=== run_controller ===
Run_controller, clock network drawn from the DEF:
The bar under the picture is 20 um long.
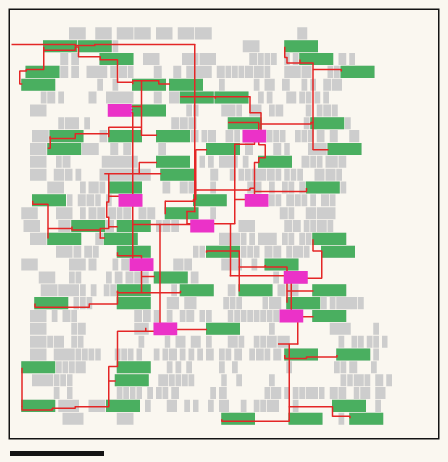

File: src/rtl/run_ctrl_pkg.sv
// Shared types and defaults for the run sequencer that drives the core start/ack handshake.
package run_ctrl_pkg;

  localparam int unsigned CNT_W_DEFAULT   = 16;
  localparam int unsigned TIMEOUT_DEFAULT = 4096;

  typedef enum logic [1:0] {
    StIdle  = 2'd0,
    StStart = 2'd1,
    StRun   = 2'd2,
    StResp  = 2'd3
  } run_state_t;

endpackage

File: src/rtl/run_cycle_counter.sv
// Up-counter with clear/enable; hit flags the cycle whose increment would reach limit.
module run_cycle_counter #(
  parameter int unsigned CNT_W = 16
) (
  input  logic             clk,
  input  logic             reset,
  input  logic             clear,
  input  logic             enable,
  input  logic [CNT_W-1:0] limit,
  output logic [CNT_W-1:0] count,
  output logic             hit
);

  logic [CNT_W-1:0] count_q;
  logic [CNT_W:0]   count_inc;

  // One extra bit so count+1 cannot alias back to zero in the compare.
  assign count_inc = {1'b0, count_q} + {{CNT_W{1'b0}}, 1'b1};
  assign hit       = (count_inc == {1'b0, limit});
  assign count     = count_q;

  always_ff @(posedge clk) begin
    if (reset || clear) begin
      count_q <= '0;
    end else if (enable) begin
      count_q <= count_inc[CNT_W-1:0];
    end
  end

endmodule

File: src/rtl/run_controller.sv
// Run sequencer: pulses core_start, times the run until ack or timeout, and
// returns the cycle count over a valid/ready response channel.
module run_controller
  import run_ctrl_pkg::*;
#(
  parameter int unsigned START_CYCLES = 2,
  parameter int unsigned TIMEOUT      = TIMEOUT_DEFAULT,
  parameter int unsigned CNT_W        = CNT_W_DEFAULT
) (
  input  logic             clk,
  input  logic             reset,
  input  logic             req_valid,
  output logic             req_ready,
  output logic             core_start,
  input  logic             core_ack,
  output logic             busy,
  output logic             rsp_valid,
  input  logic             rsp_ready,
  output logic             rsp_timeout,
  output logic [CNT_W-1:0] rsp_cycles,
  output logic [7:0]       run_count
);

  run_state_t       state_q, state_d;
  logic [CNT_W-1:0] rsp_cycles_q, rsp_cycles_d;
  logic             rsp_timeout_q, rsp_timeout_d;
  logic [7:0]       run_count_q, run_count_d;
  logic [CNT_W-1:0] run_cnt;
  logic             start_hit, run_hit;

  // Each counter is held clear outside its own state, so it always starts from 0.
  run_cycle_counter #(
    .CNT_W (CNT_W)
  ) u_start_cnt (
    .clk    (clk),
    .reset  (reset),
    .clear  (state_q != StStart),
    .enable (state_q == StStart),
    .limit  (CNT_W'(START_CYCLES)),
    .count  (),
    .hit    (start_hit)
  );

  run_cycle_counter #(
    .CNT_W (CNT_W)
  ) u_run_cnt (
    .clk    (clk),
    .reset  (reset),
    .clear  (state_q != StRun),
    .enable (state_q == StRun),
    .limit  (CNT_W'(TIMEOUT)),
    .count  (run_cnt),
    .hit    (run_hit)
  );

  always_comb begin
    state_d       = state_q;
    rsp_cycles_d  = rsp_cycles_q;
    rsp_timeout_d = rsp_timeout_q;
    run_count_d   = run_count_q;
    unique case (state_q)
      StIdle: begin
        if (req_valid) state_d = StStart;
      end
      StStart: begin
        if (start_hit) state_d = StRun;
      end
      StRun: begin
        // Ack takes priority over a timeout landing in the same cycle.
        if (core_ack) begin
          state_d       = StResp;
          rsp_cycles_d  = run_cnt + CNT_W'(1);
          rsp_timeout_d = 1'b0;
        end else if (run_hit) begin
          state_d       = StResp;
          rsp_cycles_d  = CNT_W'(TIMEOUT);
          rsp_timeout_d = 1'b1;
        end
      end
      StResp: begin
        if (rsp_ready) begin
          state_d     = StIdle;
          run_count_d = run_count_q + 8'd1;
        end
      end
      default: state_d = StIdle;
    endcase
  end

  always_ff @(posedge clk) begin
    if (reset) begin
      state_q       <= StIdle;
      rsp_cycles_q  <= '0;
      rsp_timeout_q <= 1'b0;
      run_count_q   <= '0;
    end else begin
      state_q       <= state_d;
      rsp_cycles_q  <= rsp_cycles_d;
      rsp_timeout_q <= rsp_timeout_d;
      run_count_q   <= run_count_d;
    end
  end

  assign req_ready   = (state_q == StIdle);
  assign core_start  = (state_q == StStart);
  assign busy        = (state_q == StStart) || (state_q == StRun);
  assign rsp_valid   = (state_q == StResp);
  assign rsp_cycles  = rsp_cycles_q;
  assign rsp_timeout = rsp_timeout_q;
  assign run_count   = run_count_q;

endmodule

File: config.mk
export PLATFORM = sky130hd
export DESIGN_NAME = run_controller
export DESIGN_NICKNAME = d
export VERILOG_FILES = /design/src/rtl/run_ctrl_pkg.sv /design/src/rtl/run_cycle_counter.sv /design/src/rtl/run_controller.sv
export SDC_FILE = /design/constraint.sdc
export NUM_CORES = 1
export LEC_CHECK = 0
export ABC_AREA = 1
export CORE_MARGIN = 2
export CORE_UTILIZATION = 40
export CTS_BUF_LIST = sky130_fd_sc_hd__clkbuf_2 sky130_fd_sc_hd__clkbuf_4 sky130_fd_sc_hd__clkbuf_8
export CTS_CLUSTER_SIZE = 24
export DETAILED_ROUTE_END_ITERATION = 8
export PLACE_DENSITY = 0.59
export SLEW_MARGIN = 20
export SYNTH_ARGS = -nofsm -noshare
export SYNTH_HDL_FRONTEND = slang
export SYNTH_SLANG_ARGS = --single-unit
File: constraint.sdc
create_clock -name clk -period 4.8 [get_ports clk]
set_input_delay 0.48 -clock clk [delete_from_list [all_inputs] [get_ports clk]]
set_output_delay 0.48 -clock clk [all_outputs]
set_load 0.01 [all_outputs]
=== guess_game_ctrl_flat ===
### src/rtl/guess_game_pkg.sv
// Shared types and defaults for the number-guessing game controller.
package guess_game_pkg;

   typedef enum logic [2:0] {
      SECRET,
      GUESS,
      COMPARE,
      WIN,
      LOSE
   } state_e;

   typedef logic [1:0] digit_t;

   localparam int unsigned DEFAULT_MAX_DIGITS = 5;
   localparam int unsigned DEFAULT_MAX_TRIES  = 4;

endpackage

### src/rtl/guess_game_ctrl_if.sv
// Button inputs and display/LED outputs of the guessing-game controller.
interface guess_game_ctrl_if;

   logic       I1;
   logic       I2;
   logic       I3;
   logic       I4;
   logic       enter;
   logic       win;
   logic       lose;
   logic       equal;
   logic       bigger;
   logic       smaller;
   logic [0:3] nums;

   modport master (
      output I1, I2, I3, I4, enter,
      input  win, lose, equal, bigger, smaller, nums
   );

   modport slave (
      input  I1, I2, I3, I4, enter,
      output win, lose, equal, bigger, smaller, nums
   );

endinterface

### src/rtl/guess_digit_buf.sv
// Fixed-depth digit store: index 0 holds the first (most significant) digit.
module guess_digit_buf
   import guess_game_pkg::*;
#(
   parameter int unsigned MAX_DIGITS = DEFAULT_MAX_DIGITS,
   localparam int unsigned LEN_W     = $clog2(MAX_DIGITS + 1)
) (
   input  logic                    clk,
   input  logic                    rst_n,
   input  logic                    clr_i,
   input  logic                    push_i,
   input  digit_t                  digit_i,
   output logic [LEN_W-1:0]        len_o,
   output logic                    full_o,
   output digit_t [MAX_DIGITS-1:0] digits_o
);

   logic [LEN_W-1:0]        len_q;
   digit_t [MAX_DIGITS-1:0] mem_q;

   assign full_o   = (len_q == LEN_W'(MAX_DIGITS));
   assign len_o    = len_q;
   assign digits_o = mem_q;

   always_ff @(posedge clk or negedge rst_n) begin
      if (!rst_n) begin
         len_q <= '0;
         mem_q <= '0;
      end else if (clr_i) begin
         len_q <= '0;
         mem_q <= '0;
      end else if (push_i && !full_o) begin
         for (int unsigned i = 0; i < MAX_DIGITS; i++) begin
            if (len_q == LEN_W'(i)) mem_q[i] <= digit_i;
         end
         len_q <= len_q + LEN_W'(1);
      end
   end

endmodule

### src/rtl/guess_game_ctrl.sv
// Guessing-game controller: edge-detects buttons, fills secret/guess buffers, compares.
// Define GUESS_GAME_MASK_SECRET_EN to blank the nums echo while the secret is typed.
module guess_game_ctrl
   import guess_game_pkg::*;
#(
   parameter int unsigned MAX_DIGITS = DEFAULT_MAX_DIGITS,
   parameter int unsigned MAX_TRIES  = DEFAULT_MAX_TRIES
) (
   input logic              clk,
   input logic              reset,
   guess_game_ctrl_if.slave bus
);

   localparam int unsigned LEN_W = $clog2(MAX_DIGITS + 1);
   localparam int unsigned TRY_W = $clog2(MAX_TRIES + 1);

   state_e           state_q;
   logic [4:0]       btn_q, btn_prev_q;
   logic [TRY_W-1:0] try_q;
   logic             win_q, lose_q, equal_q, bigger_q, smaller_q;
   logic [0:3]       nums_q;

   logic [3:0]       dig_ev;
   logic             ent_ev, dig_one, dig_any, ent_ok;
   digit_t           dig_val;
   logic [0:3]       dig_echo;
   logic [TRY_W-1:0] try_d;

   logic [LEN_W-1:0]        sec_len, gss_len;
   logic                    sec_full, gss_full, sec_push, gss_push, gss_clr;
   digit_t [MAX_DIGITS-1:0] sec_dig, gss_dig;
   logic                    cmp_gt, cmp_lt, cmp_eq;

   assign dig_ev   = btn_q[3:0] & ~btn_prev_q[3:0];
   assign ent_ev   = btn_q[4] & ~btn_prev_q[4];
   assign dig_one  = $onehot(dig_ev);
   assign dig_any  = |dig_ev;
   // Any digit edge, even a rejected multi-press, masks a coincident enter.
   assign ent_ok   = ent_ev && !dig_any;
   assign dig_echo = {dig_ev[0], dig_ev[1], dig_ev[2], dig_ev[3]};

   always_comb begin
      dig_val = '0;
      if (dig_ev[1]) dig_val = 2'd1;
      if (dig_ev[2]) dig_val = 2'd2;
      if (dig_ev[3]) dig_val = 2'd3;
   end

   assign try_d    = (try_q == TRY_W'(MAX_TRIES)) ? try_q : try_q + TRY_W'(1);
   assign sec_push = (state_q == SECRET) && dig_one;
   assign gss_push = (state_q == GUESS) && dig_one;
   assign gss_clr  = (state_q == COMPARE) && !cmp_eq && (try_d != TRY_W'(MAX_TRIES));

   guess_digit_buf #(.MAX_DIGITS(MAX_DIGITS)) u_secret (
      .clk(clk), .rst_n(reset), .clr_i(1'b0), .push_i(sec_push), .digit_i(dig_val),
      .len_o(sec_len), .full_o(sec_full), .digits_o(sec_dig)
   );

   guess_digit_buf #(.MAX_DIGITS(MAX_DIGITS)) u_guess (
      .clk(clk), .rst_n(reset), .clr_i(gss_clr), .push_i(gss_push), .digit_i(dig_val),
      .len_o(gss_len), .full_o(gss_full), .digits_o(gss_dig)
   );

   // Digits are never zero, so a longer number is always the bigger one.
   always_comb begin
      cmp_gt = 1'b0;
      cmp_lt = 1'b0;
      if (gss_len > sec_len) begin
         cmp_gt = 1'b1;
      end else if (gss_len < sec_len) begin
         cmp_lt = 1'b1;
      end else begin
         for (int unsigned i = 0; i < MAX_DIGITS; i++) begin
            if (!cmp_gt && !cmp_lt && (LEN_W'(i) < gss_len)) begin
               if (gss_dig[i] > sec_dig[i])      cmp_gt = 1'b1;
               else if (gss_dig[i] < sec_dig[i]) cmp_lt = 1'b1;
            end
         end
      end
   end

   assign cmp_eq = !cmp_gt && !cmp_lt;

   always_ff @(posedge clk or negedge reset) begin
      if (!reset) begin
         state_q    <= SECRET;
         btn_q      <= '0;
         btn_prev_q <= '0;
         try_q      <= '0;
         win_q      <= 1'b0;
         lose_q     <= 1'b0;
         equal_q    <= 1'b0;
         bigger_q   <= 1'b0;
         smaller_q  <= 1'b0;
         nums_q     <= '0;
      end else begin
         btn_q      <= {bus.enter, bus.I4, bus.I3, bus.I2, bus.I1};
         btn_prev_q <= btn_q;
         case (state_q)
            SECRET: begin
               if (dig_one) begin
`ifndef GUESS_GAME_MASK_SECRET_EN
                  if (!sec_full) nums_q <= dig_echo;
`endif
               end else if (ent_ok && (sec_len != '0)) begin
                  state_q <= GUESS;
                  nums_q  <= '0;
               end
            end
            GUESS: begin
               if (dig_one) begin
                  if (!gss_full) nums_q <= dig_echo;
               end else if (ent_ok && (gss_len != '0)) begin
                  state_q <= COMPARE;
               end
            end
            COMPARE: begin
               equal_q   <= cmp_eq;
               bigger_q  <= cmp_gt;
               smaller_q <= cmp_lt;
               try_q     <= try_d;
               if (cmp_eq) begin
                  state_q <= WIN;
                  win_q   <= 1'b1;
               end else if (try_d == TRY_W'(MAX_TRIES)) begin
                  state_q <= LOSE;
                  lose_q  <= 1'b1;
               end else begin
                  state_q <= GUESS;
               end
            end
            WIN, LOSE: ;
            default: state_q <= SECRET;
         endcase
      end
   end

   assign bus.win     = win_q;
   assign bus.lose    = lose_q;
   assign bus.equal   = equal_q;
   assign bus.bigger  = bigger_q;
   assign bus.smaller = smaller_q;
   assign bus.nums    = nums_q;

endmodule

### src/flat_wrapper.sv
// flat-port wrapper written by rule: the top's interface ports become plain ports
module guess_game_ctrl_flat import guess_game_pkg::*;
#(
   parameter int unsigned MAX_DIGITS = DEFAULT_MAX_DIGITS,
   parameter int unsigned MAX_TRIES  = DEFAULT_MAX_TRIES
)
  (clk, reset, bus_I1, bus_I2, bus_I3, bus_I4, bus_enter, bus_win, bus_lose, bus_equal, bus_bigger, bus_smaller, bus_nums);
  guess_game_ctrl_if bus_i ();
  input logic clk;
  input logic reset;
  input wire logic [$bits(bus_i.I1)-1:0] bus_I1;
  input wire logic [$bits(bus_i.I2)-1:0] bus_I2;
  input wire logic [$bits(bus_i.I3)-1:0] bus_I3;
  input wire logic [$bits(bus_i.I4)-1:0] bus_I4;
  input wire logic [$bits(bus_i.enter)-1:0] bus_enter;
  output wire logic [$bits(bus_i.win)-1:0] bus_win;
  output wire logic [$bits(bus_i.lose)-1:0] bus_lose;
  output wire logic [$bits(bus_i.equal)-1:0] bus_equal;
  output wire logic [$bits(bus_i.bigger)-1:0] bus_bigger;
  output wire logic [$bits(bus_i.smaller)-1:0] bus_smaller;
  output wire logic [$bits(bus_i.nums)-1:0] bus_nums;
  assign bus_i.I1 = bus_I1;
  assign bus_i.I2 = bus_I2;
  assign bus_i.I3 = bus_I3;
  assign bus_i.I4 = bus_I4;
  assign bus_i.enter = bus_enter;
  assign bus_win = bus_i.win;
  assign bus_lose = bus_i.lose;
  assign bus_equal = bus_i.equal;
  assign bus_bigger = bus_i.bigger;
  assign bus_smaller = bus_i.smaller;
  assign bus_nums = bus_i.nums;
  guess_game_ctrl #(.MAX_DIGITS(MAX_DIGITS), .MAX_TRIES(MAX_TRIES)) u_core (.clk(clk), .reset(reset), .bus(bus_i));
endmodule
### config.mk
export PLATFORM = sky130hd
export DESIGN_NAME = guess_game_ctrl_flat
export DESIGN_NICKNAME = d
export VERILOG_FILES = /design/src/rtl/guess_game_pkg.sv /design/src/rtl/guess_game_ctrl_if.sv /design/src/rtl/guess_digit_buf.sv /design/src/rtl/guess_game_ctrl.sv /design/src/flat_wrapper.sv
export SDC_FILE = /design/constraint.sdc
export NUM_CORES = 1
export LEC_CHECK = 0
export ABC_AREA = 1
export CORE_MARGIN = 2
export CORE_UTILIZATION = 50
export CTS_CLUSTER_DIAMETER = 40
export DETAILED_ROUTE_END_ITERATION = 6
export PLACE_DENSITY = 0.68
export SLEW_MARGIN = 20
export SYNTH_ARGS = -nofsm -noshare
export SYNTH_HDL_FRONTEND = slang
export SYNTH_SLANG_ARGS = --single-unit
### constraint.sdc
create_clock -name clk -period 8.8 [get_ports clk]
set_clock_uncertainty 0.2 [all_clocks]
set_input_delay 1.76 -clock clk [delete_from_list [all_inputs] [get_ports clk]]
set_output_delay 1.76 -clock clk [all_outputs]
set_load 0.02 [all_outputs]
=== baud_gen_frac ===
File: config.mk
export PLATFORM = sky130hd
export DESIGN_NAME = baud_gen_frac
export DESIGN_NICKNAME = d
export VERILOG_FILES = /design/src/rtl/baud_pkg.sv /design/src/rtl/baud_gen_frac.sv
export SDC_FILE = /design/constraint.sdc
export NUM_CORES = 1
export LEC_CHECK = 0
export CORE_MARGIN = 2
export CORE_UTILIZATION = 57
export DETAILED_ROUTE_END_ITERATION = 12
export HOLD_SLACK_MARGIN = 0.08
export MAX_ROUTING_LAYER = met4
export PLACE_DENSITY_LB_ADDON = 0.12
export SYNTH_ARGS = -nofsm -noshare
export SYNTH_HDL_FRONTEND = slang
export SYNTH_SLANG_ARGS = --single-unit
File: constraint.sdc
create_clock -name clk -period 3.5 [get_ports clk]
set_clock_uncertainty 0.2 [all_clocks]
set_input_delay 0.875 -clock clk [delete_from_list [all_inputs] [get_ports clk]]
set_output_delay 0.875 -clock clk [all_outputs]
set_load 0.01 [all_outputs]
File: src/rtl/baud_pkg.sv
// Shared definitions for the fractional baud tick generator: default-divisor
// arithmetic, the minimum integer divisor and the legal oversample ratios.
package baud_pkg;

   localparam int MIN_DIV_INT = 2;
   localparam int DIV_INT_W   = 16;
   localparam int DIV_FRAC_W  = 8;

   // Divisor bundle at the default widths, for blocks that carry a divisor around.
   typedef struct packed {
      logic [DIV_INT_W-1:0]  div_int;
      logic [DIV_FRAC_W-1:0] div_frac;
   } baud_div_t;

   // Fixed-point divisor (int.frac with frac_w fraction bits), computed in 64 bits
   // so that CLK_FREQ << FRAC_W cannot overflow.
   function automatic logic [63:0] default_div_fixed(input logic [63:0] clk_freq,
                                                     input logic [63:0] baud_rate,
                                                     input logic [63:0] oversample,
                                                     input int          frac_w);
      return (clk_freq << frac_w) / (baud_rate * oversample);
   endfunction

   function automatic bit oversample_legal(input int os);
      return (os == 4) || (os == 8) || (os == 16);
   endfunction

endpackage

File: src/rtl/baud_gen_frac.sv
// Fractional baud tick generator: os/mid/bit ticks from clk / (div_int + div_frac/2^FRAC_W).
// Define BAUD_GEN_FRAC_DITHER_EN to include the fractional accumulator; otherwise integer division only.
module baud_gen_frac
   import baud_pkg::*;
#(
   parameter int CLK_FREQ   = 50_000_000,
   parameter int BAUD_RATE  = 9600,
   parameter int OVERSAMPLE = 16,
   parameter int INT_W      = 16,
   parameter int FRAC_W     = 8
) (
   input  logic              clk,
   input  logic              reset_n,
   input  logic              enable,
   input  logic              resync,
   input  logic              cfg_valid,
   output logic              cfg_ready,
   input  logic [INT_W-1:0]  cfg_div_int,
   input  logic [FRAC_W-1:0] cfg_div_frac,
   output logic              os_tick,
   output logic              mid_tick,
   output logic              bit_tick
);

   localparam int OS_W = $clog2(OVERSAMPLE);
   localparam logic [OS_W-1:0]  OS_MID    = OS_W'(OVERSAMPLE / 2 - 1);
   localparam logic [OS_W-1:0]  OS_LAST   = OS_W'(OVERSAMPLE - 1);
   localparam logic [63:0]      DEF_FIXED = default_div_fixed(64'(CLK_FREQ), 64'(BAUD_RATE),
                                                              64'(OVERSAMPLE), FRAC_W);
   localparam logic [INT_W-1:0] DEF_INT   = DEF_FIXED[FRAC_W +: INT_W];

   if (!oversample_legal(OVERSAMPLE)) begin : g_bad_oversample
      $error("baud_gen_frac: OVERSAMPLE must be 4, 8 or 16");
   end

   logic [INT_W-1:0] r_cnt;
   logic [INT_W-1:0] r_act_int;
   logic [INT_W-1:0] r_sh_int;
   logic [OS_W-1:0]  r_os_cnt;
   logic             r_pending;
   logic             r_cfg_ready;
   logic             r_os_tick;
   logic             r_mid_tick;
   logic             r_bit_tick;

   logic [INT_W-1:0] w_cfg_int;
   logic [INT_W-1:0] w_lim;
   logic             w_carry;
   logic             w_accept;
   logic             w_resync;
   logic             w_boundary;
   logic             w_load;
   logic             w_direct;

   // Handshake: a divisor transfers on any posedge where cfg_valid && cfg_ready.
   // cfg_ready is low while a shadow value waits for its period boundary and for
   // one further cycle after it has been copied into the active divisor.
   assign w_accept   = cfg_valid & r_cfg_ready;
   assign w_resync   = enable & resync;
   assign w_boundary = enable & ~resync & (r_cnt == w_lim);
   assign w_load     = r_pending & (w_boundary | w_resync);
   assign w_direct   = w_accept & w_resync;

   assign w_cfg_int  = (cfg_div_int < INT_W'(MIN_DIV_INT)) ? INT_W'(MIN_DIV_INT) : cfg_div_int;
   assign w_lim      = r_act_int - INT_W'(1) + INT_W'(w_carry);

`ifdef BAUD_GEN_FRAC_DITHER_EN
   localparam logic [FRAC_W-1:0] DEF_FRAC = DEF_FIXED[FRAC_W-1:0];

   logic [FRAC_W-1:0] r_frac_acc;
   logic [FRAC_W-1:0] r_act_frac;
   logic [FRAC_W-1:0] r_sh_frac;
   logic [FRAC_W:0]   w_frac_sum;

   // The carry of the pending accumulation stretches the current period by one clk.
   assign w_frac_sum = {1'b0, r_frac_acc} + {1'b0, r_act_frac};
   assign w_carry    = w_frac_sum[FRAC_W];

   always_ff @(posedge clk) begin
      if (!reset_n) begin
         r_frac_acc <= '0;
         r_act_frac <= DEF_FRAC;
         r_sh_frac  <= DEF_FRAC;
      end else begin
         if (w_accept && !w_resync) begin
            r_sh_frac <= cfg_div_frac;
         end
         if (w_direct) begin
            r_act_frac <= cfg_div_frac;
         end else if (w_load) begin
            r_act_frac <= r_sh_frac;
         end
         if (w_resync) begin
            r_frac_acc <= '0;
         end else if (w_boundary) begin
            r_frac_acc <= w_frac_sum[FRAC_W-1:0];
         end
      end
   end
`else
   logic w_unused_frac;

   assign w_carry       = 1'b0;
   assign w_unused_frac = ^cfg_div_frac;
`endif

   always_ff @(posedge clk) begin
      if (!reset_n) begin
         r_cnt       <= '0;
         r_os_cnt    <= '0;
         r_act_int   <= DEF_INT;
         r_sh_int    <= DEF_INT;
         r_pending   <= 1'b0;
         r_cfg_ready <= 1'b1;
         r_os_tick   <= 1'b0;
         r_mid_tick  <= 1'b0;
         r_bit_tick  <= 1'b0;
      end else begin
         r_cfg_ready <= ~w_accept & ~r_pending;

         if (w_accept && !w_resync) begin
            r_sh_int  <= w_cfg_int;
            r_pending <= 1'b1;
         end else if (w_load) begin
            r_pending <= 1'b0;
         end

         // Reload only at a period edge or a resync, so no period is cut or stretched.
         if (w_direct) begin
            r_act_int <= w_cfg_int;
         end else if (w_load) begin
            r_act_int <= r_sh_int;
         end

         r_os_tick  <= w_boundary;
         r_mid_tick <= w_boundary & (r_os_cnt == OS_MID);
         r_bit_tick <= w_boundary & (r_os_cnt == OS_LAST);

         if (w_resync) begin
            r_cnt    <= '0;
            r_os_cnt <= '0;
         end else if (w_boundary) begin
            r_cnt    <= '0;
            r_os_cnt <= (r_os_cnt == OS_LAST) ? '0 : r_os_cnt + OS_W'(1);
         end else if (enable) begin
            r_cnt <= r_cnt + INT_W'(1);
         end
      end
   end

   assign cfg_ready = r_cfg_ready;
   assign os_tick   = r_os_tick;
   assign mid_tick  = r_mid_tick;
   assign bit_tick  = r_bit_tick;

endmodule


==> notes/layouts.md <==
Pictures saved along the way, in no particular order.

Wiring by layer.
The bar under the picture is 20 um long. Only two layers are drawn.
image #1
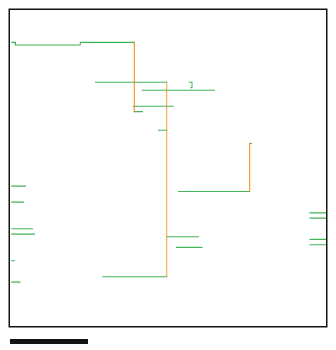
image #2
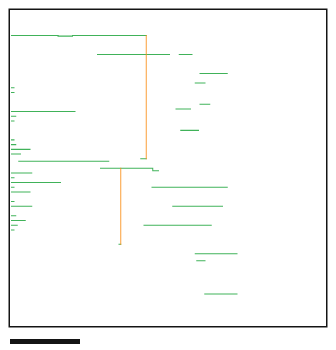
image #3
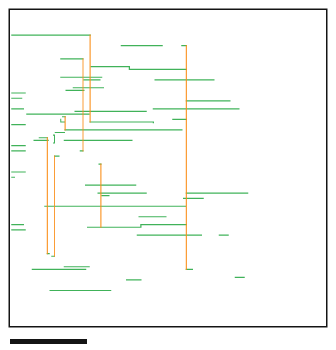
image #3: baud_gen_frac
image #2: run_controller
image #1: guess_game_ctrl_flat
The one with the largest die is image #2.
The one with the least wire is image #1.

Key to image #3:
| color | layer | wire length |
|---|---|---|
| green | M3 | 466 um |
| orange | M4 | 180 um |

guess_game_ctrl_flat, placement by cell class:
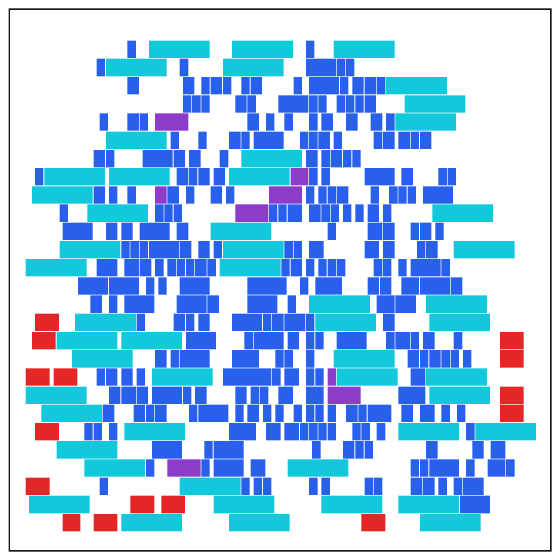
| color | class | cells | share of their area |
|---|---|---|---|
| blue | remaining logic cells | 302 | 52% |
| purple | clock drivers and dummy loads | 8 | 2.7% |
| red | remaining buffers and delay cells | 15 | 4.7% |
| cyan | registers | 51 | 41% |

==> Changelog: implementation, guess_game_ctrl_flat <==
### Changed

- Crit path top cell by count: inv_1
- Final HPWL DP: 4050 um
- Achievable Freq: 290 MHz
- Critical path launch point: u_core.btn_q[3]
- Worst setup SP type: register
- Status: finished clean
- Pin count of the biggest net entering global routing: 52
- Worst r2r path cells: 13
- Endpoints failing setup: 0
- Final cycle utilization of the critical path: 39.2%
- Layout Utilization: 57.6%
- Crit. End Element: register
- Core ar.: 5610 um^2
- DRC Markers: 0
- Most common cell after layout, fill and taps aside: nand2_1
- Num CTS Buffers: 5
- Main area contributors: dfrtp_1 (43%), ha_1 (13%), nand2_1 (9.6%)
- Synth warnings: 0
- Pleak: 1.72 nW
- Final Max Tran Viols: 0
- Worst hold path cell count: 0
==> guess_game_ctrl_flat: registers in the layout, indices dropped and copies added (netlist names), 4 cells and up <==
name and count:
u_core.bus.nums 4, u_core.btn_q 5, u_core.btn_prev_q 5, u_core.u_guess.digits_o 10
u_core.u_secret.digits_o 10
==> guess_game_ctrl_flat: cell type report <==
cell class,count,area [um^2]
multi-input cells,238,1390
inverters,64,240
clock inverters,2,12.5
clock buffers,6,72.6
fillers,562,2380
repair buffers,15,148
well taps,72,90.1
flip-flops and latches,51,1280
==> guess_game_ctrl_flat: metrics by stage <==
stage	hold WS (ps)	total power [mW]
global placement	157	0.911
finish	181	1.05
CTS	184	1.06
global route	188	1.17
floorplan	154	0.797
detailed placement	163	0.924
==> guess_game_ctrl_flat: metal layers <==
metal  wire, um  vias to the layer above
met1       2620                     1011
met5          0                        -
li1           -                     1159
met4         79                        0
met2       2330                       25
met3        170                        8
==> guess_game_ctrl_flat: where the power goes <==
part	internal, mW	switching [mW]
combinational	0.206	0.340
clock	0.0557	0.0765
sequential	0.308	0.0630
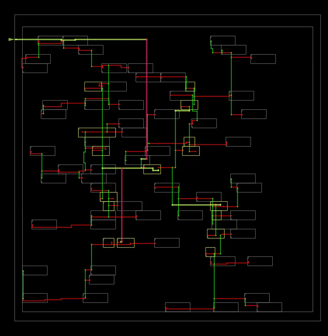
Run_controller: clock wiring as the flow saved it
clock buffers: 9
clock-net power: 453 uW

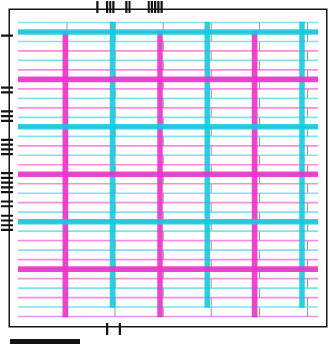
Run_controller: supply network
The bar under the picture is 20 um long. Pins as bars on the die edge. Tap cells in gray.
| color | net |
|---|---|
| cyan | VDD |
| magenta | VSS |
signal pins: 34
rows: 31
tap cells: 99
met1 rails: 32
Die Wd: 90.6 um
worst IR drop on VDD: 0.332 mV
DIE HEIGHT: 90.6 um
Core ar.: 7250 um^2

Notes on 'clock network drawn from the DEF' of run_controller above:
[green] flip-flops | count: 59
[magenta] clock-net drivers | count: 9
[red] clock wires | length: 791 um
routed clock nets: 10
Clk pwr share: 37.4%
Late-Pin Clk Latency: 330 ps
Layout Skew: 8.89 ps

==> Changelog: implementation, run_controller <==
### Changed

- Status: finished clean
- Met1 Wirelength: 3730 um
- Fin. Hold Viols: 0
- H-tree depth: 3
- Via-per-instance ratio: 4.77
- Met3 wire len: 280 um
- Port bufs: 33
- Top Layout Cells: nand2_1 (111), dfxtp_1 (59), nor2_1 (58)
- Layout cells sized above 1: 7.92%
- Avg WL per Cell: 12.1 um
- Crit path top cell by count: nand2_1
- Pre-CTS setup slack: 2200 ps
- Distinct lib cells: 31
- Worst min-delay path class: register to register
- Syn nets: 452
- Main area contributors: dfxtp_1 (39%), nand2_1 (14%), nor2_1 (7.3%)
- Placed instance area: 3420 um^2
- Num ports: 34
- Sequential cell area fraction in the yosys report: 39.3%
- Clock Path Buffers: 2
- Post-synthesis cell count: 438
- Detail Route Antenna Nets: 0
- Post-synth design cell area: 3000 um^2
- Slowest stage delay, CP: 420 ps
- Num CTS Buffers: 9
- Starting DRT DRC Count: 148
- Ant. Diodes: 0
- Min Clock Period, post-route: 2300 ps
- Clock Pin Slew Worst Setup and Hold Paths: 80 ps
- Most common cell after layout, fill and taps aside: nand2_1
- Clock Sinks: 59
- Top cell area share: 39.3%
- Post-synth ARST share: 0%
- Filler cell count: 723
- Pleak: 1.38 nW
-- run_controller: worst paths after layout --
check	end	slack, ps	cells past startpoint
worst min-delay path	rsp_timeout	480	2
worst max register to register	state_q[0]	2500	14
worst max-delay path	state_q[0]	2500	14
worst min register to register	rsp_timeout	480	2
-- run_controller: kinds of logic after synthesis --
group / share of synthesized area, %
and+or+nand+nor: 39.6
buffers and inverters: 8.25
DFF: 39.3
AOI/OAI and AO/OA: 8.42
adders and majority gates: 3.75
xor gates and xnor gates: 0.584
-- run_controller: area by class of cell --
class / count / share of cell area, %
multi-input combinational: 315 / 43.4
sequential: 59 / 32.6
timing repair buffer: 33 / 9.11
inverter: 57 / 5.90
clock buffer: 9 / 3.42
tap: 99 / 3.42
clock inverter: 7 / 2.17
-- run_controller: state kept, by name, indices dropped and copies added (netlist names) --
register and flops:
run_count 8, rsp_timeout 1, rsp_cycles 16, u_run_cnt.count 16, u_start_cnt.count 16, state_q 2
-- run_controller: where the power goes --
part           internal [mW]  switching [mW]
Combinational         0.0923           0.140
Sequential             0.508          0.0182
Clock                  0.242           0.211
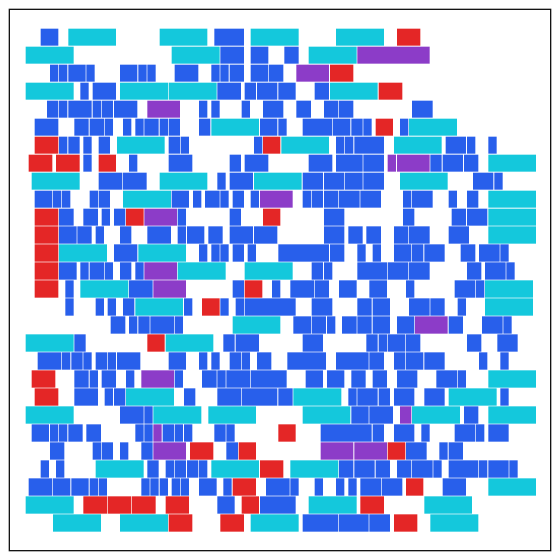
baud_gen_frac: placement by cell class
| color | class | cells | share of their area |
|---|---|---|---|
| purple | clock drivers and dummy loads | 16 | 5.4% |
| red | remaining buffers and delay cells | 37 | 8.7% |
| blue | remaining logic cells | 341 | 56% |
| cyan | registers | 57 | 29% |

==> Changelog: implementation, baud_gen_frac <==
### Changed

- Comb. pwr: 205 uW
- Synth warnings: 0
- Sequential power: 712 uW
- Worst min-delay path class: register to register
- Resize count post-CTS: 0
- Status: finished clean
- DRC Markers: 0
- Flip-flops: 57
- Sequential power share: 45.7%
- Worst Path Max Fanout: 7
- Unrepaired setup endpoints after global routing: no
- Main area contributors: dfxtp_1 (33%), nand2_1 (9.7%), mux2i_1 (4.7%)
- Ant. Diodes: 0
- Sequential cell area fraction in the yosys report: 33.2%
- Vias: 3,102
- Final cycle utilization of the critical path: 89.5%
- Syn nets: 455
- Pin count of the biggest net entering global routing: 33
- AND-OR/OR-AND Cells, Area Fraction: 17.7%
- Clock buffers: 14
- WP depth: 8
- Crit. End Element: register
- Yosys reg bits: 57
- Layout Utilization: 67.3%
- Clk pwr share: 41.2%
- Nets: 478
- Pleak: 1.60 nW
- Starting DRT DRC Count: 137
- Yosys stat chip area: 3430 um^2
- Die Wd: 81.6 um
- Top FF cell, synth: dfxtp_1
- CTS tree: built
- Flip-flops with a built-in enable: 0
- Overflow after GRT: 0
- # Cells Yosys: 423
- Fin. Hold Viols: 0
- Top logic family: simple AND/OR/NAND/NOR gates
- Bufs and invs on worst path: 1
- Comb power frac: 13.1%
- Layout cells sized above 1: 9.76%
- Postcts setup bufs: 0
- FP Util: 58.4%
- FP Rows: 28
- Setup TNS: 0 ps
- Pint: 1.16 mW
-- baud_gen_frac: routing by layer --
layer | share of wire (%) | GRT usage, % | wire (um) | up-vias
met5 | 0 | - | 0 | -
met2 | 47 | 42.3 | 3680 | 91
li1 | - | - | - | 1560
met1 | 45 | 32.9 | 3520 | 1431
met3 | 5.9 | 5.71 | 466 | 20
met4 | 2.3 | 11.7 | 179 | 0
-- baud_gen_frac: worst reg2reg max path, cell delays in order (launching register included) --
cell	delay [ps]
dfxtp_1	370
inv_1	100
ha_1	290
or4b_4	540
or4_1	460
o21ai_2	180
nand4_2	160
o31ai_4	390
mux2_4	340
-- baud_gen_frac: sequential cells by signal, summed over array words and instances, names as in the netlist, 4 cells and up --
name	count
r_act_int	16
r_cnt	16
r_sh_int	16
r_os_cnt	4
-- baud_gen_frac: through the flow --
stage / instance area [um^2] / total power, mW / cells / setup slack (ps)
floorplan: 3430 / 0.854 / 423 / 564
global placement: 3760 / 0.924 / 510 / 114
detailed placement: 3760 / 0.930 / 510 / 76.7
CTS: 3960 / 1.57 / 526 / 347
global route: 3960 / 1.62 / 526 / 153
finish: 3960 / 1.56 / 526 / 368

=== dig_scan ===
dig_scan, placement by cell class:
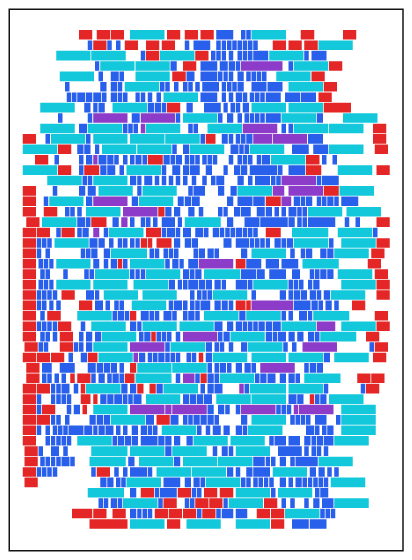

`src/rtl/dig_scan_pkg.sv`:
```
`default_nettype none
// +----------------------------------------------------------------------------+
// | Module      : dig_scan_pkg                                                 |
// | Description : Shared definitions for the multiplexed hex display scanner:  |
// |               register offsets, CTRL field layout, CTRL reset value and    |
// |               the hex-to-segment table.                                    |
// | Ports       : none (package)                                               |
// | Revision    : 1.0 - initial release                                        |
// +----------------------------------------------------------------------------+

`ifndef PERI_ADDR_DIG
`define PERI_ADDR_DIG 32'h4000_0100
`endif

package dig_scan_pkg;

  // Register byte offsets from BASE_ADDR
  localparam logic [31:0] c_data_ofs = 32'h0000_0000;
  localparam logic [31:0] c_ctrl_ofs = 32'h0000_0004;

  // CTRL field positions
  localparam int unsigned c_ctrl_en_bit     = 0;
  localparam int unsigned c_ctrl_lzs_bit    = 1;
  localparam int unsigned c_ctrl_dig_lsb    = 8;
  localparam int unsigned c_ctrl_dp_lsb     = 16;
  localparam int unsigned c_ctrl_bright_lsb = 24;

  // EN=1, all digits enabled, BRIGHT=15, LZS=0, no decimal points
  localparam logic [31:0] c_ctrl_rst   = 32'h0F00_FF01;
  // Only implemented CTRL bits are stored; everything else reads back 0
  localparam logic [31:0] c_ctrl_wmask = 32'h0FFF_FF03;

  // CTRL register viewed as fields (matches the bit positions above)
  typedef struct packed {
    logic [3:0] rsvd_hi;
    logic [3:0] bright;
    logic [7:0] dp_mask;
    logic [7:0] dig_mask;
    logic [5:0] rsvd_lo;
    logic       lzs;
    logic       en;
  } ctrl_t;

  // Segment pattern {a,b,c,d,e,f,g}; the dp bit is appended by the caller.
  function automatic logic [6:0] seg_lut(input logic [3:0] hex);
    logic [6:0] pat;
    case (hex)
      4'h0:    pat = 7'h7E;
      4'h1:    pat = 7'h30;
      4'h2:    pat = 7'h6D;
      4'h3:    pat = 7'h79;
      4'h4:    pat = 7'h33;
      4'h5:    pat = 7'h5B;
      4'h6:    pat = 7'h5F;
      4'h7:    pat = 7'h70;
      4'h8:    pat = 7'h7F;
      4'h9:    pat = 7'h7B;
      4'hA:    pat = 7'h77;
      4'hB:    pat = 7'h1F;
      4'hC:    pat = 7'h4E;
      4'hD:    pat = 7'h3D;
      4'hE:    pat = 7'h4F;
      default: pat = 7'h47;
    endcase
    return pat;
  endfunction

endpackage

`default_nettype wire

```
`src/rtl/dig_scan_seg_decode.sv`:
```
`default_nettype none
// +----------------------------------------------------------------------------+
// | Module      : seg_decode                                                   |
// | Description : Combinational hex digit to 7-segment pattern decoder.        |
// | Ports       : hex_i [3:0] - hex value                                      |
// |               seg_o [6:0] - segments {a,b,c,d,e,f,g}, active-high          |
// | Revision    : 1.0 - initial release                                        |
// +----------------------------------------------------------------------------+
module seg_decode
  import dig_scan_pkg::*;
(
  input  logic [3:0] hex_i,
  output logic [6:0] seg_o
);

  assign seg_o = seg_lut(hex_i);

endmodule

`default_nettype wire

```
`src/rtl/dig_scan.sv`:
```
`default_nettype none
// +----------------------------------------------------------------------------+
// | Module      : dig_scan                                                     |
// | Description : Multiplexed 7-segment hex display scanner with a DATA/CTRL   |
// |               register pair, frame-synchronous DATA update, PWM dimming,   |
// |               per-digit enable/dp masks and leading-zero suppression.      |
// | Ports       : clk_i    - system clock                                      |
// |               rst_ni   - asynchronous active-low reset                     |
// |               we_i     - write strobe                                      |
// |               re_i     - read strobe                                       |
// |               addr_i   - byte address (DATA=BASE_ADDR, CTRL=BASE_ADDR+4)   |
// |               data_i   - write data                                        |
// |               rdata_o  - registered read data                              |
// |               an_o     - one-hot digit select, active-high                 |
// |               seg_o    - segments {a,b,c,d,e,f,g,dp}, active-high          |
// | Revision    : 1.0 - initial release                                        |
// +----------------------------------------------------------------------------+
module dig_scan
  import dig_scan_pkg::*;
#(
  parameter int unsigned NUM_DIGITS  = 8,
  parameter int unsigned SLOT_CYCLES = 20000,
  parameter logic [31:0] BASE_ADDR   = `PERI_ADDR_DIG
)(
  input  logic                  clk_i,
  input  logic                  rst_ni,
  input  logic                  we_i,
  input  logic                  re_i,
  input  logic [31:0]           addr_i,
  input  logic [31:0]           data_i,
  output logic [31:0]           rdata_o,
  output logic [NUM_DIGITS-1:0] an_o,
  output logic [7:0]            seg_o
);

  // The slot prescaler is kept as (phase, cycle-within-phase) so the PWM
  // phase is available directly without a divider.
  localparam int unsigned c_phase_len  = SLOT_CYCLES / 16;
  localparam int unsigned c_pw         = (c_phase_len > 1) ? $clog2(c_phase_len) : 1;
  localparam int unsigned c_iw         = (NUM_DIGITS > 1) ? $clog2(NUM_DIGITS) : 1;
  localparam logic [c_pw-1:0] c_sub_last = c_pw'(c_phase_len - 1);
  localparam logic [c_iw-1:0] c_idx_last = c_iw'(NUM_DIGITS - 1);

  logic [c_pw-1:0]       r_sub;
  logic [3:0]            r_phase;
  logic [c_iw-1:0]       r_idx;
  logic [31:0]           r_shadow;
  logic [31:0]           r_active;
  logic [31:0]           r_ctrl;
  logic [31:0]           r_rdata;
  logic [NUM_DIGITS-1:0] r_an;
  logic [7:0]            r_seg;

  logic                  w_slot_end;
  logic                  w_frame_end;
  logic                  w_wr_data;
  logic                  w_wr_ctrl;
  logic                  w_rd_data;
  logic                  w_rd_ctrl;
  ctrl_t                 w_ctrl;
  logic [2:0]            w_sel;
  logic [3:0]            w_nib;
  logic [6:0]            w_seg7;
  logic                  w_upper_zero;
  logic                  w_lit;
  logic [NUM_DIGITS-1:0] w_an_next;
  logic [7:0]            w_seg_next;
  logic                  w_unused;

  assign w_slot_end  = (r_sub == c_sub_last) && (r_phase == 4'hF);
  assign w_frame_end = w_slot_end && (r_idx == c_idx_last);

  assign w_wr_data = we_i && (addr_i == BASE_ADDR + c_data_ofs);
  assign w_wr_ctrl = we_i && (addr_i == BASE_ADDR + c_ctrl_ofs);
  assign w_rd_data = re_i && (addr_i == BASE_ADDR + c_data_ofs);
  assign w_rd_ctrl = re_i && (addr_i == BASE_ADDR + c_ctrl_ofs);

  assign w_ctrl = ctrl_t'(r_ctrl);
  assign w_sel  = 3'(r_idx);
  assign w_nib  = r_active[{w_sel, 2'b00} +: 4];

  // Nibbles beyond NUM_DIGITS and reserved CTRL bits never reach the display.
  assign w_unused = ^{r_active, w_ctrl};

  // ---------------------------------------------------------------- scanning
  always_ff @(posedge clk_i or negedge rst_ni) begin
    if (!rst_ni) begin
      r_sub   <= '0;
      r_phase <= '0;
      r_idx   <= '0;
    end else begin
      if (r_sub == c_sub_last) begin
        r_sub   <= '0;
        r_phase <= r_phase + 4'd1;
      end else begin
        r_sub   <= r_sub + c_pw'(1);
      end
      if (w_slot_end) begin
        r_idx <= (r_idx == c_idx_last) ? '0 : r_idx + c_iw'(1);
      end
    end
  end

  // --------------------------------------------------------------- registers
  always_ff @(posedge clk_i or negedge rst_ni) begin
    if (!rst_ni) begin
      r_shadow <= '0;
      r_active <= '0;
      r_ctrl   <= c_ctrl_rst;
      r_rdata  <= '0;
    end else begin
      if (w_wr_data) begin
        r_shadow <= data_i;
      end
      // A write landing on the boundary cycle bypasses the shadow so it is
      // not lost for a whole frame.
      if (w_frame_end) begin
        r_active <= w_wr_data ? data_i : r_shadow;
      end
      if (w_wr_ctrl) begin
        r_ctrl <= data_i & c_ctrl_wmask;
      end
      if (w_rd_data) begin
        r_rdata <= r_shadow;
      end else if (w_rd_ctrl) begin
        r_rdata <= r_ctrl;
      end else begin
        r_rdata <= '0;
      end
    end
  end

  // ------------------------------------------------------------ display path
  seg_decode u_seg_decode (
    .hex_i (w_nib),
    .seg_o (w_seg7)
  );

  // All active nibbles from the current digit upward are zero.
  always_comb begin
    w_upper_zero = 1'b1;
    for (int i = 0; i < int'(NUM_DIGITS); i++) begin
      if ((i >= int'(w_sel)) && (r_active[4*i +: 4] != 4'h0)) begin
        w_upper_zero = 1'b0;
      end
    end
  end

  always_comb begin
    w_lit = w_ctrl.en
            && w_ctrl.dig_mask[w_sel]
            && (r_phase <= w_ctrl.bright)
            && !(w_ctrl.lzs && (w_sel != 3'd0) && w_upper_zero);
    w_an_next = '0;
    for (int i = 0; i < int'(NUM_DIGITS); i++) begin
      w_an_next[i] = w_lit && (w_sel == 3'(i));
    end
    w_seg_next = w_lit ? {w_seg7, w_ctrl.dp_mask[w_sel]} : 8'h00;
  end

  // Registered outputs keep slot transitions glitch-free.
  always_ff @(posedge clk_i or negedge rst_ni) begin
    if (!rst_ni) begin
      r_an  <= '0;
      r_seg <= '0;
    end else begin
      r_an  <= w_an_next;
      r_seg <= w_seg_next;
    end
  end

  assign rdata_o = r_rdata;
  assign an_o    = r_an;
  assign seg_o   = r_seg;

endmodule

`default_nettype wire

```
`config.mk`:
```
export PLATFORM = sky130hd
export DESIGN_NAME = dig_scan
export DESIGN_NICKNAME = d
export VERILOG_FILES = /design/src/rtl/dig_scan_pkg.sv /design/src/rtl/dig_scan_seg_decode.sv /design/src/rtl/dig_scan.sv
export SDC_FILE = /design/constraint.sdc
export NUM_CORES = 1
export LEC_CHECK = 0
export ABC_AREA = 1
export CORE_ASPECT_RATIO = 1.4
export CORE_MARGIN = 3
export CORE_UTILIZATION = 59
export DETAILED_ROUTE_END_ITERATION = 10
export GPL_TIMING_DRIVEN = 0
export HOLD_SLACK_MARGIN = 0.08
export PLACE_DENSITY = 0.91
export SLEW_MARGIN = 30
export SYNTH_ARGS = -nofsm -noshare
export SYNTH_HDL_FRONTEND = slang
export SYNTH_HIERARCHICAL = 1
export SYNTH_SLANG_ARGS = --single-unit
```
`constraint.sdc`:
```
create_clock -name clk_i -period 5.4 [get_ports clk_i]
set_clock_uncertainty 0.1 [all_clocks]
set_input_delay 1.08 -clock clk_i [delete_from_list [all_inputs] [get_ports clk_i]]
set_output_delay 1.08 -clock clk_i [all_outputs]
set_load 0.02 [all_outputs]
```
=== uart_rx ===
<file path="src/rtl/uart_pkg.sv">
// ============================================================================
// Module  : uart_pkg
// Brief   : Shared UART types and constants (FSM encoding, oversampling).
// Revision: 1.0
// ============================================================================
`default_nettype none

package uart_pkg;

    typedef enum logic [2:0] {
        IDLE   = 3'd0,
        START  = 3'd1,
        DATA   = 3'd2,
        PARITY = 3'd3,
        STOP   = 3'd4
    } state_t;

    localparam int OVERSAMPLE  = 16;
    localparam int SB_TICK_1   = 16;
    localparam int SB_TICK_1P5 = 24;
    localparam int SB_TICK_2   = 32;

    localparam logic [4:0] c_BIT_MID  = 5'(OVERSAMPLE / 2 - 1);
    localparam logic [4:0] c_BIT_LAST = 5'(OVERSAMPLE - 1);

endpackage

`default_nettype wire

</file>
<file path="src/rtl/uart_rx_sync_2ff.sv">
// ============================================================================
// Module  : sync_2ff
// Brief   : Two-flop synchroniser for an asynchronous level, with a
//           configurable reset value.
// Revision: 1.0
// ============================================================================
`default_nettype none

module sync_2ff #(
    parameter logic RST_VAL = 1'b0
) (
    input  logic clk,
    input  logic rst,
    input  logic i_d,
    output logic o_q
);

    logic r_meta;
    logic r_sync;

    always_ff @(posedge clk or negedge rst) begin
        if (!rst) begin
            r_meta <= RST_VAL;
            r_sync <= RST_VAL;
        end else begin
            r_meta <= i_d;
            r_sync <= r_meta;
        end
    end

    assign o_q = r_sync;

endmodule

`default_nettype wire

</file>
<file path="src/rtl/uart_rx.sv">
// ============================================================================
// Module  : uart_rx
// Brief   : 16x-oversampled UART receiver with optional parity and
//           framing/parity error flags.
// Revision: 1.0
// ============================================================================
`default_nettype none

module uart_rx
    import uart_pkg::*;
#(
    parameter int DBIT       = 8,
    parameter int SB_TICK    = 16,
    parameter int PARITY_EN  = 0,
    parameter int PARITY_ODD = 0
) (
    input  logic            clk,
    input  logic            rst,
    input  logic            s_tick,
    input  logic            rx,
    output logic [DBIT-1:0] dout,
    output logic            rx_done_tick,
    output logic            frame_err,
    output logic            parity_err
);

    localparam logic [2:0] c_N_LAST    = 3'(DBIT - 1);
    localparam logic [4:0] c_STOP_LAST = 5'(SB_TICK - 1);
    localparam logic       c_PAR_ODD   = (PARITY_ODD != 0);
    localparam logic       c_PAR_EN    = (PARITY_EN != 0);

    logic w_rx_s;

    sync_2ff #(
        .RST_VAL (1'b1)
    ) u_sync (
        .clk (clk),
        .rst (rst),
        .i_d (rx),
        .o_q (w_rx_s)
    );

    state_t          r_state, w_state;
    logic [4:0]      r_s,     w_s;
    logic [2:0]      r_n,     w_n;
    logic [DBIT-1:0] r_shift, w_shift;
    logic            r_p,     w_p;
    logic [DBIT-1:0] r_dout,  w_dout;
    logic            r_done,  w_done;
    logic            r_ferr,  w_ferr;
    logic            r_perr,  w_perr;

    always_ff @(posedge clk or negedge rst) begin
        if (!rst) begin
            r_state <= IDLE;
            r_s     <= '0;
            r_n     <= '0;
            r_shift <= '0;
            r_p     <= 1'b0;
            r_dout  <= '0;
            r_done  <= 1'b0;
            r_ferr  <= 1'b0;
            r_perr  <= 1'b0;
        end else begin
            r_state <= w_state;
            r_s     <= w_s;
            r_n     <= w_n;
            r_shift <= w_shift;
            r_p     <= w_p;
            r_dout  <= w_dout;
            r_done  <= w_done;
            r_ferr  <= w_ferr;
            r_perr  <= w_perr;
        end
    end

    always_comb begin
        w_state = r_state;
        w_s     = r_s;
        w_n     = r_n;
        w_shift = r_shift;
        w_p     = r_p;
        w_dout  = r_dout;
        w_done  = 1'b0;
        w_ferr  = r_ferr;
        w_perr  = r_perr;

        case (r_state)
            IDLE: begin
                if (!w_rx_s) begin
                    w_state = START;
                    w_s     = '0;
                end
            end
            START: begin
                // A start bit that is high again at its centre is a glitch.
                if (s_tick) begin
                    if (r_s == c_BIT_MID) begin
                        if (!w_rx_s) begin
                            w_state = DATA;
                            w_s     = '0;
                            w_n     = '0;
                        end else begin
                            w_state = IDLE;
                        end
                    end else begin
                        w_s = r_s + 5'd1;
                    end
                end
            end
            DATA: begin
                if (s_tick) begin
                    if (r_s == c_BIT_LAST) begin
                        w_shift = {w_rx_s, r_shift[DBIT-1:1]};
                        w_s     = '0;
                        if (r_n == c_N_LAST) begin
                            w_state = c_PAR_EN ? PARITY : STOP;
                        end else begin
                            w_n = r_n + 3'd1;
                        end
                    end else begin
                        w_s = r_s + 5'd1;
                    end
                end
            end
            PARITY: begin
                if (s_tick) begin
                    if (r_s == c_BIT_LAST) begin
                        w_p     = w_rx_s;
                        w_s     = '0;
                        w_state = STOP;
                    end else begin
                        w_s = r_s + 5'd1;
                    end
                end
            end
            STOP: begin
                // Frames with a bad stop bit are still delivered, flagged.
                if (s_tick) begin
                    if (r_s == c_STOP_LAST) begin
                        w_state = IDLE;
                        w_dout  = r_shift;
                        w_ferr  = ~w_rx_s;
                        w_perr  = c_PAR_EN & (r_p != ((^r_shift) ^ c_PAR_ODD));
                        w_done  = 1'b1;
                    end else begin
                        w_s = r_s + 5'd1;
                    end
                end
            end
            default: begin
                w_state = IDLE;
            end
        endcase
    end

    assign dout         = r_dout;
    assign rx_done_tick = r_done;
    assign frame_err    = r_ferr;
    assign parity_err   = r_perr;

endmodule

`default_nettype wire

</file>
<file path="config.mk">
export PLATFORM = sky130hd
export DESIGN_NAME = uart_rx
export DESIGN_NICKNAME = d
export VERILOG_FILES = /design/src/rtl/uart_pkg.sv /design/src/rtl/uart_rx_sync_2ff.sv /design/src/rtl/uart_rx.sv
export SDC_FILE = /design/constraint.sdc
export NUM_CORES = 1
export LEC_CHECK = 0
export ABC_AREA = 1
export CORE_ASPECT_RATIO = 0.9
export CORE_MARGIN = 3
export CORE_UTILIZATION = 38
export CTS_CLUSTER_DIAMETER = 200
export CTS_CLUSTER_SIZE = 28
export DETAILED_ROUTE_END_ITERATION = 7
export PLACE_DENSITY = 0.62
export SLEW_MARGIN = 5
export SYNTH_ARGS = -nofsm -noshare
export SYNTH_HDL_FRONTEND = slang
export SYNTH_HIERARCHICAL = 1
export SYNTH_SLANG_ARGS = --single-unit
</file>
<file path="constraint.sdc">
create_clock -name clk -period 1.97 [get_ports clk]
set_clock_uncertainty 0.2 [all_clocks]
set_input_delay 0.394 -clock clk [delete_from_list [all_inputs] [get_ports clk]]
set_output_delay 0.394 -clock clk [all_outputs]
set_load 0.03 [all_outputs]
</file>
=== stopwatch_bcd ===
## config.mk

```make
export PLATFORM = sky130hd
export DESIGN_NAME = stopwatch_bcd
export DESIGN_NICKNAME = d
export VERILOG_FILES = /design/src/rtl/stopwatch_pkg.sv /design/src/rtl/tick_gen.sv /design/src/rtl/stopwatch_bcd.sv
export SDC_FILE = /design/constraint.sdc
export NUM_CORES = 1
export LEC_CHECK = 0
export CAP_MARGIN = 20
export CORE_AREA = 2 2 103 105
export DETAILED_ROUTE_END_ITERATION = 16
export DIE_AREA = 0 0 105 107
export PLACE_DENSITY_LB_ADDON = 0.05
export SYNTH_ARGS = -nofsm -noshare
export SYNTH_HDL_FRONTEND = slang
export SYNTH_HIERARCHICAL = 1
export SYNTH_SLANG_ARGS = --single-unit
```

## constraint.sdc

```tcl
create_clock -name CLK -period 3.3 [get_ports CLK]
set_input_delay 0.66 -clock CLK [delete_from_list [all_inputs] [get_ports CLK]]
set_output_delay 0.66 -clock CLK [all_outputs]
set_load 0.005 [all_outputs]
```

## src/rtl/stopwatch_pkg.sv

```systemverilog
// rtl/stopwatch_pkg.sv - shared state encoding and BCD digit width for the stopwatch
package stopwatch_pkg;

  localparam int BCD_W = 4;

  typedef enum logic [1:0] {
    S_IDLE = 2'd0,
    S_RUN  = 2'd1,
    S_HOLD = 2'd2
  } state_t;

endpackage

```

## src/rtl/tick_gen.sv

```systemverilog
// rtl/tick_gen.sv - prescaler issuing one TICK every CNT_FULL enabled cycles
// The count is held while EN is low so a paused period resumes where it stopped.
module tick_gen #(
  parameter int CNT_FULL = 100_000_000
) (
  input  logic CLK,
  input  logic RST,
  input  logic EN,
  output logic TICK
);

  localparam int CW = (CNT_FULL > 1) ? $clog2(CNT_FULL) : 1;

  logic [CW-1:0] r_cnt;
  logic          w_last;

  assign w_last = (r_cnt == CW'(CNT_FULL - 1));
  assign TICK   = EN & w_last;

  always_ff @(posedge CLK) begin
    if (RST) begin
      r_cnt <= '0;
    end else if (EN) begin
      r_cnt <= w_last ? '0 : r_cnt + CW'(1);
    end
  end

endmodule

```

## src/rtl/stopwatch_bcd.sv

```systemverilog
// rtl/stopwatch_bcd.sv - BCD stopwatch with start/stop, hold-clear and lap capture
// Lap capture is built only when STOPWATCH_LAP_EN is defined; otherwise LAP_VAL is 0.
module stopwatch_bcd
  import stopwatch_pkg::*;
#(
  parameter int CNT_FULL = 100_000_000,
  parameter int DIGITS   = 4,
  parameter int WRAP     = 1
) (
  input  logic                    CLK,
  input  logic                    RST,
  input  logic                    BTN_SS,
  input  logic                    BTN_LAP,
  output logic [BCD_W*DIGITS-1:0] VAL,
  output logic [BCD_W*DIGITS-1:0] LAP_VAL,
  output logic                    RUN,
  output logic                    OVF
);

  localparam int W = BCD_W * DIGITS;

  state_t         r_state;
  state_t         w_state_nxt;
  logic [W-1:0]   r_val;
  logic [W-1:0]   w_val_nxt;
  logic [W-1:0]   w_val_inc;
  logic           r_ovf;
  logic           w_ovf_nxt;
  logic           r_ss_d;
  logic           r_lap_d;
  logic           w_ss_e;
  logic           w_lap_e;
  logic           w_carry;
  logic           w_clr;
  logic           w_tick;

  // Start/stop wins a same-cycle collision, so the lap edge is dropped.
  assign w_ss_e  = BTN_SS & ~r_ss_d;
  assign w_lap_e = BTN_LAP & ~r_lap_d & ~w_ss_e;

  assign w_clr = ((r_state == S_HOLD) & w_lap_e) |
                 ((r_state != S_IDLE) & (r_state != S_RUN) & (r_state != S_HOLD));

  tick_gen #(
    .CNT_FULL(CNT_FULL)
  ) u_tick_gen (
    .CLK (CLK),
    .RST (RST | w_clr),
    .EN  (r_state == S_RUN),
    .TICK(w_tick)
  );

  // Ripple BCD increment; w_carry left high means every digit was 9.
  always_comb begin
    w_val_inc = r_val;
    w_carry   = 1'b1;
    for (int i = 0; i < DIGITS; i++) begin
      if (w_carry) begin
        if (r_val[i*BCD_W +: BCD_W] == BCD_W'(9)) begin
          w_val_inc[i*BCD_W +: BCD_W] = '0;
        end else begin
          w_val_inc[i*BCD_W +: BCD_W] = r_val[i*BCD_W +: BCD_W] + BCD_W'(1);
          w_carry = 1'b0;
        end
      end
    end
  end

  always_comb begin
    w_state_nxt = r_state;
    w_val_nxt   = r_val;
    w_ovf_nxt   = r_ovf;
    if (w_tick) begin
      if (w_carry) begin
        w_ovf_nxt = 1'b1;
        w_val_nxt = (WRAP != 0) ? '0 : r_val;
      end else begin
        w_val_nxt = w_val_inc;
      end
    end
    case (r_state)
      S_IDLE: if (w_ss_e) w_state_nxt = S_RUN;
      S_RUN:  if (w_ss_e) w_state_nxt = S_HOLD;
      S_HOLD: begin
        if (w_ss_e) begin
          w_state_nxt = S_RUN;
        end else if (w_lap_e) begin
          w_state_nxt = S_IDLE;
          w_val_nxt   = '0;
          w_ovf_nxt   = 1'b0;
        end
      end
      default: begin
        w_state_nxt = S_IDLE;
        w_val_nxt   = '0;
        w_ovf_nxt   = 1'b0;
      end
    endcase
  end

  always_ff @(posedge CLK) begin
    if (RST) begin
      r_state <= S_IDLE;
      r_val   <= '0;
      r_ovf   <= 1'b0;
      r_ss_d  <= 1'b0;
      r_lap_d <= 1'b0;
    end else begin
      r_state <= w_state_nxt;
      r_val   <= w_val_nxt;
      r_ovf   <= w_ovf_nxt;
      r_ss_d  <= BTN_SS;
      r_lap_d <= BTN_LAP;
    end
  end

`ifdef STOPWATCH_LAP_EN
  logic [W-1:0] r_lap_val;

  always_ff @(posedge CLK) begin
    if (RST) begin
      r_lap_val <= '0;
    end else if ((r_state == S_RUN) && w_lap_e) begin
      r_lap_val <= r_val;
    end
  end

  assign LAP_VAL = r_lap_val;
`else
  assign LAP_VAL = '0;
`endif

  assign VAL = r_val;
  assign RUN = (r_state == S_RUN);
  assign OVF = r_ovf;

endmodule

```

uart_rx, supply network:
The bar under the picture is 20 um long. Pins as bars on the die edge. Tap cells in gray.
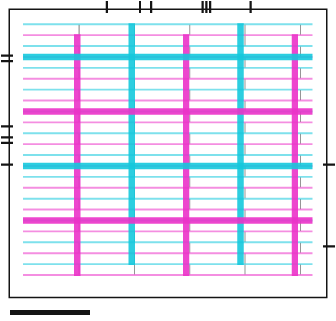
| color | net |
|---|---|
| cyan | VDD |
| magenta | VSS |
tap cells: 62
met5 straps: 4
signal pins: 15
met1 rails: 24
rows: 23
Core ar.: 4520 um^2
worst IR drop on VDD: 0.474 mV

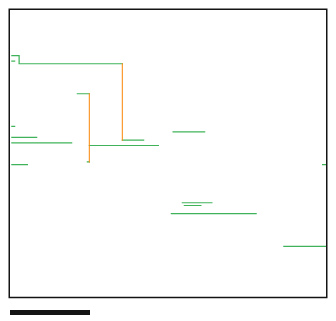
uart_rx: wiring by layer
The bar under the picture is 20 um long. Only two layers are drawn.
| color | layer | wire length |
|---|---|---|
| green | M3 | 133 um |
| orange | M4 | 36.0 um |

==> Changelog: implementation, uart_rx <==
### Changed

- Gate Area: 891 um^2
- Overflow after GRT: 0
- Synth warnings: 6
- Top logic family: simple AND/OR/NAND/NOR gates
- Highest Signal Layer: met4
- # Cells Yosys: 227
- Post-synthesis cell count: 227
- Layout cells sized above 1: 19.1%
- Fraction of area in multi-input gates: 40.6%
- Fin. Hold Viols: 0
- Avg WL per Cell: 11.5 um
- Crit. End Element: output port
- Overall power: 2.24 mW
- Comb. pwr: 865 uW
- Status: finished clean
- Pint: 1.37 mW
- WP depth: 1
- Sequential cell area fraction in the yosys report: 42.9%
- Port bufs: 13
- Reg2Reg Launch Point: r_s[1]
- Sequential power: 757 uW
- Non-filler instance count after layout: 313
[uart_rx: placed cells by master (no fill, tap or decap), drive strengths merged]
| cell | n |
|---|---|
| a21oi | 1 |
| o21ai | 17 |
| nand3 | 26 |
| nand2 | 82 |
| buf | 9 |
| clkinv | 2 |
| ha | 6 |
| dfrtp | 29 |
| dfstp | 2 |
| bufinv | 1 |
| nand3b | 5 |
| clkdlybuf4s50 | 13 |
| nand4 | 6 |
| clkbuf | 5 |
| inv | 33 |
| nor2 | 13 |
| conb | 1 |
[uart_rx: metrics by stage]
stage	cell area, um^2	hold slack [ps]	setup TNS [ps]
floorplan	1810	-102	0
detailed placement	2050	147	0
global placement	2050	146	0
global route	2190	157	-114
finish	2190	156	0
CTS	2160	157	0
[uart_rx: worst min-delay path by stage]
stage / startpoint / to / slack (ps) / cells past startpoint
after floorplan: rst / dout[0] / -100 / 0
after global placement: u_sync/r_meta / u_sync/o_q / 150 / 0
after CTS: u_sync/r_meta / u_sync/o_q / 160 / 0
after detailed placement: u_sync/r_meta / u_sync/o_q / 150 / 0
after global routing: u_sync/r_meta / u_sync/o_q / 160 / 0
final: u_sync/r_meta / u_sync/o_q / 160 / 0
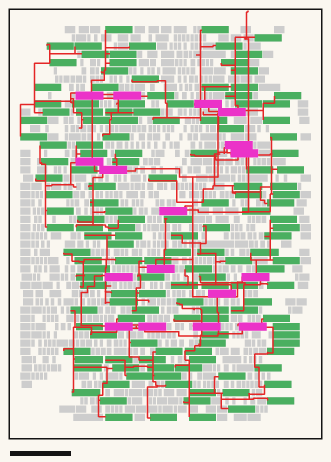
dig_scan: clock network drawn from the DEF
The bar under the picture is 20 um long.
[green] flip-flops | count: 152
[magenta] clock-net drivers | count: 17
[red] clock wires | length: 1,710 um
flops lie: spread over the die

Notes on 'placement by cell class' of dig_scan above:
| color | class | cells | share of their area |
|---|---|---|---|
| blue | remaining logic cells | 744 | 39% |
| purple | clock drivers and dummy loads | 32 | 6.1% |
| red | remaining buffers and delay cells | 148 | 15% |
| cyan | registers | 152 | 40% |
FP Rows: 48
sequential share of cell area: 39.7%

==> Changelog: implementation, dig_scan <==
### Changed

- Status: finished clean
- Die area: 14,500 um^2
- Crit path to: r_shadow[10]
- Clock Path Buffers: 2
- Routing usage on met3: 6.04%
- Worst Path Max Fanout: 10
- Met2 routed WL: 10,500 um
- Worst setup SP type: input port
- Gr usage total: 29.9%
- Post-synth design cell area: 7690 um^2
- Crit Path Category: input port to register
- Pint: 1.89 mW
- Sequential cell area fraction in the yosys report: 49.7%
- Area-dominant cell class after layout: sequential cells
- Global-route wire length before repair: 33,500 um
- Crit. End Element: register
- CTS Hold Bufs: 0
- Via-per-instance ratio: 5.63
- Top Layout Cells: nand2_1 (228), dfrtp_1 (139), inv_1 (131)
- Worst r2r path cells: 13
- Num CTS Buffers: 17
- Nets: 1,149
- DIE HEIGHT: 141 um
- Syn nets: 1,015
- Most common cell after layout, fill and taps aside: nand2_1
- Clock Pin Slew Worst Setup and Hold Paths: 60 ps
- Avg WL per Cell: 16.8 um
- Worst r2r dst: seg_o[4]
- Root Buffer: clkbuf_16
- Reg2Reg Launch Point: r_idx[0]
- Overall power: 2.40 mW
- Met2 GRT Util: 49.9%
- Synth warnings: 6
- Power per cell area: 249 nW/um^2
- First-pass DRT Iterations: 6
==> dig_scan: sequential cells by signal (all words and copies together) (netlist names) <==
name / flops
an_o: 8
r_active: 32
r_ctrl: 22
r_idx: 3
r_phase: 4
r_shadow: 32
r_sub: 11
rdata_o: 32
seg_o: 8
==> dig_scan: kinds of logic (layout without fill, tap and decap cells) <==
logic type / Yosys count / in the layout / synth area share (%)
compound gates: 91 / 91 / 6.49
xor+xnor: 7 / 7 / 0.797
fa+ha+maj: 18 / 18 / 2.93
buf+inv: 171 / 318 / 9.95
flops: 152 / 152 / 49.7
simple gates: 490 / 490 / 30.2
==> dig_scan: Yosys cell counts (9+ instances only) <==
library cell | instances | share of area [%]
nor2_1 | 82 | 4.0
inv_1 | 131 | 6.4
clkbuf_1 | 10 | 0.49
nor2_4 | 13 | 1.9
and2_1 | 32 | 2.6
o21ai_1 | 35 | 2.3
nand3_1 | 100 | 6.5
dfrtp_1 | 139 | 45
a21oi_1 | 10 | 0.65
nand2_1 | 228 | 11
o21ai_0 | 35 | 2.3
buf_6 | 9 | 1.3
ha_1 | 18 | 2.9
dfstp_2 | 13 | 4.4
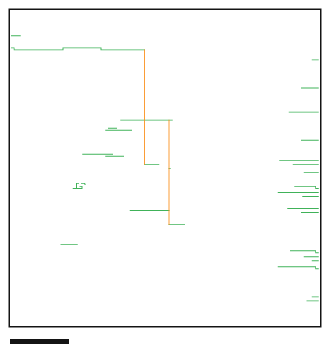
stopwatch_bcd: wiring by layer
The bar under the picture is 20 um long. Only two layers are drawn.
| color | layer | wire length |
|---|---|---|
| green | M3 | 264 um |
| orange | M4 | 74.1 um |

==> Changelog: implementation, stopwatch_bcd <==
### Changed

- Routed WL: 5560 um
- Post-synthesis cell count: 301
- Met2 routed WL: 2510 um
- Flip-flops: 48
- Achievable Freq: 400 MHz
- Setup TNS: 0 ps
- Critical path arrival: 2730 ps
- Die area: 11,200 um^2
- Vias in the first global route: 1,943
- Top cells by count, synth: dfxtp_1 (48), nor2_1 (41), nand2_1 (25), a21oi_1 (18), nand3_1 (18)
- Gate Area: 1380 um^2
- Min Clock Period, post-route: 2500 ps
- Num ports: 38
- Synth warnings: 6
- Main area contributors: dfxtp_1 (39%), nor2_1 (6.2%), buf_4 (5.1%)
- Clock buffers: 7
- Nets: 337
- Critical path required time: 3530 ps
- Count of tool warnings: 30
- Top cell area share: 38.6%
- Sequential cell area fraction in the yosys report: 38.6%
- Hold_ws: 477 ps
- Power per cell area: 362 nW/um^2
- DRC Markers: 0
- Post-synth ARST share: 0%
- Met3 wire len: 263 um
- Final instance area: 2900 um^2
- First-pass DRT Iterations: 5
- Slowest stage delay, CP: 510 ps
- XOR Share, Synth: 7.04%
- Status: finished clean
## stopwatch_bcd: flip-flops by register name, indices dropped and copies added, names as in the netlist
| name | flops |
|---|---|
| VAL | 16 |
| OVF | 1 |
| r_state | 2 |
| u_tick_gen/r_cnt | 27 |
| r_ss_d | 1 |
| r_lap_d | 1 |
## stopwatch_bcd: worst reg2reg max path: cells and delay by family, from the launching register on
family	cells	cell delay (ps)
AOI/OAI and AO/OA	1	160
and+or+nand+nor	7	1740
buffers and inverters	1	150
DFF	1	380
## stopwatch_bcd: worst min-delay path by stage
stage	slack, ps	to
2_1_floorplan	460	OVF
6_report	480	OVF
3_5_place_dp	460	OVF
4_1_cts	490	OVF
3_3_place_gp	450	OVF
5_1_grt	500	OVF
## stopwatch_bcd: routing by layer
| metal | up-vias | GRT usage (%) |
|---|---|---|
| met3 | 6 | 2.86 |
| met1 | 927 | 13.5 |
| met4 | 0 | 3.43 |
| met5 | - | 0 |
| li1 | 1065 | - |
| met2 | 40 | 17.3 |

=== if_id_stage_flat ===
if_id_stage_flat, supply network:
The bar under the picture is 50 um long. Pins as bars on the die edge. Tap cells in gray.
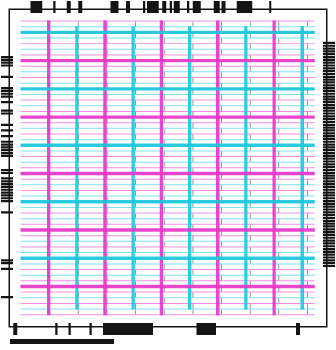

## src/rtl/if_id_stage_if.sv

```systemverilog
// if_id_stage_if: bundles the hazard-unit controls, fetch bus and IF/ID
// outputs of the fetch stage. The stage connects through the slave modport;
// the hazard unit / instruction memory side uses the master modport.
interface if_id_stage_if #(
  parameter int CNT_W = 16
);
  logic             pc_hold_i;
  logic             ifid_hold_i;
  logic             ifid_flush_i;
  logic             pcsrc_i;
  logic [31:0]      branch_target_i;
  logic [31:0]      instr_i;
  logic [31:0]      pc_o;
  logic [31:0]      ifid_pc4_o;
  logic [31:0]      ifid_instr_o;
  logic             ifid_valid_o;
  logic [4:0]       ifid_rs_o;
  logic [4:0]       ifid_rt_o;
  logic [CNT_W-1:0] stall_cnt_o;
  logic [CNT_W-1:0] flush_cnt_o;

  modport master (
    output pc_hold_i, ifid_hold_i, ifid_flush_i, pcsrc_i, branch_target_i, instr_i,
    input  pc_o, ifid_pc4_o, ifid_instr_o, ifid_valid_o, ifid_rs_o, ifid_rt_o,
           stall_cnt_o, flush_cnt_o
  );

  modport slave (
    input  pc_hold_i, ifid_hold_i, ifid_flush_i, pcsrc_i, branch_target_i, instr_i,
    output pc_o, ifid_pc4_o, ifid_instr_o, ifid_valid_o, ifid_rs_o, ifid_rt_o,
           stall_cnt_o, flush_cnt_o
  );
endinterface

```

## src/rtl/if_id_stage.sv

```systemverilog
// if_id_stage: program counter plus IF/ID pipeline register of the five-stage
// MIPS pipeline. Redirects win over PC hold; flush wins over IF/ID hold.
// Optional stall/flush performance counters are built when the macro
// IF_ID_STAGE_PERF_CNT_EN is defined; otherwise both count ports read 0.
module if_id_stage #(
  parameter logic [31:0] RESET_PC = 32'h0000_0000,
  parameter int          CNT_W    = 16
) (
  input  logic          clk_i,
  input  logic          rst_i,
  if_id_stage_if.slave  bus
);

  localparam logic [31:0] ALIGN_MASK = 32'hFFFF_FFFC;
  localparam logic [31:0] PC_RESET   = RESET_PC & ALIGN_MASK;

  logic [31:0] pc_q,         pc_d;
  logic [31:0] ifid_pc4_q,   ifid_pc4_d;
  logic [31:0] ifid_instr_q, ifid_instr_d;
  logic        ifid_valid_q, ifid_valid_d;
  logic [31:0] pc_plus4;

  assign pc_plus4 = pc_q + 32'd4;

  // Next PC: redirect, then hold, then sequential (wraps modulo 2^32).
  always_comb begin
    pc_d = pc_plus4;
    if (bus.pcsrc_i) begin
      pc_d = bus.branch_target_i & ALIGN_MASK;
    end else if (bus.pc_hold_i) begin
      pc_d = pc_q;
    end
  end

  // Next IF/ID contents: bubble, then hold, then load the fetched word.
  always_comb begin
    // NOTE: every combinational output gets a default first so no path leaves it unassigned (no latch).
    ifid_instr_d = bus.instr_i;
    ifid_pc4_d   = pc_plus4;
    ifid_valid_d = 1'b1;
    if (bus.ifid_flush_i) begin
      ifid_instr_d = 32'h0000_0000;
      ifid_pc4_d   = 32'h0000_0000;
      ifid_valid_d = 1'b0;
    end else if (bus.ifid_hold_i) begin
      ifid_instr_d = ifid_instr_q;
      ifid_pc4_d   = ifid_pc4_q;
      ifid_valid_d = ifid_valid_q;
    end
  end

  // PC and IF/ID state registers with asynchronous active-low clear.
  always_ff @(posedge clk_i or negedge rst_i) begin
    if (!rst_i) begin
      pc_q         <= PC_RESET;
      ifid_pc4_q   <= 32'h0000_0000;
      ifid_instr_q <= 32'h0000_0000;
      ifid_valid_q <= 1'b0;
    end else begin
      // NOTE: state is updated with non-blocking assignments so every register samples pre-edge values.
      pc_q         <= pc_d;
      ifid_pc4_q   <= ifid_pc4_d;
      ifid_instr_q <= ifid_instr_d;
      ifid_valid_q <= ifid_valid_d;
    end
  end

  assign bus.pc_o         = pc_q;
  assign bus.ifid_pc4_o   = ifid_pc4_q;
  assign bus.ifid_instr_o = ifid_instr_q;
  assign bus.ifid_valid_o = ifid_valid_q;
  assign bus.ifid_rs_o    = ifid_instr_q[25:21];
  assign bus.ifid_rt_o    = ifid_instr_q[20:16];

`ifdef IF_ID_STAGE_PERF_CNT_EN
  localparam logic [CNT_W-1:0] CNT_ONE = CNT_W'(1);
  localparam logic [CNT_W-1:0] CNT_MAX = {CNT_W{1'b1}};

  logic [CNT_W-1:0] stall_cnt_q, stall_cnt_d;
  logic [CNT_W-1:0] flush_cnt_q, flush_cnt_d;

  // Saturating increments: stalls count only when no flush overrides the hold.
  always_comb begin
    stall_cnt_d = stall_cnt_q;
    flush_cnt_d = flush_cnt_q;
    if (bus.ifid_hold_i && !bus.ifid_flush_i && stall_cnt_q != CNT_MAX) begin
      stall_cnt_d = stall_cnt_q + CNT_ONE;
    end
    if (bus.ifid_flush_i && flush_cnt_q != CNT_MAX) begin
      flush_cnt_d = flush_cnt_q + CNT_ONE;
    end
  end

  // Counter registers, cleared with the rest of the stage.
  always_ff @(posedge clk_i or negedge rst_i) begin
    if (!rst_i) begin
      stall_cnt_q <= '0;
      flush_cnt_q <= '0;
    end else begin
      stall_cnt_q <= stall_cnt_d;
      flush_cnt_q <= flush_cnt_d;
    end
  end

  assign bus.stall_cnt_o = stall_cnt_q;
  assign bus.flush_cnt_o = flush_cnt_q;
`else
  assign bus.stall_cnt_o = {CNT_W{1'b0}};
  assign bus.flush_cnt_o = {CNT_W{1'b0}};
`endif

endmodule

```

## src/flat_wrapper.sv

```systemverilog
// flat-port wrapper written by rule: the top's interface ports become plain ports
module if_id_stage_flat 
#(
  parameter logic [31:0] RESET_PC = 32'h0000_0000,
  parameter int          CNT_W    = 16
)
  (clk_i, rst_i, bus_pc_hold_i, bus_ifid_hold_i, bus_ifid_flush_i, bus_pcsrc_i, bus_branch_target_i, bus_instr_i, bus_pc_o, bus_ifid_pc4_o, bus_ifid_instr_o, bus_ifid_valid_o, bus_ifid_rs_o, bus_ifid_rt_o, bus_stall_cnt_o, bus_flush_cnt_o);
  if_id_stage_if #(.CNT_W(CNT_W)) bus_i ();
  input  logic clk_i;
  input  logic rst_i;
  input wire logic [$bits(bus_i.pc_hold_i)-1:0] bus_pc_hold_i;
  input wire logic [$bits(bus_i.ifid_hold_i)-1:0] bus_ifid_hold_i;
  input wire logic [$bits(bus_i.ifid_flush_i)-1:0] bus_ifid_flush_i;
  input wire logic [$bits(bus_i.pcsrc_i)-1:0] bus_pcsrc_i;
  input wire logic [$bits(bus_i.branch_target_i)-1:0] bus_branch_target_i;
  input wire logic [$bits(bus_i.instr_i)-1:0] bus_instr_i;
  output wire logic [$bits(bus_i.pc_o)-1:0] bus_pc_o;
  output wire logic [$bits(bus_i.ifid_pc4_o)-1:0] bus_ifid_pc4_o;
  output wire logic [$bits(bus_i.ifid_instr_o)-1:0] bus_ifid_instr_o;
  output wire logic [$bits(bus_i.ifid_valid_o)-1:0] bus_ifid_valid_o;
  output wire logic [$bits(bus_i.ifid_rs_o)-1:0] bus_ifid_rs_o;
  output wire logic [$bits(bus_i.ifid_rt_o)-1:0] bus_ifid_rt_o;
  output wire logic [$bits(bus_i.stall_cnt_o)-1:0] bus_stall_cnt_o;
  output wire logic [$bits(bus_i.flush_cnt_o)-1:0] bus_flush_cnt_o;
  assign bus_i.pc_hold_i = bus_pc_hold_i;
  assign bus_i.ifid_hold_i = bus_ifid_hold_i;
  assign bus_i.ifid_flush_i = bus_ifid_flush_i;
  assign bus_i.pcsrc_i = bus_pcsrc_i;
  assign bus_i.branch_target_i = bus_branch_target_i;
  assign bus_i.instr_i = bus_instr_i;
  assign bus_pc_o = bus_i.pc_o;
  assign bus_ifid_pc4_o = bus_i.ifid_pc4_o;
  assign bus_ifid_instr_o = bus_i.ifid_instr_o;
  assign bus_ifid_valid_o = bus_i.ifid_valid_o;
  assign bus_ifid_rs_o = bus_i.ifid_rs_o;
  assign bus_ifid_rt_o = bus_i.ifid_rt_o;
  assign bus_stall_cnt_o = bus_i.stall_cnt_o;
  assign bus_flush_cnt_o = bus_i.flush_cnt_o;
  if_id_stage #(.RESET_PC(RESET_PC), .CNT_W(CNT_W)) u_core (.clk_i(clk_i), .rst_i(rst_i), .bus(bus_i));
endmodule
```

## config.mk

```make
export PLATFORM = sky130hd
export DESIGN_NAME = if_id_stage_flat
export DESIGN_NICKNAME = d
export VERILOG_FILES = /design/src/rtl/if_id_stage_if.sv /design/src/rtl/if_id_stage.sv /design/src/flat_wrapper.sv
export SDC_FILE = /design/constraint.sdc
export NUM_CORES = 1
export LEC_CHECK = 0
export CORE_MARGIN = 5
export CORE_UTILIZATION = 25
export CTS_BUF_LIST = sky130_fd_sc_hd__clkbuf_16
export DETAILED_ROUTE_END_ITERATION = 6
export HOLD_SLACK_MARGIN = 0.12
export PLACE_DENSITY = 0.5
export SLEW_MARGIN = 20
export SYNTH_ARGS = -nofsm -noshare
export SYNTH_HDL_FRONTEND = slang
export SYNTH_SLANG_ARGS = --single-unit
```

## constraint.sdc

```tcl
create_clock -name clk_i -period 2.9 [get_ports clk_i]
set_clock_uncertainty 0.15 [all_clocks]
set_input_delay 0.435 -clock clk_i [delete_from_list [all_inputs] [get_ports clk_i]]
set_output_delay 0.435 -clock clk_i [all_outputs]
set_load 0.05 [all_outputs]
```

=== time_counter ===
==> src/rtl/time_counter.sv <==
// Timekeeping core: hh:mm:ss counter on clk_1Hz with a midnight day_tick pulse.
// UI state bus is shared with the date block; only states 2-4 (time set) freeze the clock.
//
//   state | meaning
//   0     | RUN        - counting
//   1     | SHOW_DATE  - counting
//   2     | SET_SECOND - frozen, press clears seconds
//   3     | SET_MINUTE - frozen, press increments minutes (no carry)
//   4     | SET_HOUR   - frozen, press increments hours (no day_tick)
//   5-7   | date-set   - counting, owned by the date block
module time_counter #(
  parameter int hour_num  = 5,
  parameter int min_num   = 6,
  parameter int sec_num   = 6,
  parameter int state_num = 8,
  parameter int hour_max  = 24
) (
  input  logic                         clk_1Hz,
  input  logic                         rst_n,
  input  logic [$clog2(state_num)-1:0] state,
  input  logic                         set_button,
  output logic [sec_num-1:0]           seconds,
  output logic [min_num-1:0]           minutes,
  output logic [hour_num-1:0]          hours,
  output logic                         day_tick,
  output logic                         setting
);

  localparam int state_w = $clog2(state_num);

  localparam logic [state_w-1:0]  st_set_sec  = state_w'(2);
  localparam logic [state_w-1:0]  st_set_min  = state_w'(3);
  localparam logic [state_w-1:0]  st_set_hour = state_w'(4);

  localparam logic [sec_num-1:0]  sec_last  = sec_num'(59);
  localparam logic [min_num-1:0]  min_last  = min_num'(59);
  localparam logic [hour_num-1:0] hour_last = hour_num'(hour_max - 1);

  logic btn_s1, btn_s2, btn_s2_d;
  logic press;

  logic [sec_num-1:0]  sec_nxt;
  logic [min_num-1:0]  min_nxt;
  logic [hour_num-1:0] hour_nxt;
  logic                tick_nxt;

  // Button idles high; synchronizer flops reset to the released level so reset never fakes a press.
  always_ff @(posedge clk_1Hz or negedge rst_n) begin
    if (!rst_n) begin
      btn_s1   <= 1'b1;
      btn_s2   <= 1'b1;
      btn_s2_d <= 1'b1;
    end else begin
      btn_s1   <= set_button;
      btn_s2   <= btn_s1;
      btn_s2_d <= btn_s2;
    end
  end

  assign press   = btn_s2_d & ~btn_s2;
  assign setting = (state == st_set_sec) || (state == st_set_min) || (state == st_set_hour);

  always_comb begin
    sec_nxt  = seconds;
    min_nxt  = minutes;
    hour_nxt = hours;
    tick_nxt = 1'b0;
    case (state)
      st_set_sec: begin
        if (press) sec_nxt = '0;
      end
      st_set_min: begin
        if (press) min_nxt = (minutes == min_last) ? '0 : minutes + min_num'(1);
      end
      st_set_hour: begin
        if (press) hour_nxt = (hours == hour_last) ? '0 : hours + hour_num'(1);
      end
      default: begin
        if (seconds == sec_last) begin
          sec_nxt = '0;
          if (minutes == min_last) begin
            min_nxt = '0;
            if (hours == hour_last) begin
              hour_nxt = '0;
              tick_nxt = 1'b1;
            end else begin
              hour_nxt = hours + hour_num'(1);
            end
          end else begin
            min_nxt = minutes + min_num'(1);
          end
        end else begin
          sec_nxt = seconds + sec_num'(1);
        end
      end
    endcase
  end

  always_ff @(posedge clk_1Hz or negedge rst_n) begin
    if (!rst_n) begin
      seconds  <= '0;
      minutes  <= '0;
      hours    <= '0;
      day_tick <= 1'b0;
    end else begin
      seconds  <= sec_nxt;
      minutes  <= min_nxt;
      hours    <= hour_nxt;
      day_tick <= tick_nxt;
    end
  end

endmodule

==> config.mk <==
export PLATFORM = sky130hd
export DESIGN_NAME = time_counter
export DESIGN_NICKNAME = d
export VERILOG_FILES = /design/src/rtl/time_counter.sv
export SDC_FILE = /design/constraint.sdc
export NUM_CORES = 1
export LEC_CHECK = 0
export ABC_AREA = 1
export CAP_MARGIN = 20
export CORE_MARGIN = 2
export CORE_UTILIZATION = 26
export CTS_CLUSTER_DIAMETER = 40
export CTS_CLUSTER_SIZE = 14
export DETAILED_ROUTE_END_ITERATION = 8
export GPL_TIMING_DRIVEN = 0
export PLACE_DENSITY = 0.56
export RECOVER_POWER = 25
export SETUP_SLACK_MARGIN = 0.3
export SLEW_MARGIN = 30
export SYNTH_ARGS = -nofsm -noshare
export SYNTH_HDL_FRONTEND = slang
export SYNTH_SLANG_ARGS = --single-unit
==> constraint.sdc <==
create_clock -name clk_1Hz -period 1.6 [get_ports clk_1Hz]
set_input_delay 0.48 -clock clk_1Hz [delete_from_list [all_inputs] [get_ports clk_1Hz]]
set_output_delay 0.48 -clock clk_1Hz [all_outputs]
set_load 0.005 [all_outputs]
if_id_stage_flat, clock network drawn from the DEF:
The bar under the picture is 50 um long.
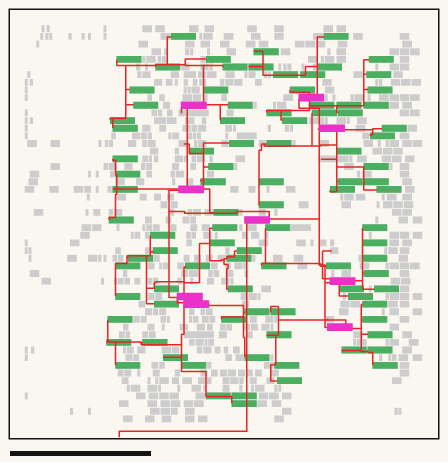
[green] flip-flops | count: 94
[red] clock wires | length: 1,370 um
[magenta] clock-net drivers | count: 9
routed clock nets: 10
Clk pwr share: 34.0%
clock-net power: 1.38 mW
Late-Pin Clk Latency: 350 ps

Notes on 'supply network' of if_id_stage_flat above:
| color | net |
|---|---|
| magenta | VSS |
| cyan | VDD |
met5 straps: 10
met1 rails: 53
signal pins: 209
rows: 52
met4 straps: 10

==> Changelog: implementation, if_id_stage_flat <==
### Changed

- Post-synth design cell area: 5050 um^2
- Post-synthesis cell count: 534
- Root Buffer: clkbuf_16
- Unrepaired setup endpoints after global routing: no
- Vias: 4,416
- Sequential cell area fraction in the yosys report: 46.5%
- Critical path required time: 3000 ps
- DRC Markers: 0
- Top Layout Cells: clkdlybuf4s50_1 (169), dfrtp_1 (94), nor2_1 (82)
- GR Util met1: 18.6%
- Die Wd: 152 um
- Yosys stat chip area: 5050 um^2
- # Cells Yosys: 534
- Crit. End Element: register
- Top FF cell, synth: dfrtp_1
- Hold_ws: 369 ps
- Clock Path Buffers: 2
- Sw Share: 34.9%
- Status: finished clean
- Ant. Diodes: 0
-- if_id_stage_flat: registers in the layout, summed over array words and instances (netlist names) --
signal / cells
u_core.bus.ifid_pc4_o: 31
u_core.bus.ifid_instr_o: 32
u_core.bus.ifid_valid_o: 1
u_core.bus.pc_o: 30
-- if_id_stage_flat: cell type report --
type	count	area (um^2)
inverters	4	15.0
clock inverters	7	121
clock buffers	9	225
flip-flops and latches	94	2350
multi-input cells	381	2310
repair buffers	189	1860
fillers	2078	12800
well taps	270	338
-- if_id_stage_flat: cells by family after synthesis --
logic type | share of synthesized area (%)
other | 0.0742
AND/OR/NAND/NOR | 19.5
buffers and inverters | 10.3
multiplexers | 6.73
XOR/XNOR | 3.99
adder cells (fa/ha/maj) | 0.247
AND-OR/OR-AND | 12.6
flip-flops | 46.5
-- if_id_stage_flat: timing repair --
action	CTS	global route
setup buffers	0	0
hold buffers	1	0
endpoints found under the hold margin	44	0
-- if_id_stage_flat: worst max-delay path: cells and delay by family, from the launching register on --
kind | cells | cell delay [ps]
compound gates | 1 | 270
flops | 1 | 530
simple gates | 3 | 1420
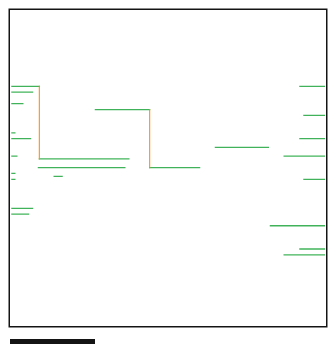
time_counter: wiring by layer
The bar under the picture is 20 um long. Only two layers are drawn.
| color | layer | wire length |
|---|---|---|
| green | M3 | 168 um |
| orange | M4 | 30.6 um |

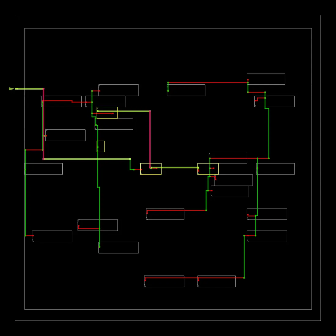
time_counter: clock wiring as the flow saved it
Layout Skew: 15.1 ps
clock buffers: 3
Late-Pin Clk Latency: 270 ps

==> Changelog: implementation, time_counter <==
### Changed

- Status: finished clean
- Achievable Freq: 708 MHz
- Clock Path Buffers: 2
- Die Wd: 74.0 um
- Yosys reg bits: 21
- Pleak: 0.964 nW
- Layout Utilization: 41.7%
- Met2 routed WL: 1510 um
- Global-route wire length before repair: 5160 um
- Worst IR drop on VDD: 0.526 mV
- DRC Markers: 0
- Worst setup SP type: input port
- Ant. Diodes: 0
- Worst Path Max Fanout: 3
- Crit path to: setting
- Core ar.: 4720 um^2
- Main area contributors: dfrtp_1 (35%), nand2_1 (15%), nand3_1 (11%)
- Unrepaired setup endpoints after global routing: yes
- Filler cell count: 486
- Tapcells: 67
- Flop-to-flop setup slack: 240 ps
- Clock Pin Slew Worst Setup and Hold Paths: 70 ps
- Cells after DPL: 266
- Endpoints failing setup: 0
- Vias: 1,314
- Hold path start: btn_s1
- Num ports: 25
- Final Max Tran Viols: 0
- Final instance area: 1970 um^2
- Comb gates: 126
- Crit Path Category: input port to output port
- Post-synth design cell area: 1270 um^2
- Num CTS Buffers: 3
- Fraction of area in multi-input gates: 41.1%
- Gate Area: 811 um^2
- Pin count of the biggest net entering global routing: 22
- GR Util met1: 16.2%
- Crit. End Element: output port
time_counter: flip-flops by register name (all words and copies together), names as in the netlist:
signal	cells
seconds	6
btn_s2_d	1
hours	5
btn_s1	1
day_tick	1
btn_s2	1
minutes	6
time_counter: cells in the mapped netlist (3+ instances only):
master / n
nand3_1: 29
dfrtp_1: 18
dfstp_2: 3
nand2_1: 51
ha_1: 3
nand2_2: 3
o21ai_0: 3
nor2_1: 13
a21oi_1: 3
nand4_1: 4
inv_1: 26
o21ai_2: 4
time_counter: worst max-delay path, cell delays in order:
cell,delay [ps]
buf_8,100
nor2_4,110
nand2_2,70
nand2_2,70
buf_2,110
time_counter: what timing repair did:
action | 4_1_cts | 5_1_grt
pin swaps | 7 | 19
endpoints found under the setup margin | 37 | 31
resized | 128 | 29
hold endpoints to repair | 0 | 0
hold buffers | 0 | 0
setup buffers | 18 | 8
time_counter: power by group:
| part | internal (mW) | switching [mW] |
|---|---|---|
| logic | 0.791 | 0.805 |
| registers | 0.725 | 0.111 |
| clock network | 0.174 | 0.196 |
| total | 1.69 | 1.11 |

=== alarm_status_ctrl ===
alarm_status_ctrl, wiring by layer:
The bar under the picture is 50 um long. Only two layers are drawn.
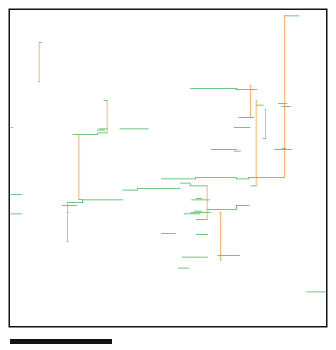

**config.mk**
```make
export PLATFORM = sky130hd
export DESIGN_NAME = alarm_status_ctrl
export DESIGN_NICKNAME = d
export VERILOG_FILES = /design/src/rtl/alarm_status_ctrl.sv
export SDC_FILE = /design/constraint.sdc
export NUM_CORES = 1
export LEC_CHECK = 0
export CORE_MARGIN = 4
export CORE_UTILIZATION = 38
export CTS_CLUSTER_DIAMETER = 30
export DETAILED_ROUTE_END_ITERATION = 10
export GPL_TIMING_DRIVEN = 0
export SLEW_MARGIN = 20
export SYNTH_ARGS = -nofsm -noshare
export SYNTH_HDL_FRONTEND = slang
export SYNTH_SLANG_ARGS = --single-unit
export TNS_END_PERCENT = 50
```
**constraint.sdc**
```tcl
create_clock -name iCLK -period 3.26 [get_ports iCLK]
set_input_delay 0.815 -clock iCLK [delete_from_list [all_inputs] [get_ports iCLK]]
set_output_delay 0.815 -clock iCLK [all_outputs]
set_load 0.02 [all_outputs]
```
**src/rtl/alarm_status_ctrl.sv**
```systemverilog
// -----------------------------------------------------------------------------
// alarm_status_ctrl
//   Alarm-system supervisor placed in front of the LCD message stage. It
//   synchronises and debounces the arm key, intrusion sensor and panic switch,
//   runs the OFF / ARMED / PENDING / ALARM / DANGER state machine and drives
//   the LCD message code, the buzzer and the entry-pending LED.
//
// Ports
//   iCLK       in   1  system clock (50 MHz nominal)
//   iRST_N     in   1  asynchronous, active-low reset
//   iKEY_ARM   in   1  arm/disarm pushbutton, active-low (pressed = 0)
//   iSENSOR    in   1  intrusion sensor, active-high
//   iPANIC     in   1  panic switch, active-high
//   oMESG      out  2  0=OFF, 1=ARMED/PENDING, 2=ALARM, 3=DANGER
//   oBUZZER    out  1  buzzer drive
//   oLED_PEND  out  1  high while the entry delay runs
// -----------------------------------------------------------------------------
module alarm_status_ctrl #(
  parameter int DEB_CYC   = 500000,
  parameter int ENTRY_CYC = 250000000,
  parameter int ESC_CYC   = 500000000,
  parameter int BEEP_HALF = 12500000
) (
  input  logic       iCLK,
  input  logic       iRST_N,
  input  logic       iKEY_ARM,
  input  logic       iSENSOR,
  input  logic       iPANIC,
  output logic [1:0] oMESG,
  output logic       oBUZZER,
  output logic       oLED_PEND
);

  localparam int DW = (DEB_CYC   > 1) ? $clog2(DEB_CYC)   : 1;
  localparam int EW = (ENTRY_CYC > 1) ? $clog2(ENTRY_CYC) : 1;
  localparam int SW = (ESC_CYC   > 1) ? $clog2(ESC_CYC)   : 1;
  localparam int BW = (BEEP_HALF > 1) ? $clog2(BEEP_HALF) : 1;

  localparam logic [DW-1:0] DEB_TERM = DW'(DEB_CYC - 1);
  localparam logic [EW-1:0] ENT_TERM = EW'(ENTRY_CYC - 1);
  localparam logic [SW-1:0] ESC_TERM = SW'(ESC_CYC - 1);
  localparam logic [BW-1:0] BEP_TERM = BW'(BEEP_HALF - 1);
  localparam logic [DW-1:0] DEB_ONE  = DW'(1);
  localparam logic [EW-1:0] ENT_ONE  = EW'(1);
  localparam logic [SW-1:0] ESC_ONE  = SW'(1);
  localparam logic [BW-1:0] BEP_ONE  = BW'(1);

  // Input vector order: [0]=key, [1]=sensor, [2]=panic. Idle: key released.
  localparam logic [2:0] IDLE_LVL = 3'b001;

  typedef enum logic [2:0] {
    ST_OFF    = 3'd0,
    ST_ARMED  = 3'd1,
    ST_PEND   = 3'd2,
    ST_ALARM  = 3'd3,
    ST_DANGER = 3'd4
  } state_t;

  logic [2:0]    sync1_q, sync2_q;
  logic [2:0]    db_q, db_d;
  logic [DW-1:0] deb_cnt_q [3];
  logic [DW-1:0] deb_cnt_d [3];

  logic key_dly_q, key_ev_q;
  logic panic_dly_q, panic_ev_q;
  logic sensor_q, panic_lvl_q;

  state_t        state_q, state_d;
  logic [EW-1:0] ent_q, ent_d;
  logic [SW-1:0] esc_q, esc_d;
  logic [BW-1:0] beep_q, beep_d;
  logic          buz_q, buz_d;
  logic [1:0]    mesg_q, mesg_d;
  logic          led_q, led_d;

  // Two-flop synchronisers for all three raw inputs.
  always_ff @(posedge iCLK or negedge iRST_N) begin
    if (!iRST_N) begin
      sync1_q <= IDLE_LVL;
      sync2_q <= IDLE_LVL;
    end else begin
      sync1_q <= {iPANIC, iSENSOR, iKEY_ARM};
      sync2_q <= sync1_q;
    end
  end

  // Debounce next-state: count consecutive disagreeing samples, accept the
  // new level on the DEB_CYC-th one.
  always_comb begin
    db_d = db_q;
    for (int i = 0; i < 3; i++) begin
      deb_cnt_d[i] = {DW{1'b0}};
      if (sync2_q[i] != db_q[i]) begin
        if (deb_cnt_q[i] == DEB_TERM) begin
          db_d[i] = sync2_q[i];
        end else begin
          deb_cnt_d[i] = deb_cnt_q[i] + DEB_ONE;
        end
      end else begin
        deb_cnt_d[i] = {DW{1'b0}};
      end
    end
  end

  // Debounced levels and their counters.
  always_ff @(posedge iCLK or negedge iRST_N) begin
    if (!iRST_N) begin
      db_q <= IDLE_LVL;
      for (int i = 0; i < 3; i++) begin
        deb_cnt_q[i] <= {DW{1'b0}};
      end
    end else begin
      db_q <= db_d;
      for (int i = 0; i < 3; i++) begin
        deb_cnt_q[i] <= deb_cnt_d[i];
      end
    end
  end

  // Event/level register stage; sensor and panic levels go through the same
  // stage so every input reaches the FSM with identical latency.
  always_ff @(posedge iCLK or negedge iRST_N) begin
    if (!iRST_N) begin
      key_dly_q   <= 1'b1;
      key_ev_q    <= 1'b0;
      panic_dly_q <= 1'b0;
      panic_ev_q  <= 1'b0;
      sensor_q    <= 1'b0;
      panic_lvl_q <= 1'b0;
    end else begin
      key_dly_q   <= db_q[0];
      key_ev_q    <= key_dly_q & ~db_q[0];
      panic_dly_q <= db_q[2];
      panic_ev_q  <= ~panic_dly_q & db_q[2];
      sensor_q    <= db_q[1];
      panic_lvl_q <= db_q[2];
    end
  end

  // FSM next-state, timers and registered-output next values.
  always_comb begin
    state_d = state_q;
    ent_d   = ent_q;
    esc_d   = esc_q;
    beep_d  = beep_q;
    buz_d   = 1'b0;
    mesg_d  = 2'd0;
    led_d   = 1'b0;

    if (panic_ev_q) begin
      state_d = ST_DANGER;
    end else if (key_ev_q) begin
      case (state_q)
        ST_OFF:    state_d = ST_ARMED;
        ST_DANGER: state_d = panic_lvl_q ? ST_DANGER : ST_OFF;
        default:   state_d = ST_OFF;
      endcase
    end else begin
      case (state_q)
        ST_ARMED: begin
          if (sensor_q) begin
            state_d = ST_PEND;
            ent_d   = {EW{1'b0}};
          end else begin
            state_d = ST_ARMED;
          end
        end
        ST_PEND: begin
          if (ent_q == ENT_TERM) begin
            state_d = ST_ALARM;
          end else begin
            ent_d = ent_q + ENT_ONE;
          end
        end
        ST_ALARM: begin
          // Escalation needs an unbroken run of sensor activity.
          if (!sensor_q) begin
            esc_d = {SW{1'b0}};
          end else if (esc_q == ESC_TERM) begin
            state_d = ST_DANGER;
          end else begin
            esc_d = esc_q + ESC_ONE;
          end
        end
        default: state_d = state_q;
      endcase
    end

    case (state_d)
      ST_OFF:   mesg_d = 2'd0;
      ST_ARMED: mesg_d = 2'd1;
      ST_PEND: begin
        mesg_d = 2'd1;
        led_d  = 1'b1;
      end
      ST_ALARM: begin
        mesg_d = 2'd2;
        if (state_q != ST_ALARM) begin
          // Fresh entry: buzzer starts high, beep and escalation restart.
          buz_d  = 1'b1;
          beep_d = {BW{1'b0}};
          esc_d  = {SW{1'b0}};
        end else if (beep_q == BEP_TERM) begin
          buz_d  = ~buz_q;
          beep_d = {BW{1'b0}};
        end else begin
          buz_d  = buz_q;
          beep_d = beep_q + BEP_ONE;
        end
      end
      ST_DANGER: begin
        mesg_d = 2'd3;
        buz_d  = 1'b1;
      end
      default: mesg_d = 2'd0;
    endcase
  end

  // State, timers and registered outputs.
  always_ff @(posedge iCLK or negedge iRST_N) begin
    if (!iRST_N) begin
      state_q <= ST_OFF;
      ent_q   <= {EW{1'b0}};
      esc_q   <= {SW{1'b0}};
      beep_q  <= {BW{1'b0}};
      buz_q   <= 1'b0;
      mesg_q  <= 2'd0;
      led_q   <= 1'b0;
    end else begin
      state_q <= state_d;
      ent_q   <= ent_d;
      esc_q   <= esc_d;
      beep_q  <= beep_d;
      buz_q   <= buz_d;
      mesg_q  <= mesg_d;
      led_q   <= led_d;
    end
  end

  assign oMESG     = mesg_q;
  assign oBUZZER   = buz_q;
  assign oLED_PEND = led_q;

endmodule

```
=== fpu_seq ===
`src/rtl/fpu_seq.sv`:
```
// Sequencer for an external single-precision fadd/fmul/finv datapath.
// Latches operands, waits the configured unit latency, captures the result
// and exception flags, and chains finv -> fmul to implement division.
module fpu_seq #(
  parameter int unsigned ADD_LAT = 1,
  parameter int unsigned MUL_LAT = 1,
  parameter int unsigned INV_LAT = 2
) (
  input  logic        clk,
  input  logic        rst,
  input  logic        req,
  input  logic [1:0]  op,
  input  logic [31:0] fs,
  input  logic [31:0] ft,
  input  logic        cancel,
  output logic [31:0] fpu_a,
  output logic [31:0] fpu_b,
  input  logic [31:0] fadd_d,
  input  logic [31:0] fmul_d,
  input  logic [31:0] finv_d,
  input  logic        fadd_of,
  input  logic        fmul_of,
  input  logic        fmul_uf,
  input  logic        finv_of,
  input  logic        finv_uf,
  output logic        busy,
  output logic        done,
  output logic [31:0] result,
  output logic        ovf,
  output logic        unf
);

  typedef enum logic [1:0] {
    IDLE    = 2'b00,
    RUN_ADD = 2'b01,
    RUN_MUL = 2'b10,
    RUN_INV = 2'b11
  } state_t;

  // Counter preload values: the counter reaches zero on the capture cycle.
  localparam logic [3:0] ADD_CNT = 4'(ADD_LAT - 1);
  localparam logic [3:0] MUL_CNT = 4'(MUL_LAT - 1);
  localparam logic [3:0] INV_CNT = 4'(INV_LAT - 1);

  state_t      r_state, w_state_nx;
  logic [3:0]  r_cnt, w_cnt_nx;
  logic        r_done, w_done_nx;
  logic [31:0] r_result, w_result_nx;
  logic        r_ovf, w_ovf_nx;
  logic        r_unf, w_unf_nx;
  logic [31:0] r_fpu_a, w_fpu_a_nx;
  logic [31:0] r_fpu_b, w_fpu_b_nx;
  logic        r_inv_of, w_inv_of_nx;
  logic        r_inv_uf, w_inv_uf_nx;

  // Next-state and next-value logic; every register holds unless a rule below fires.
  always_comb begin
    w_state_nx  = r_state;
    w_cnt_nx    = r_cnt;
    w_done_nx   = 1'b0;
    w_result_nx = r_result;
    w_ovf_nx    = r_ovf;
    w_unf_nx    = r_unf;
    w_fpu_a_nx  = r_fpu_a;
    w_fpu_b_nx  = r_fpu_b;
    w_inv_of_nx = r_inv_of;
    w_inv_uf_nx = r_inv_uf;
    case (r_state)
      IDLE: begin
        if (req && !cancel) begin
          // Inverse flags belong to one division only; clear them per operation.
          w_fpu_a_nx  = fs;
          w_inv_of_nx = 1'b0;
          w_inv_uf_nx = 1'b0;
          case (op)
            2'b00: begin
              w_fpu_b_nx = ft;
              w_state_nx = RUN_ADD;
              w_cnt_nx   = ADD_CNT;
            end
            2'b01: begin
              // Subtraction reuses the adder with the second operand negated.
              w_fpu_b_nx = {~ft[31], ft[30:0]};
              w_state_nx = RUN_ADD;
              w_cnt_nx   = ADD_CNT;
            end
            2'b10: begin
              w_fpu_b_nx = ft;
              w_state_nx = RUN_MUL;
              w_cnt_nx   = MUL_CNT;
            end
            default: begin
              w_fpu_b_nx = ft;
              w_state_nx = RUN_INV;
              w_cnt_nx   = INV_CNT;
            end
          endcase
        end else begin
          w_state_nx = IDLE;
        end
      end
      RUN_ADD: begin
        if (cancel) begin
          w_state_nx = IDLE;
        end else if (r_cnt != 4'd0) begin
          w_cnt_nx = r_cnt - 4'd1;
        end else begin
          w_result_nx = fadd_d;
          w_ovf_nx    = fadd_of;
          w_unf_nx    = 1'b0;
          w_done_nx   = 1'b1;
          w_state_nx  = IDLE;
        end
      end
      RUN_MUL: begin
        if (cancel) begin
          w_state_nx = IDLE;
        end else if (r_cnt != 4'd0) begin
          w_cnt_nx = r_cnt - 4'd1;
        end else begin
          // Division reports the union of its inverse and multiply flags.
          w_result_nx = fmul_d;
          w_ovf_nx    = fmul_of | r_inv_of;
          w_unf_nx    = fmul_uf | r_inv_uf;
          w_done_nx   = 1'b1;
          w_state_nx  = IDLE;
        end
      end
      RUN_INV: begin
        if (cancel) begin
          w_state_nx = IDLE;
        end else if (r_cnt != 4'd0) begin
          w_cnt_nx = r_cnt - 4'd1;
        end else begin
          // Feed 1/ft back into the multiplier's b operand and start the multiply.
          w_fpu_b_nx  = finv_d;
          w_inv_of_nx = finv_of;
          w_inv_uf_nx = finv_uf;
          w_cnt_nx    = MUL_CNT;
          w_state_nx  = RUN_MUL;
        end
      end
      default: begin
        w_state_nx = IDLE;
      end
    endcase
  end

  // State and datapath registers with synchronous reset.
  always_ff @(posedge clk) begin
    if (rst) begin
      r_state  <= IDLE;
      r_cnt    <= 4'd0;
      r_done   <= 1'b0;
      r_result <= 32'd0;
      r_ovf    <= 1'b0;
      r_unf    <= 1'b0;
      r_fpu_a  <= 32'd0;
      r_fpu_b  <= 32'd0;
      r_inv_of <= 1'b0;
      r_inv_uf <= 1'b0;
    end else begin
      r_state  <= w_state_nx;
      r_cnt    <= w_cnt_nx;
      r_done   <= w_done_nx;
      r_result <= w_result_nx;
      r_ovf    <= w_ovf_nx;
      r_unf    <= w_unf_nx;
      r_fpu_a  <= w_fpu_a_nx;
      r_fpu_b  <= w_fpu_b_nx;
      r_inv_of <= w_inv_of_nx;
      r_inv_uf <= w_inv_uf_nx;
    end
  end

  assign busy   = (r_state != IDLE);
  assign done   = r_done;
  assign result = r_result;
  assign ovf    = r_ovf;
  assign unf    = r_unf;
  assign fpu_a  = r_fpu_a;
  assign fpu_b  = r_fpu_b;

endmodule
```
`config.mk`:
```
export PLATFORM = sky130hd
export DESIGN_NAME = fpu_seq
export DESIGN_NICKNAME = d
export VERILOG_FILES = /design/src/rtl/fpu_seq.sv
export SDC_FILE = /design/constraint.sdc
export NUM_CORES = 1
export LEC_CHECK = 0
export ABC_AREA = 1
export CAP_MARGIN = 40
export CORE_ASPECT_RATIO = 1.5
export CORE_UTILIZATION = 40
export DETAILED_ROUTE_END_ITERATION = 12
export HOLD_SLACK_MARGIN = 0.12
export PLACE_DENSITY = 0.82
export SETUP_SLACK_MARGIN = 0.4
export SLEW_MARGIN = 10
export SYNTH_ARGS = -nofsm -noshare
export SYNTH_HDL_FRONTEND = slang
export SYNTH_SLANG_ARGS = --single-unit
```
`constraint.sdc`:
```
create_clock -name clk -period 1.8 [get_ports clk]
set_clock_uncertainty 0.05 [all_clocks]
set_input_delay 0.36 -clock clk [delete_from_list [all_inputs] [get_ports clk]]
set_output_delay 0.36 -clock clk [all_outputs]
set_load 0.005 [all_outputs]
```
=== fetch_unit ===
<file path="config.mk">
export PLATFORM = sky130hd
export DESIGN_NAME = fetch_unit
export DESIGN_NICKNAME = d
export VERILOG_FILES = /design/src/rtl/fetch_unit.sv
export SDC_FILE = /design/constraint.sdc
export NUM_CORES = 1
export LEC_CHECK = 0
export CAP_MARGIN = 20
export CORE_UTILIZATION = 40
export DETAILED_ROUTE_END_ITERATION = 8
export PLACE_DENSITY = 0.74
export SETUP_SLACK_MARGIN = 0.4
export SLEW_MARGIN = 20
export SYNTH_ARGS = -nofsm -noshare
export SYNTH_HDL_FRONTEND = slang
export SYNTH_SLANG_ARGS = --single-unit
export TNS_END_PERCENT = 100
</file>
<file path="constraint.sdc">
create_clock -name clk -period 5.9 [get_ports clk]
set_input_delay 1.18 -clock clk [delete_from_list [all_inputs] [get_ports clk]]
set_output_delay 1.18 -clock clk [all_outputs]
set_load 0.01 [all_outputs]
</file>
<file path="src/rtl/fetch_unit.sv">
// Instruction-fetch stage: owns the pc, addresses the instruction ROM and
// queues {pc, instr} pairs in a small circular FIFO toward decode.
module fetch_unit #(
    parameter int               WIDTH    = 32,
    parameter int               DEPTH    = 2,
    parameter logic [WIDTH-1:0] RESET_PC = '0
) (
    input  logic             clk,
    input  logic             rst_n,
    input  logic             fetch_en,
    output logic [WIDTH-1:0] imem_addr,
    input  logic [WIDTH-1:0] imem_rd,
    input  logic             redir_valid,
    input  logic [WIDTH-1:0] redir_pc,
    output logic             out_valid,
    input  logic             out_ready,
    output logic [WIDTH-1:0] out_instr,
    output logic [WIDTH-1:0] out_pc
);

    localparam int AW = (DEPTH > 1) ? $clog2(DEPTH) : 1;
    localparam int CW = $clog2(DEPTH) + 1;

    logic [WIDTH-1:0] pc;
    logic [AW-1:0]    head;
    logic [AW-1:0]    tail;
    logic [CW-1:0]    count;
    logic [WIDTH-1:0] pc_mem    [DEPTH];
    logic [WIDTH-1:0] instr_mem [DEPTH];

    logic full;
    logic push;
    logic pop;
    logic unused_redir_bits;

    assign unused_redir_bits = ^redir_pc[1:0];

    assign imem_addr = {2'b00, pc[WIDTH-1:2]};
    assign out_valid = (count != '0);
    assign full      = (count == CW'(DEPTH));
    assign pop       = out_valid & out_ready;
    // A full FIFO may still accept a push when its head leaves in the same cycle.
    assign push      = fetch_en & ~redir_valid & (~full | pop);

    assign out_pc    = out_valid ? pc_mem[head]    : '0;
    assign out_instr = out_valid ? instr_mem[head] : '0;

    always_ff @(posedge clk or negedge rst_n) begin
        if (!rst_n) begin
            pc    <= RESET_PC;
            head  <= '0;
            tail  <= '0;
            count <= '0;
        end else if (redir_valid) begin
            pc    <= {redir_pc[WIDTH-1:2], 2'b00};
            head  <= '0;
            tail  <= '0;
            count <= '0;
        end else begin
            if (push) begin
                pc   <= pc + WIDTH'(4);
                tail <= tail + AW'(1);
            end
            if (pop) begin
                head <= head + AW'(1);
            end
            case ({push, pop})
                2'b10:   count <= count + CW'(1);
                2'b01:   count <= count - CW'(1);
                default: count <= count;
            endcase
        end
    end

    // Payload storage needs no reset; validity is tracked entirely by count.
    always_ff @(posedge clk) begin
        if (push) begin
            pc_mem[tail]    <= pc;
            instr_mem[tail] <= imem_rd;
        end
    end

endmodule
</file>
fetch_unit, clock network drawn from the DEF:
The bar under the picture is 50 um long.
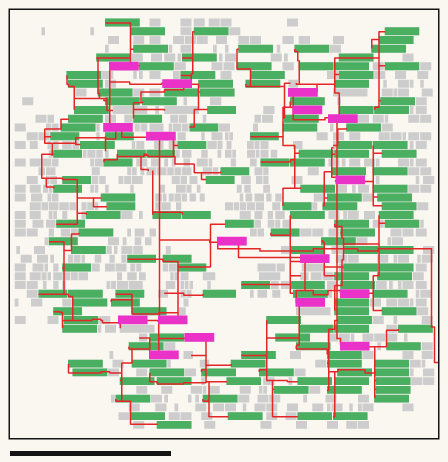
[green] flip-flops | count: 158
[red] clock wires | length: 1,800 um
[magenta] clock-net drivers | count: 17
flops lie: spread over the die

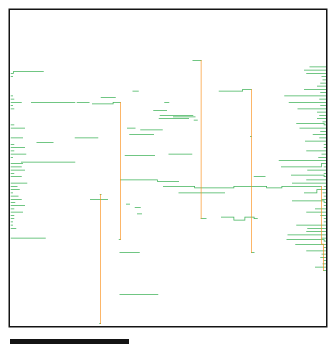
fetch_unit: wiring by layer
The bar under the picture is 50 um long. Only two layers are drawn.
| color | layer | wire length |
|---|---|---|
| orange | M4 | 284 um |
| green | M3 | 877 um |
Avg WL per Cell: 17.7 um
gr usage total: 19.0%
Routed WL: 16,300 um
vias: 4,915

==> Changelog: implementation, fetch_unit <==
### Changed

- Ant. Diodes: 0
- Sequential share of cell area: 49.1%
- Yosys stat chip area: 6870 um^2
- Tapcells: 220
- Signal buffers: 167
- Sw Share: 23.2%
- Yosys reg bits: 158
- GPL Wtd Cong: 0.841
- Crit Path Category: register to output port
- Max-Cap Viols: 0
- Clock Pin Slew Worst Setup and Hold Paths: 70 ps
- Status: finished clean
- Comb power frac: 12.7%
- Adder share: 0.182%
- Vias in the first global route: 4,894
- Slowest stage delay, CP: 650 ps
- Post-synth design cell area: 6870 um^2
- Top logic family: simple AND/OR/NAND/NOR gates
- Late-Pin Clk Latency: 420 ps
- Pint: 2.22 mW
- Mux area share: 9.17%
- Hold path start: pc[14]
- Post-synth ARST share: 21.5%
- FP Rows: 47
- Detail Route Antenna Nets: 0
- Worst slew pin tran: 945 ps
- Flip-flops with a built-in enable: 124
- Comb. pwr: 368 uW
- Clock-net power: 1.18 mW
- Register area: 4580 um^2
- Sequential power: 1.34 mW
- Top cell area share: 54.2%
- Min Clock Period, post-route: 3840 ps
- Pin count of the biggest net entering global routing: 64
- Num ports: 166
- Met2 routed WL: 8050 um
- Filler cell count: 1,365
- Resize count post-CTS: 0
- Pleak: 3.16 nW
- Cells along the critical path: nor2_4 > buf_4 > nor2_1 > clkdlybuf4s50_1
- Flip-flops: 158
- Die Wd: 133 um
- Sequential cell area fraction in the yosys report: 66.5%
==> fetch_unit: registers in the layout, summed over array words and instances, names as in the netlist <==
| register | count |
|---|---|
| tail | 1 |
| instr_mem | 64 |
| pc | 30 |
| pc_mem | 60 |
| head | 1 |
| count | 2 |
==> fetch_unit: through the flow <==
step | std cells | hold slack [ps] | instance area (um^2) | utilization (%) | power (mW)
5_1_grt | 918 | 596 | 9330 | 55.9 | 3.00
3_5_place_dp | 885 | 545 | 8670 | 51.9 | 1.73
6_report | 918 | 561 | 9330 | 55.9 | 2.89
4_1_cts | 917 | 565 | 9310 | 55.8 | 2.92
3_3_place_gp | 885 | 530 | 8670 | 51.9 | 1.72
2_1_floorplan | 531 | 536 | 6900 | - | 1.52
==> fetch_unit: cells by family after synthesis <==
family,after synthesis
AOI/OAI and AO/OA,55
xor gates and xnor gates,10
other,1
and+or+nand+nor,201
muxes,63
adders and majority gates,1
buffers and inverters,39
DFF,158
==> fetch_unit: critical path, delay by kind of cell, from the launching register on <==
kind	cells	cell delay, ps
and+or+nand+nor	2	750
DFF	1	460
buffers and inverters	2	1020
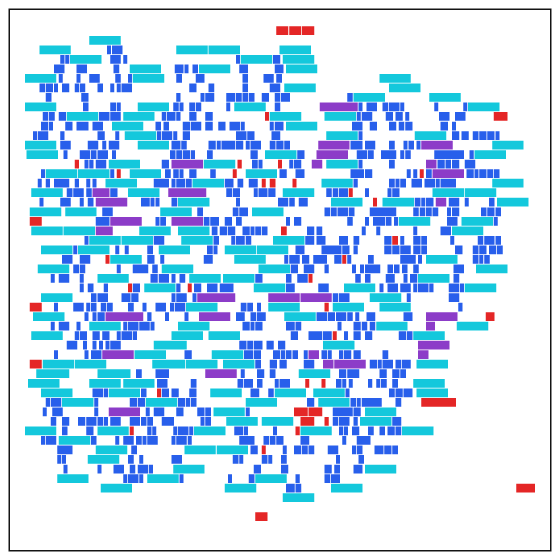
alarm_status_ctrl: placement by cell class
| color | class | cells | share of their area |
|---|---|---|---|
| blue | remaining logic cells | 675 | 45% |
| red | remaining buffers and delay cells | 42 | 3.1% |
| purple | clock drivers and dummy loads | 30 | 7.1% |
| cyan | registers | 159 | 45% |

About 'wiring by layer' of alarm_status_ctrl:
| color | layer | wire length |
|---|---|---|
| orange | M4 | 275 um |
| green | M3 | 404 um |

==> Changelog: implementation, alarm_status_ctrl <==
### Changed

- Largest Register: deb_cnt_q
- Fin. Hold Viols: 0
- FP Util: 38.6%
- Crit path to: oBUZZER
- Cells after DPL: 1,151
- Achievable Freq: 331 MHz
- Avg WL per Cell: 14.6 um
- Worst min-delay path class: input port to asynchronous set/reset pin
- Status: finished clean
- Cells along the critical path: or4bb_1 > nor4_1 > nand3_1 > o311ai_2 > nand3b_1 > clkbuf_1 > or4_1 > and3_1
- Yosys stat chip area: 8120 um^2
- Mux area share: 0.555%
- CP max stage cell: or4bb_1
- Top logic family: simple AND/OR/NAND/NOR gates
- Worst setup SP type: register
- Filler cell count: 2,016
## alarm_status_ctrl: final cells by class
type	instances	area (um^2)	area share, %
well taps	275	344	3.73
clock buffers	19	453	4.92
clock inverters	11	180	1.96
repair buffers	9	113	1.22
flip-flops and latches	159	3980	43.2
multi-input cells	658	3920	42.5
plain buffers	33	161	1.75
inverters	17	63.8	0.692
## alarm_status_ctrl: cells by family (layout without fill, tap and decap cells)
kind of cell / Yosys count / after routing
buf+inv: 50 / 89
compound gates: 171 / 171
flops: 159 / 159
mux: 4 / 4
simple gates: 413 / 413
xor+xnor: 64 / 64
fa+ha+maj: 6 / 6
## alarm_status_ctrl: metal layers
| layer | GRT usage (%) | part of all wire, % | vias to the layer above |
|---|---|---|---|
| met1 | 21.6 | 50 | 3174 |
| met2 | 22.9 | 46 | 78 |
| met4 | 5.21 | 1.6 | 0 |
| li1 | - | - | 3173 |
| met3 | 3.10 | 2.3 | 23 |
| met5 | 0 | 0 | - |
## alarm_status_ctrl: worst register-to-register path, stage by stage, from the launching register on
cell      delay (ps)
dfrtp_1          440
or4bb_1          560
nor4_1           430
nand3_1          190
o311ai_2         160
nand3b_1         200
clkbuf_1         260
or4_1            500
and3_1           180
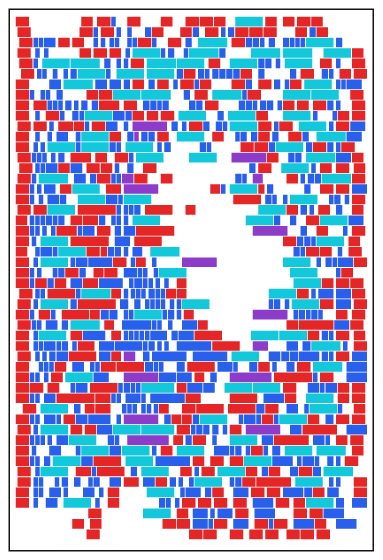
fpu_seq: placement by cell class
| color | class | cells | share of their area |
|---|---|---|---|
| blue | remaining logic cells | 532 | 34% |
| purple | clock drivers and dummy loads | 16 | 3.6% |
| red | remaining buffers and delay cells | 330 | 39% |
| cyan | registers | 107 | 24% |

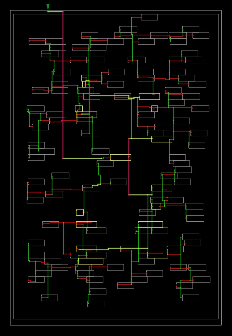
fpu_seq: clock wiring as the flow saved it
flip-flops: 107
Clock Sinks: 107
clock-net power: 2.15 mW
Late-Pin Clk Latency: 340 ps
clock buffers: 10

==> Changelog: implementation, fpu_seq <==
### Changed

- Ant. Diodes: 0
- Routed WL: 18,000 um
- Global-route wire length before repair: 26,400 um
- Reg2Reg Launch Point: r_state[0]
- Simple-Gate Area Share: 26.8%
- Flop-to-flop setup slack: 80 ps
- Total net switching power: 1.96 mW
- Num CTS Buffers: 9
- Layout Area Growth over Synthesis: 80.1%
- Num ports: 271
- Top logic family: simple AND/OR/NAND/NOR gates
- Overflow after GRT: 0
- Mux area share: 7.06%
- Status: finished clean
- Postcts setup bufs: 15
- Overall power: 6.93 mW
- Yosys reg bits: 107
- Count of tool warnings: 34
- Post-synth design cell area: 5110 um^2
- Crit. End Element: register
- Vias: 5,776
- GR Util met1: 23.2%
- Detail Route Antenna Nets: 0
- Top FF cell, synth: dfxtp_1
- Yosys stat chip area: 5110 um^2
- Worst hold path cell count: 2
- Most numerous cell in the Yosys netlist: nand2_1
- Gr usage total: 25.7%
- Die Wd: 94.3 um
- Final cycle utilization of the critical path: 95.4%
- Worst Path Max Fanout: 5
- CTS tree: built
- Pleak: 4.06 nW
- First-pass DRT Iterations: 4
- Worst IR drop on VDD: 0.422 mV
- Mean Syn Cell Area: 7.44 um^2
- Slowest stage delay, CP: 380 ps
- Max-Cap Viols: 0
- Most common cell after layout, fill and taps aside: nand2_1
- Hold_ws: 407 ps
- Routing usage on met3: 6.35%
- Critical path arrival: 1900 ps
- Worst r2r path cells: 9
- Highest Signal Layer: met4
==> fpu_seq: cell type report <==
type,count,area (um^2),share of cell area [%]
Inverter,21,101,1.10
Sequential cell,107,2170,23.6
Multi-Input combinational cell,511,2930,31.8
Timing Repair Buffer,330,3470,37.8
Clock inverter,6,96.3,1.05
Tap cell,156,195,2.12
Clock buffer,10,229,2.49
==> fpu_seq: cells by family (layout without fill, tap and decap cells) <==
| group | after synthesis | after routing |
|---|---|---|
| and+or+nand+nor | 327 | 328 |
| muxes | 32 | 32 |
| AOI/OAI and AO/OA | 144 | 144 |
| buffers and inverters | 69 | 367 |
| DFF | 107 | 107 |
| adders and majority gates | 7 | 7 |
==> fpu_seq: metrics by stage <==
step	setup TNS, ps	instances	area (um^2)	setup WS, ps
final	0	1141	9200	82.9
after global routing	0	1141	9200	31.0
after floorplan	0	686	5270	368
after global placement	-11.5	1093	8170	-8.21
after detailed placement	-425	1093	8170	-41.8
after CTS	0	1132	8910	151
==> fpu_seq: worst max-delay path, delay by kind of cell (launching register included) <==
family                   cells  cell delay (ps)
buffers and inverters        4              480
flip-flops                   1              380
AND-OR/OR-AND                2              320
AND/OR/NAND/NOR              2              210
adder cells (fa/ha/maj)      1              170


## Gallery

Wiring by layer.
picture 1
The bar under the picture is 50 um long. Only two layers are drawn.
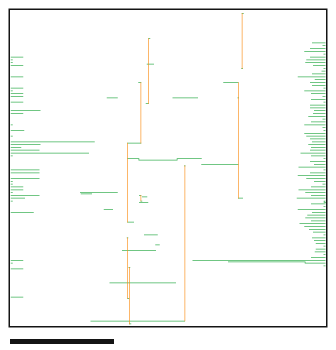
picture 2
The bar under the picture is 20 um long. Only two layers are drawn.
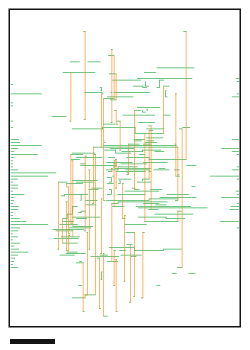
picture 3
The bar under the picture is 20 um long. Only two layers are drawn.
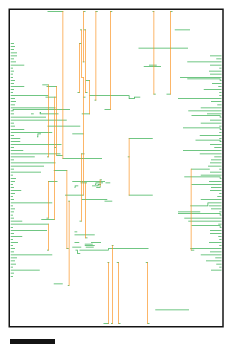
- picture 3 = fpu_seq
- picture 2 = dig_scan
- picture 1 = if_id_stage_flat
- largest die: picture 1

Key to picture 2:
| color | layer | wire length |
|---|---|---|
| green | M3 | 1,470 um |
| orange | M4 | 1,230 um |


==> gallery <==
Clock network drawn from the DEF.
The bar under the picture is 20 um long.
shot_01.png
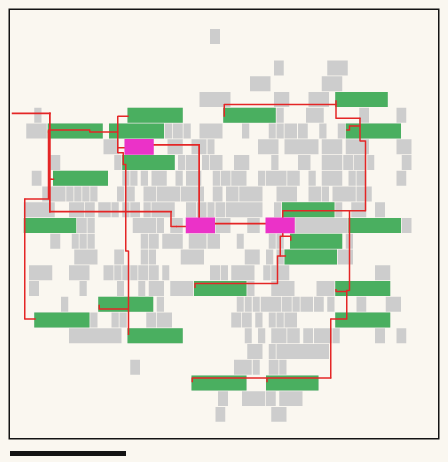
shot_02.png
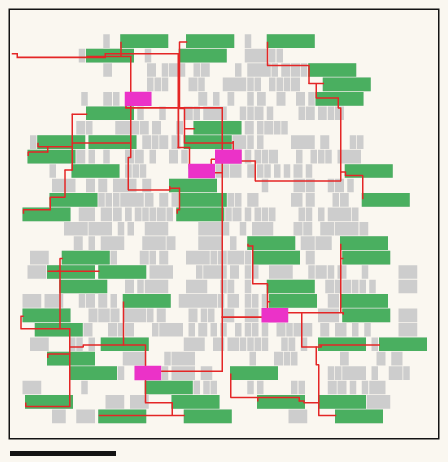
shot_03.png
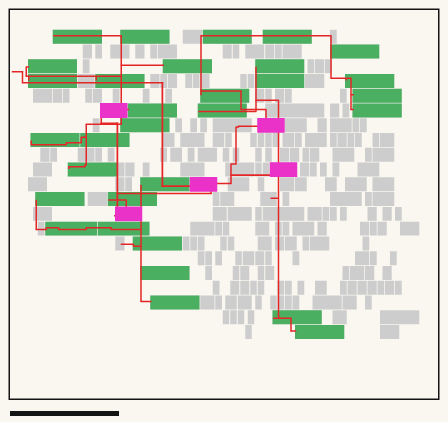
shot_04.png
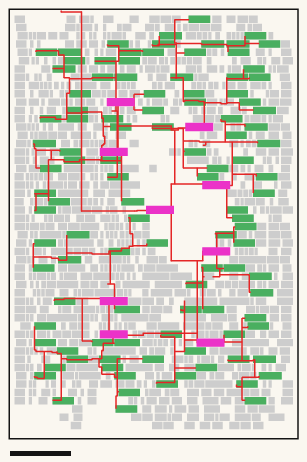
shot_05.png
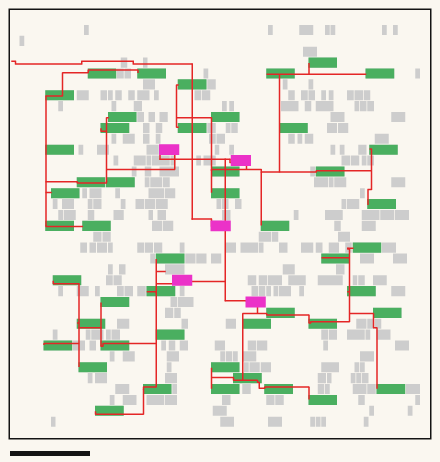
shot_06.png
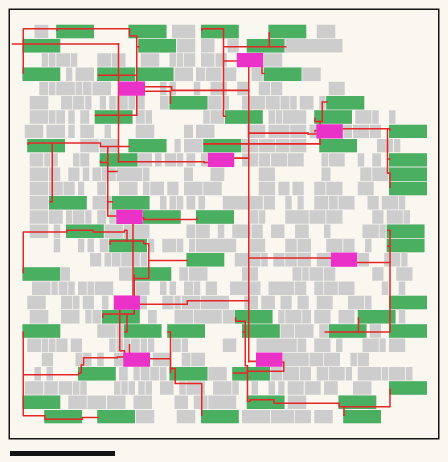
shot_01.png: time_counter
shot_05.png: stopwatch_bcd
shot_04.png: fpu_seq
shot_02.png: guess_game_ctrl_flat
shot_03.png: uart_rx
shot_06.png: baud_gen_frac

Key to shot_01.png:
[red] clock wires | length: 349 um
[magenta] clock-net drivers | count: 3
[green] flip-flops | count: 21
routed clock nets: 4

Power is estimated from default activity; no workload was simulated.
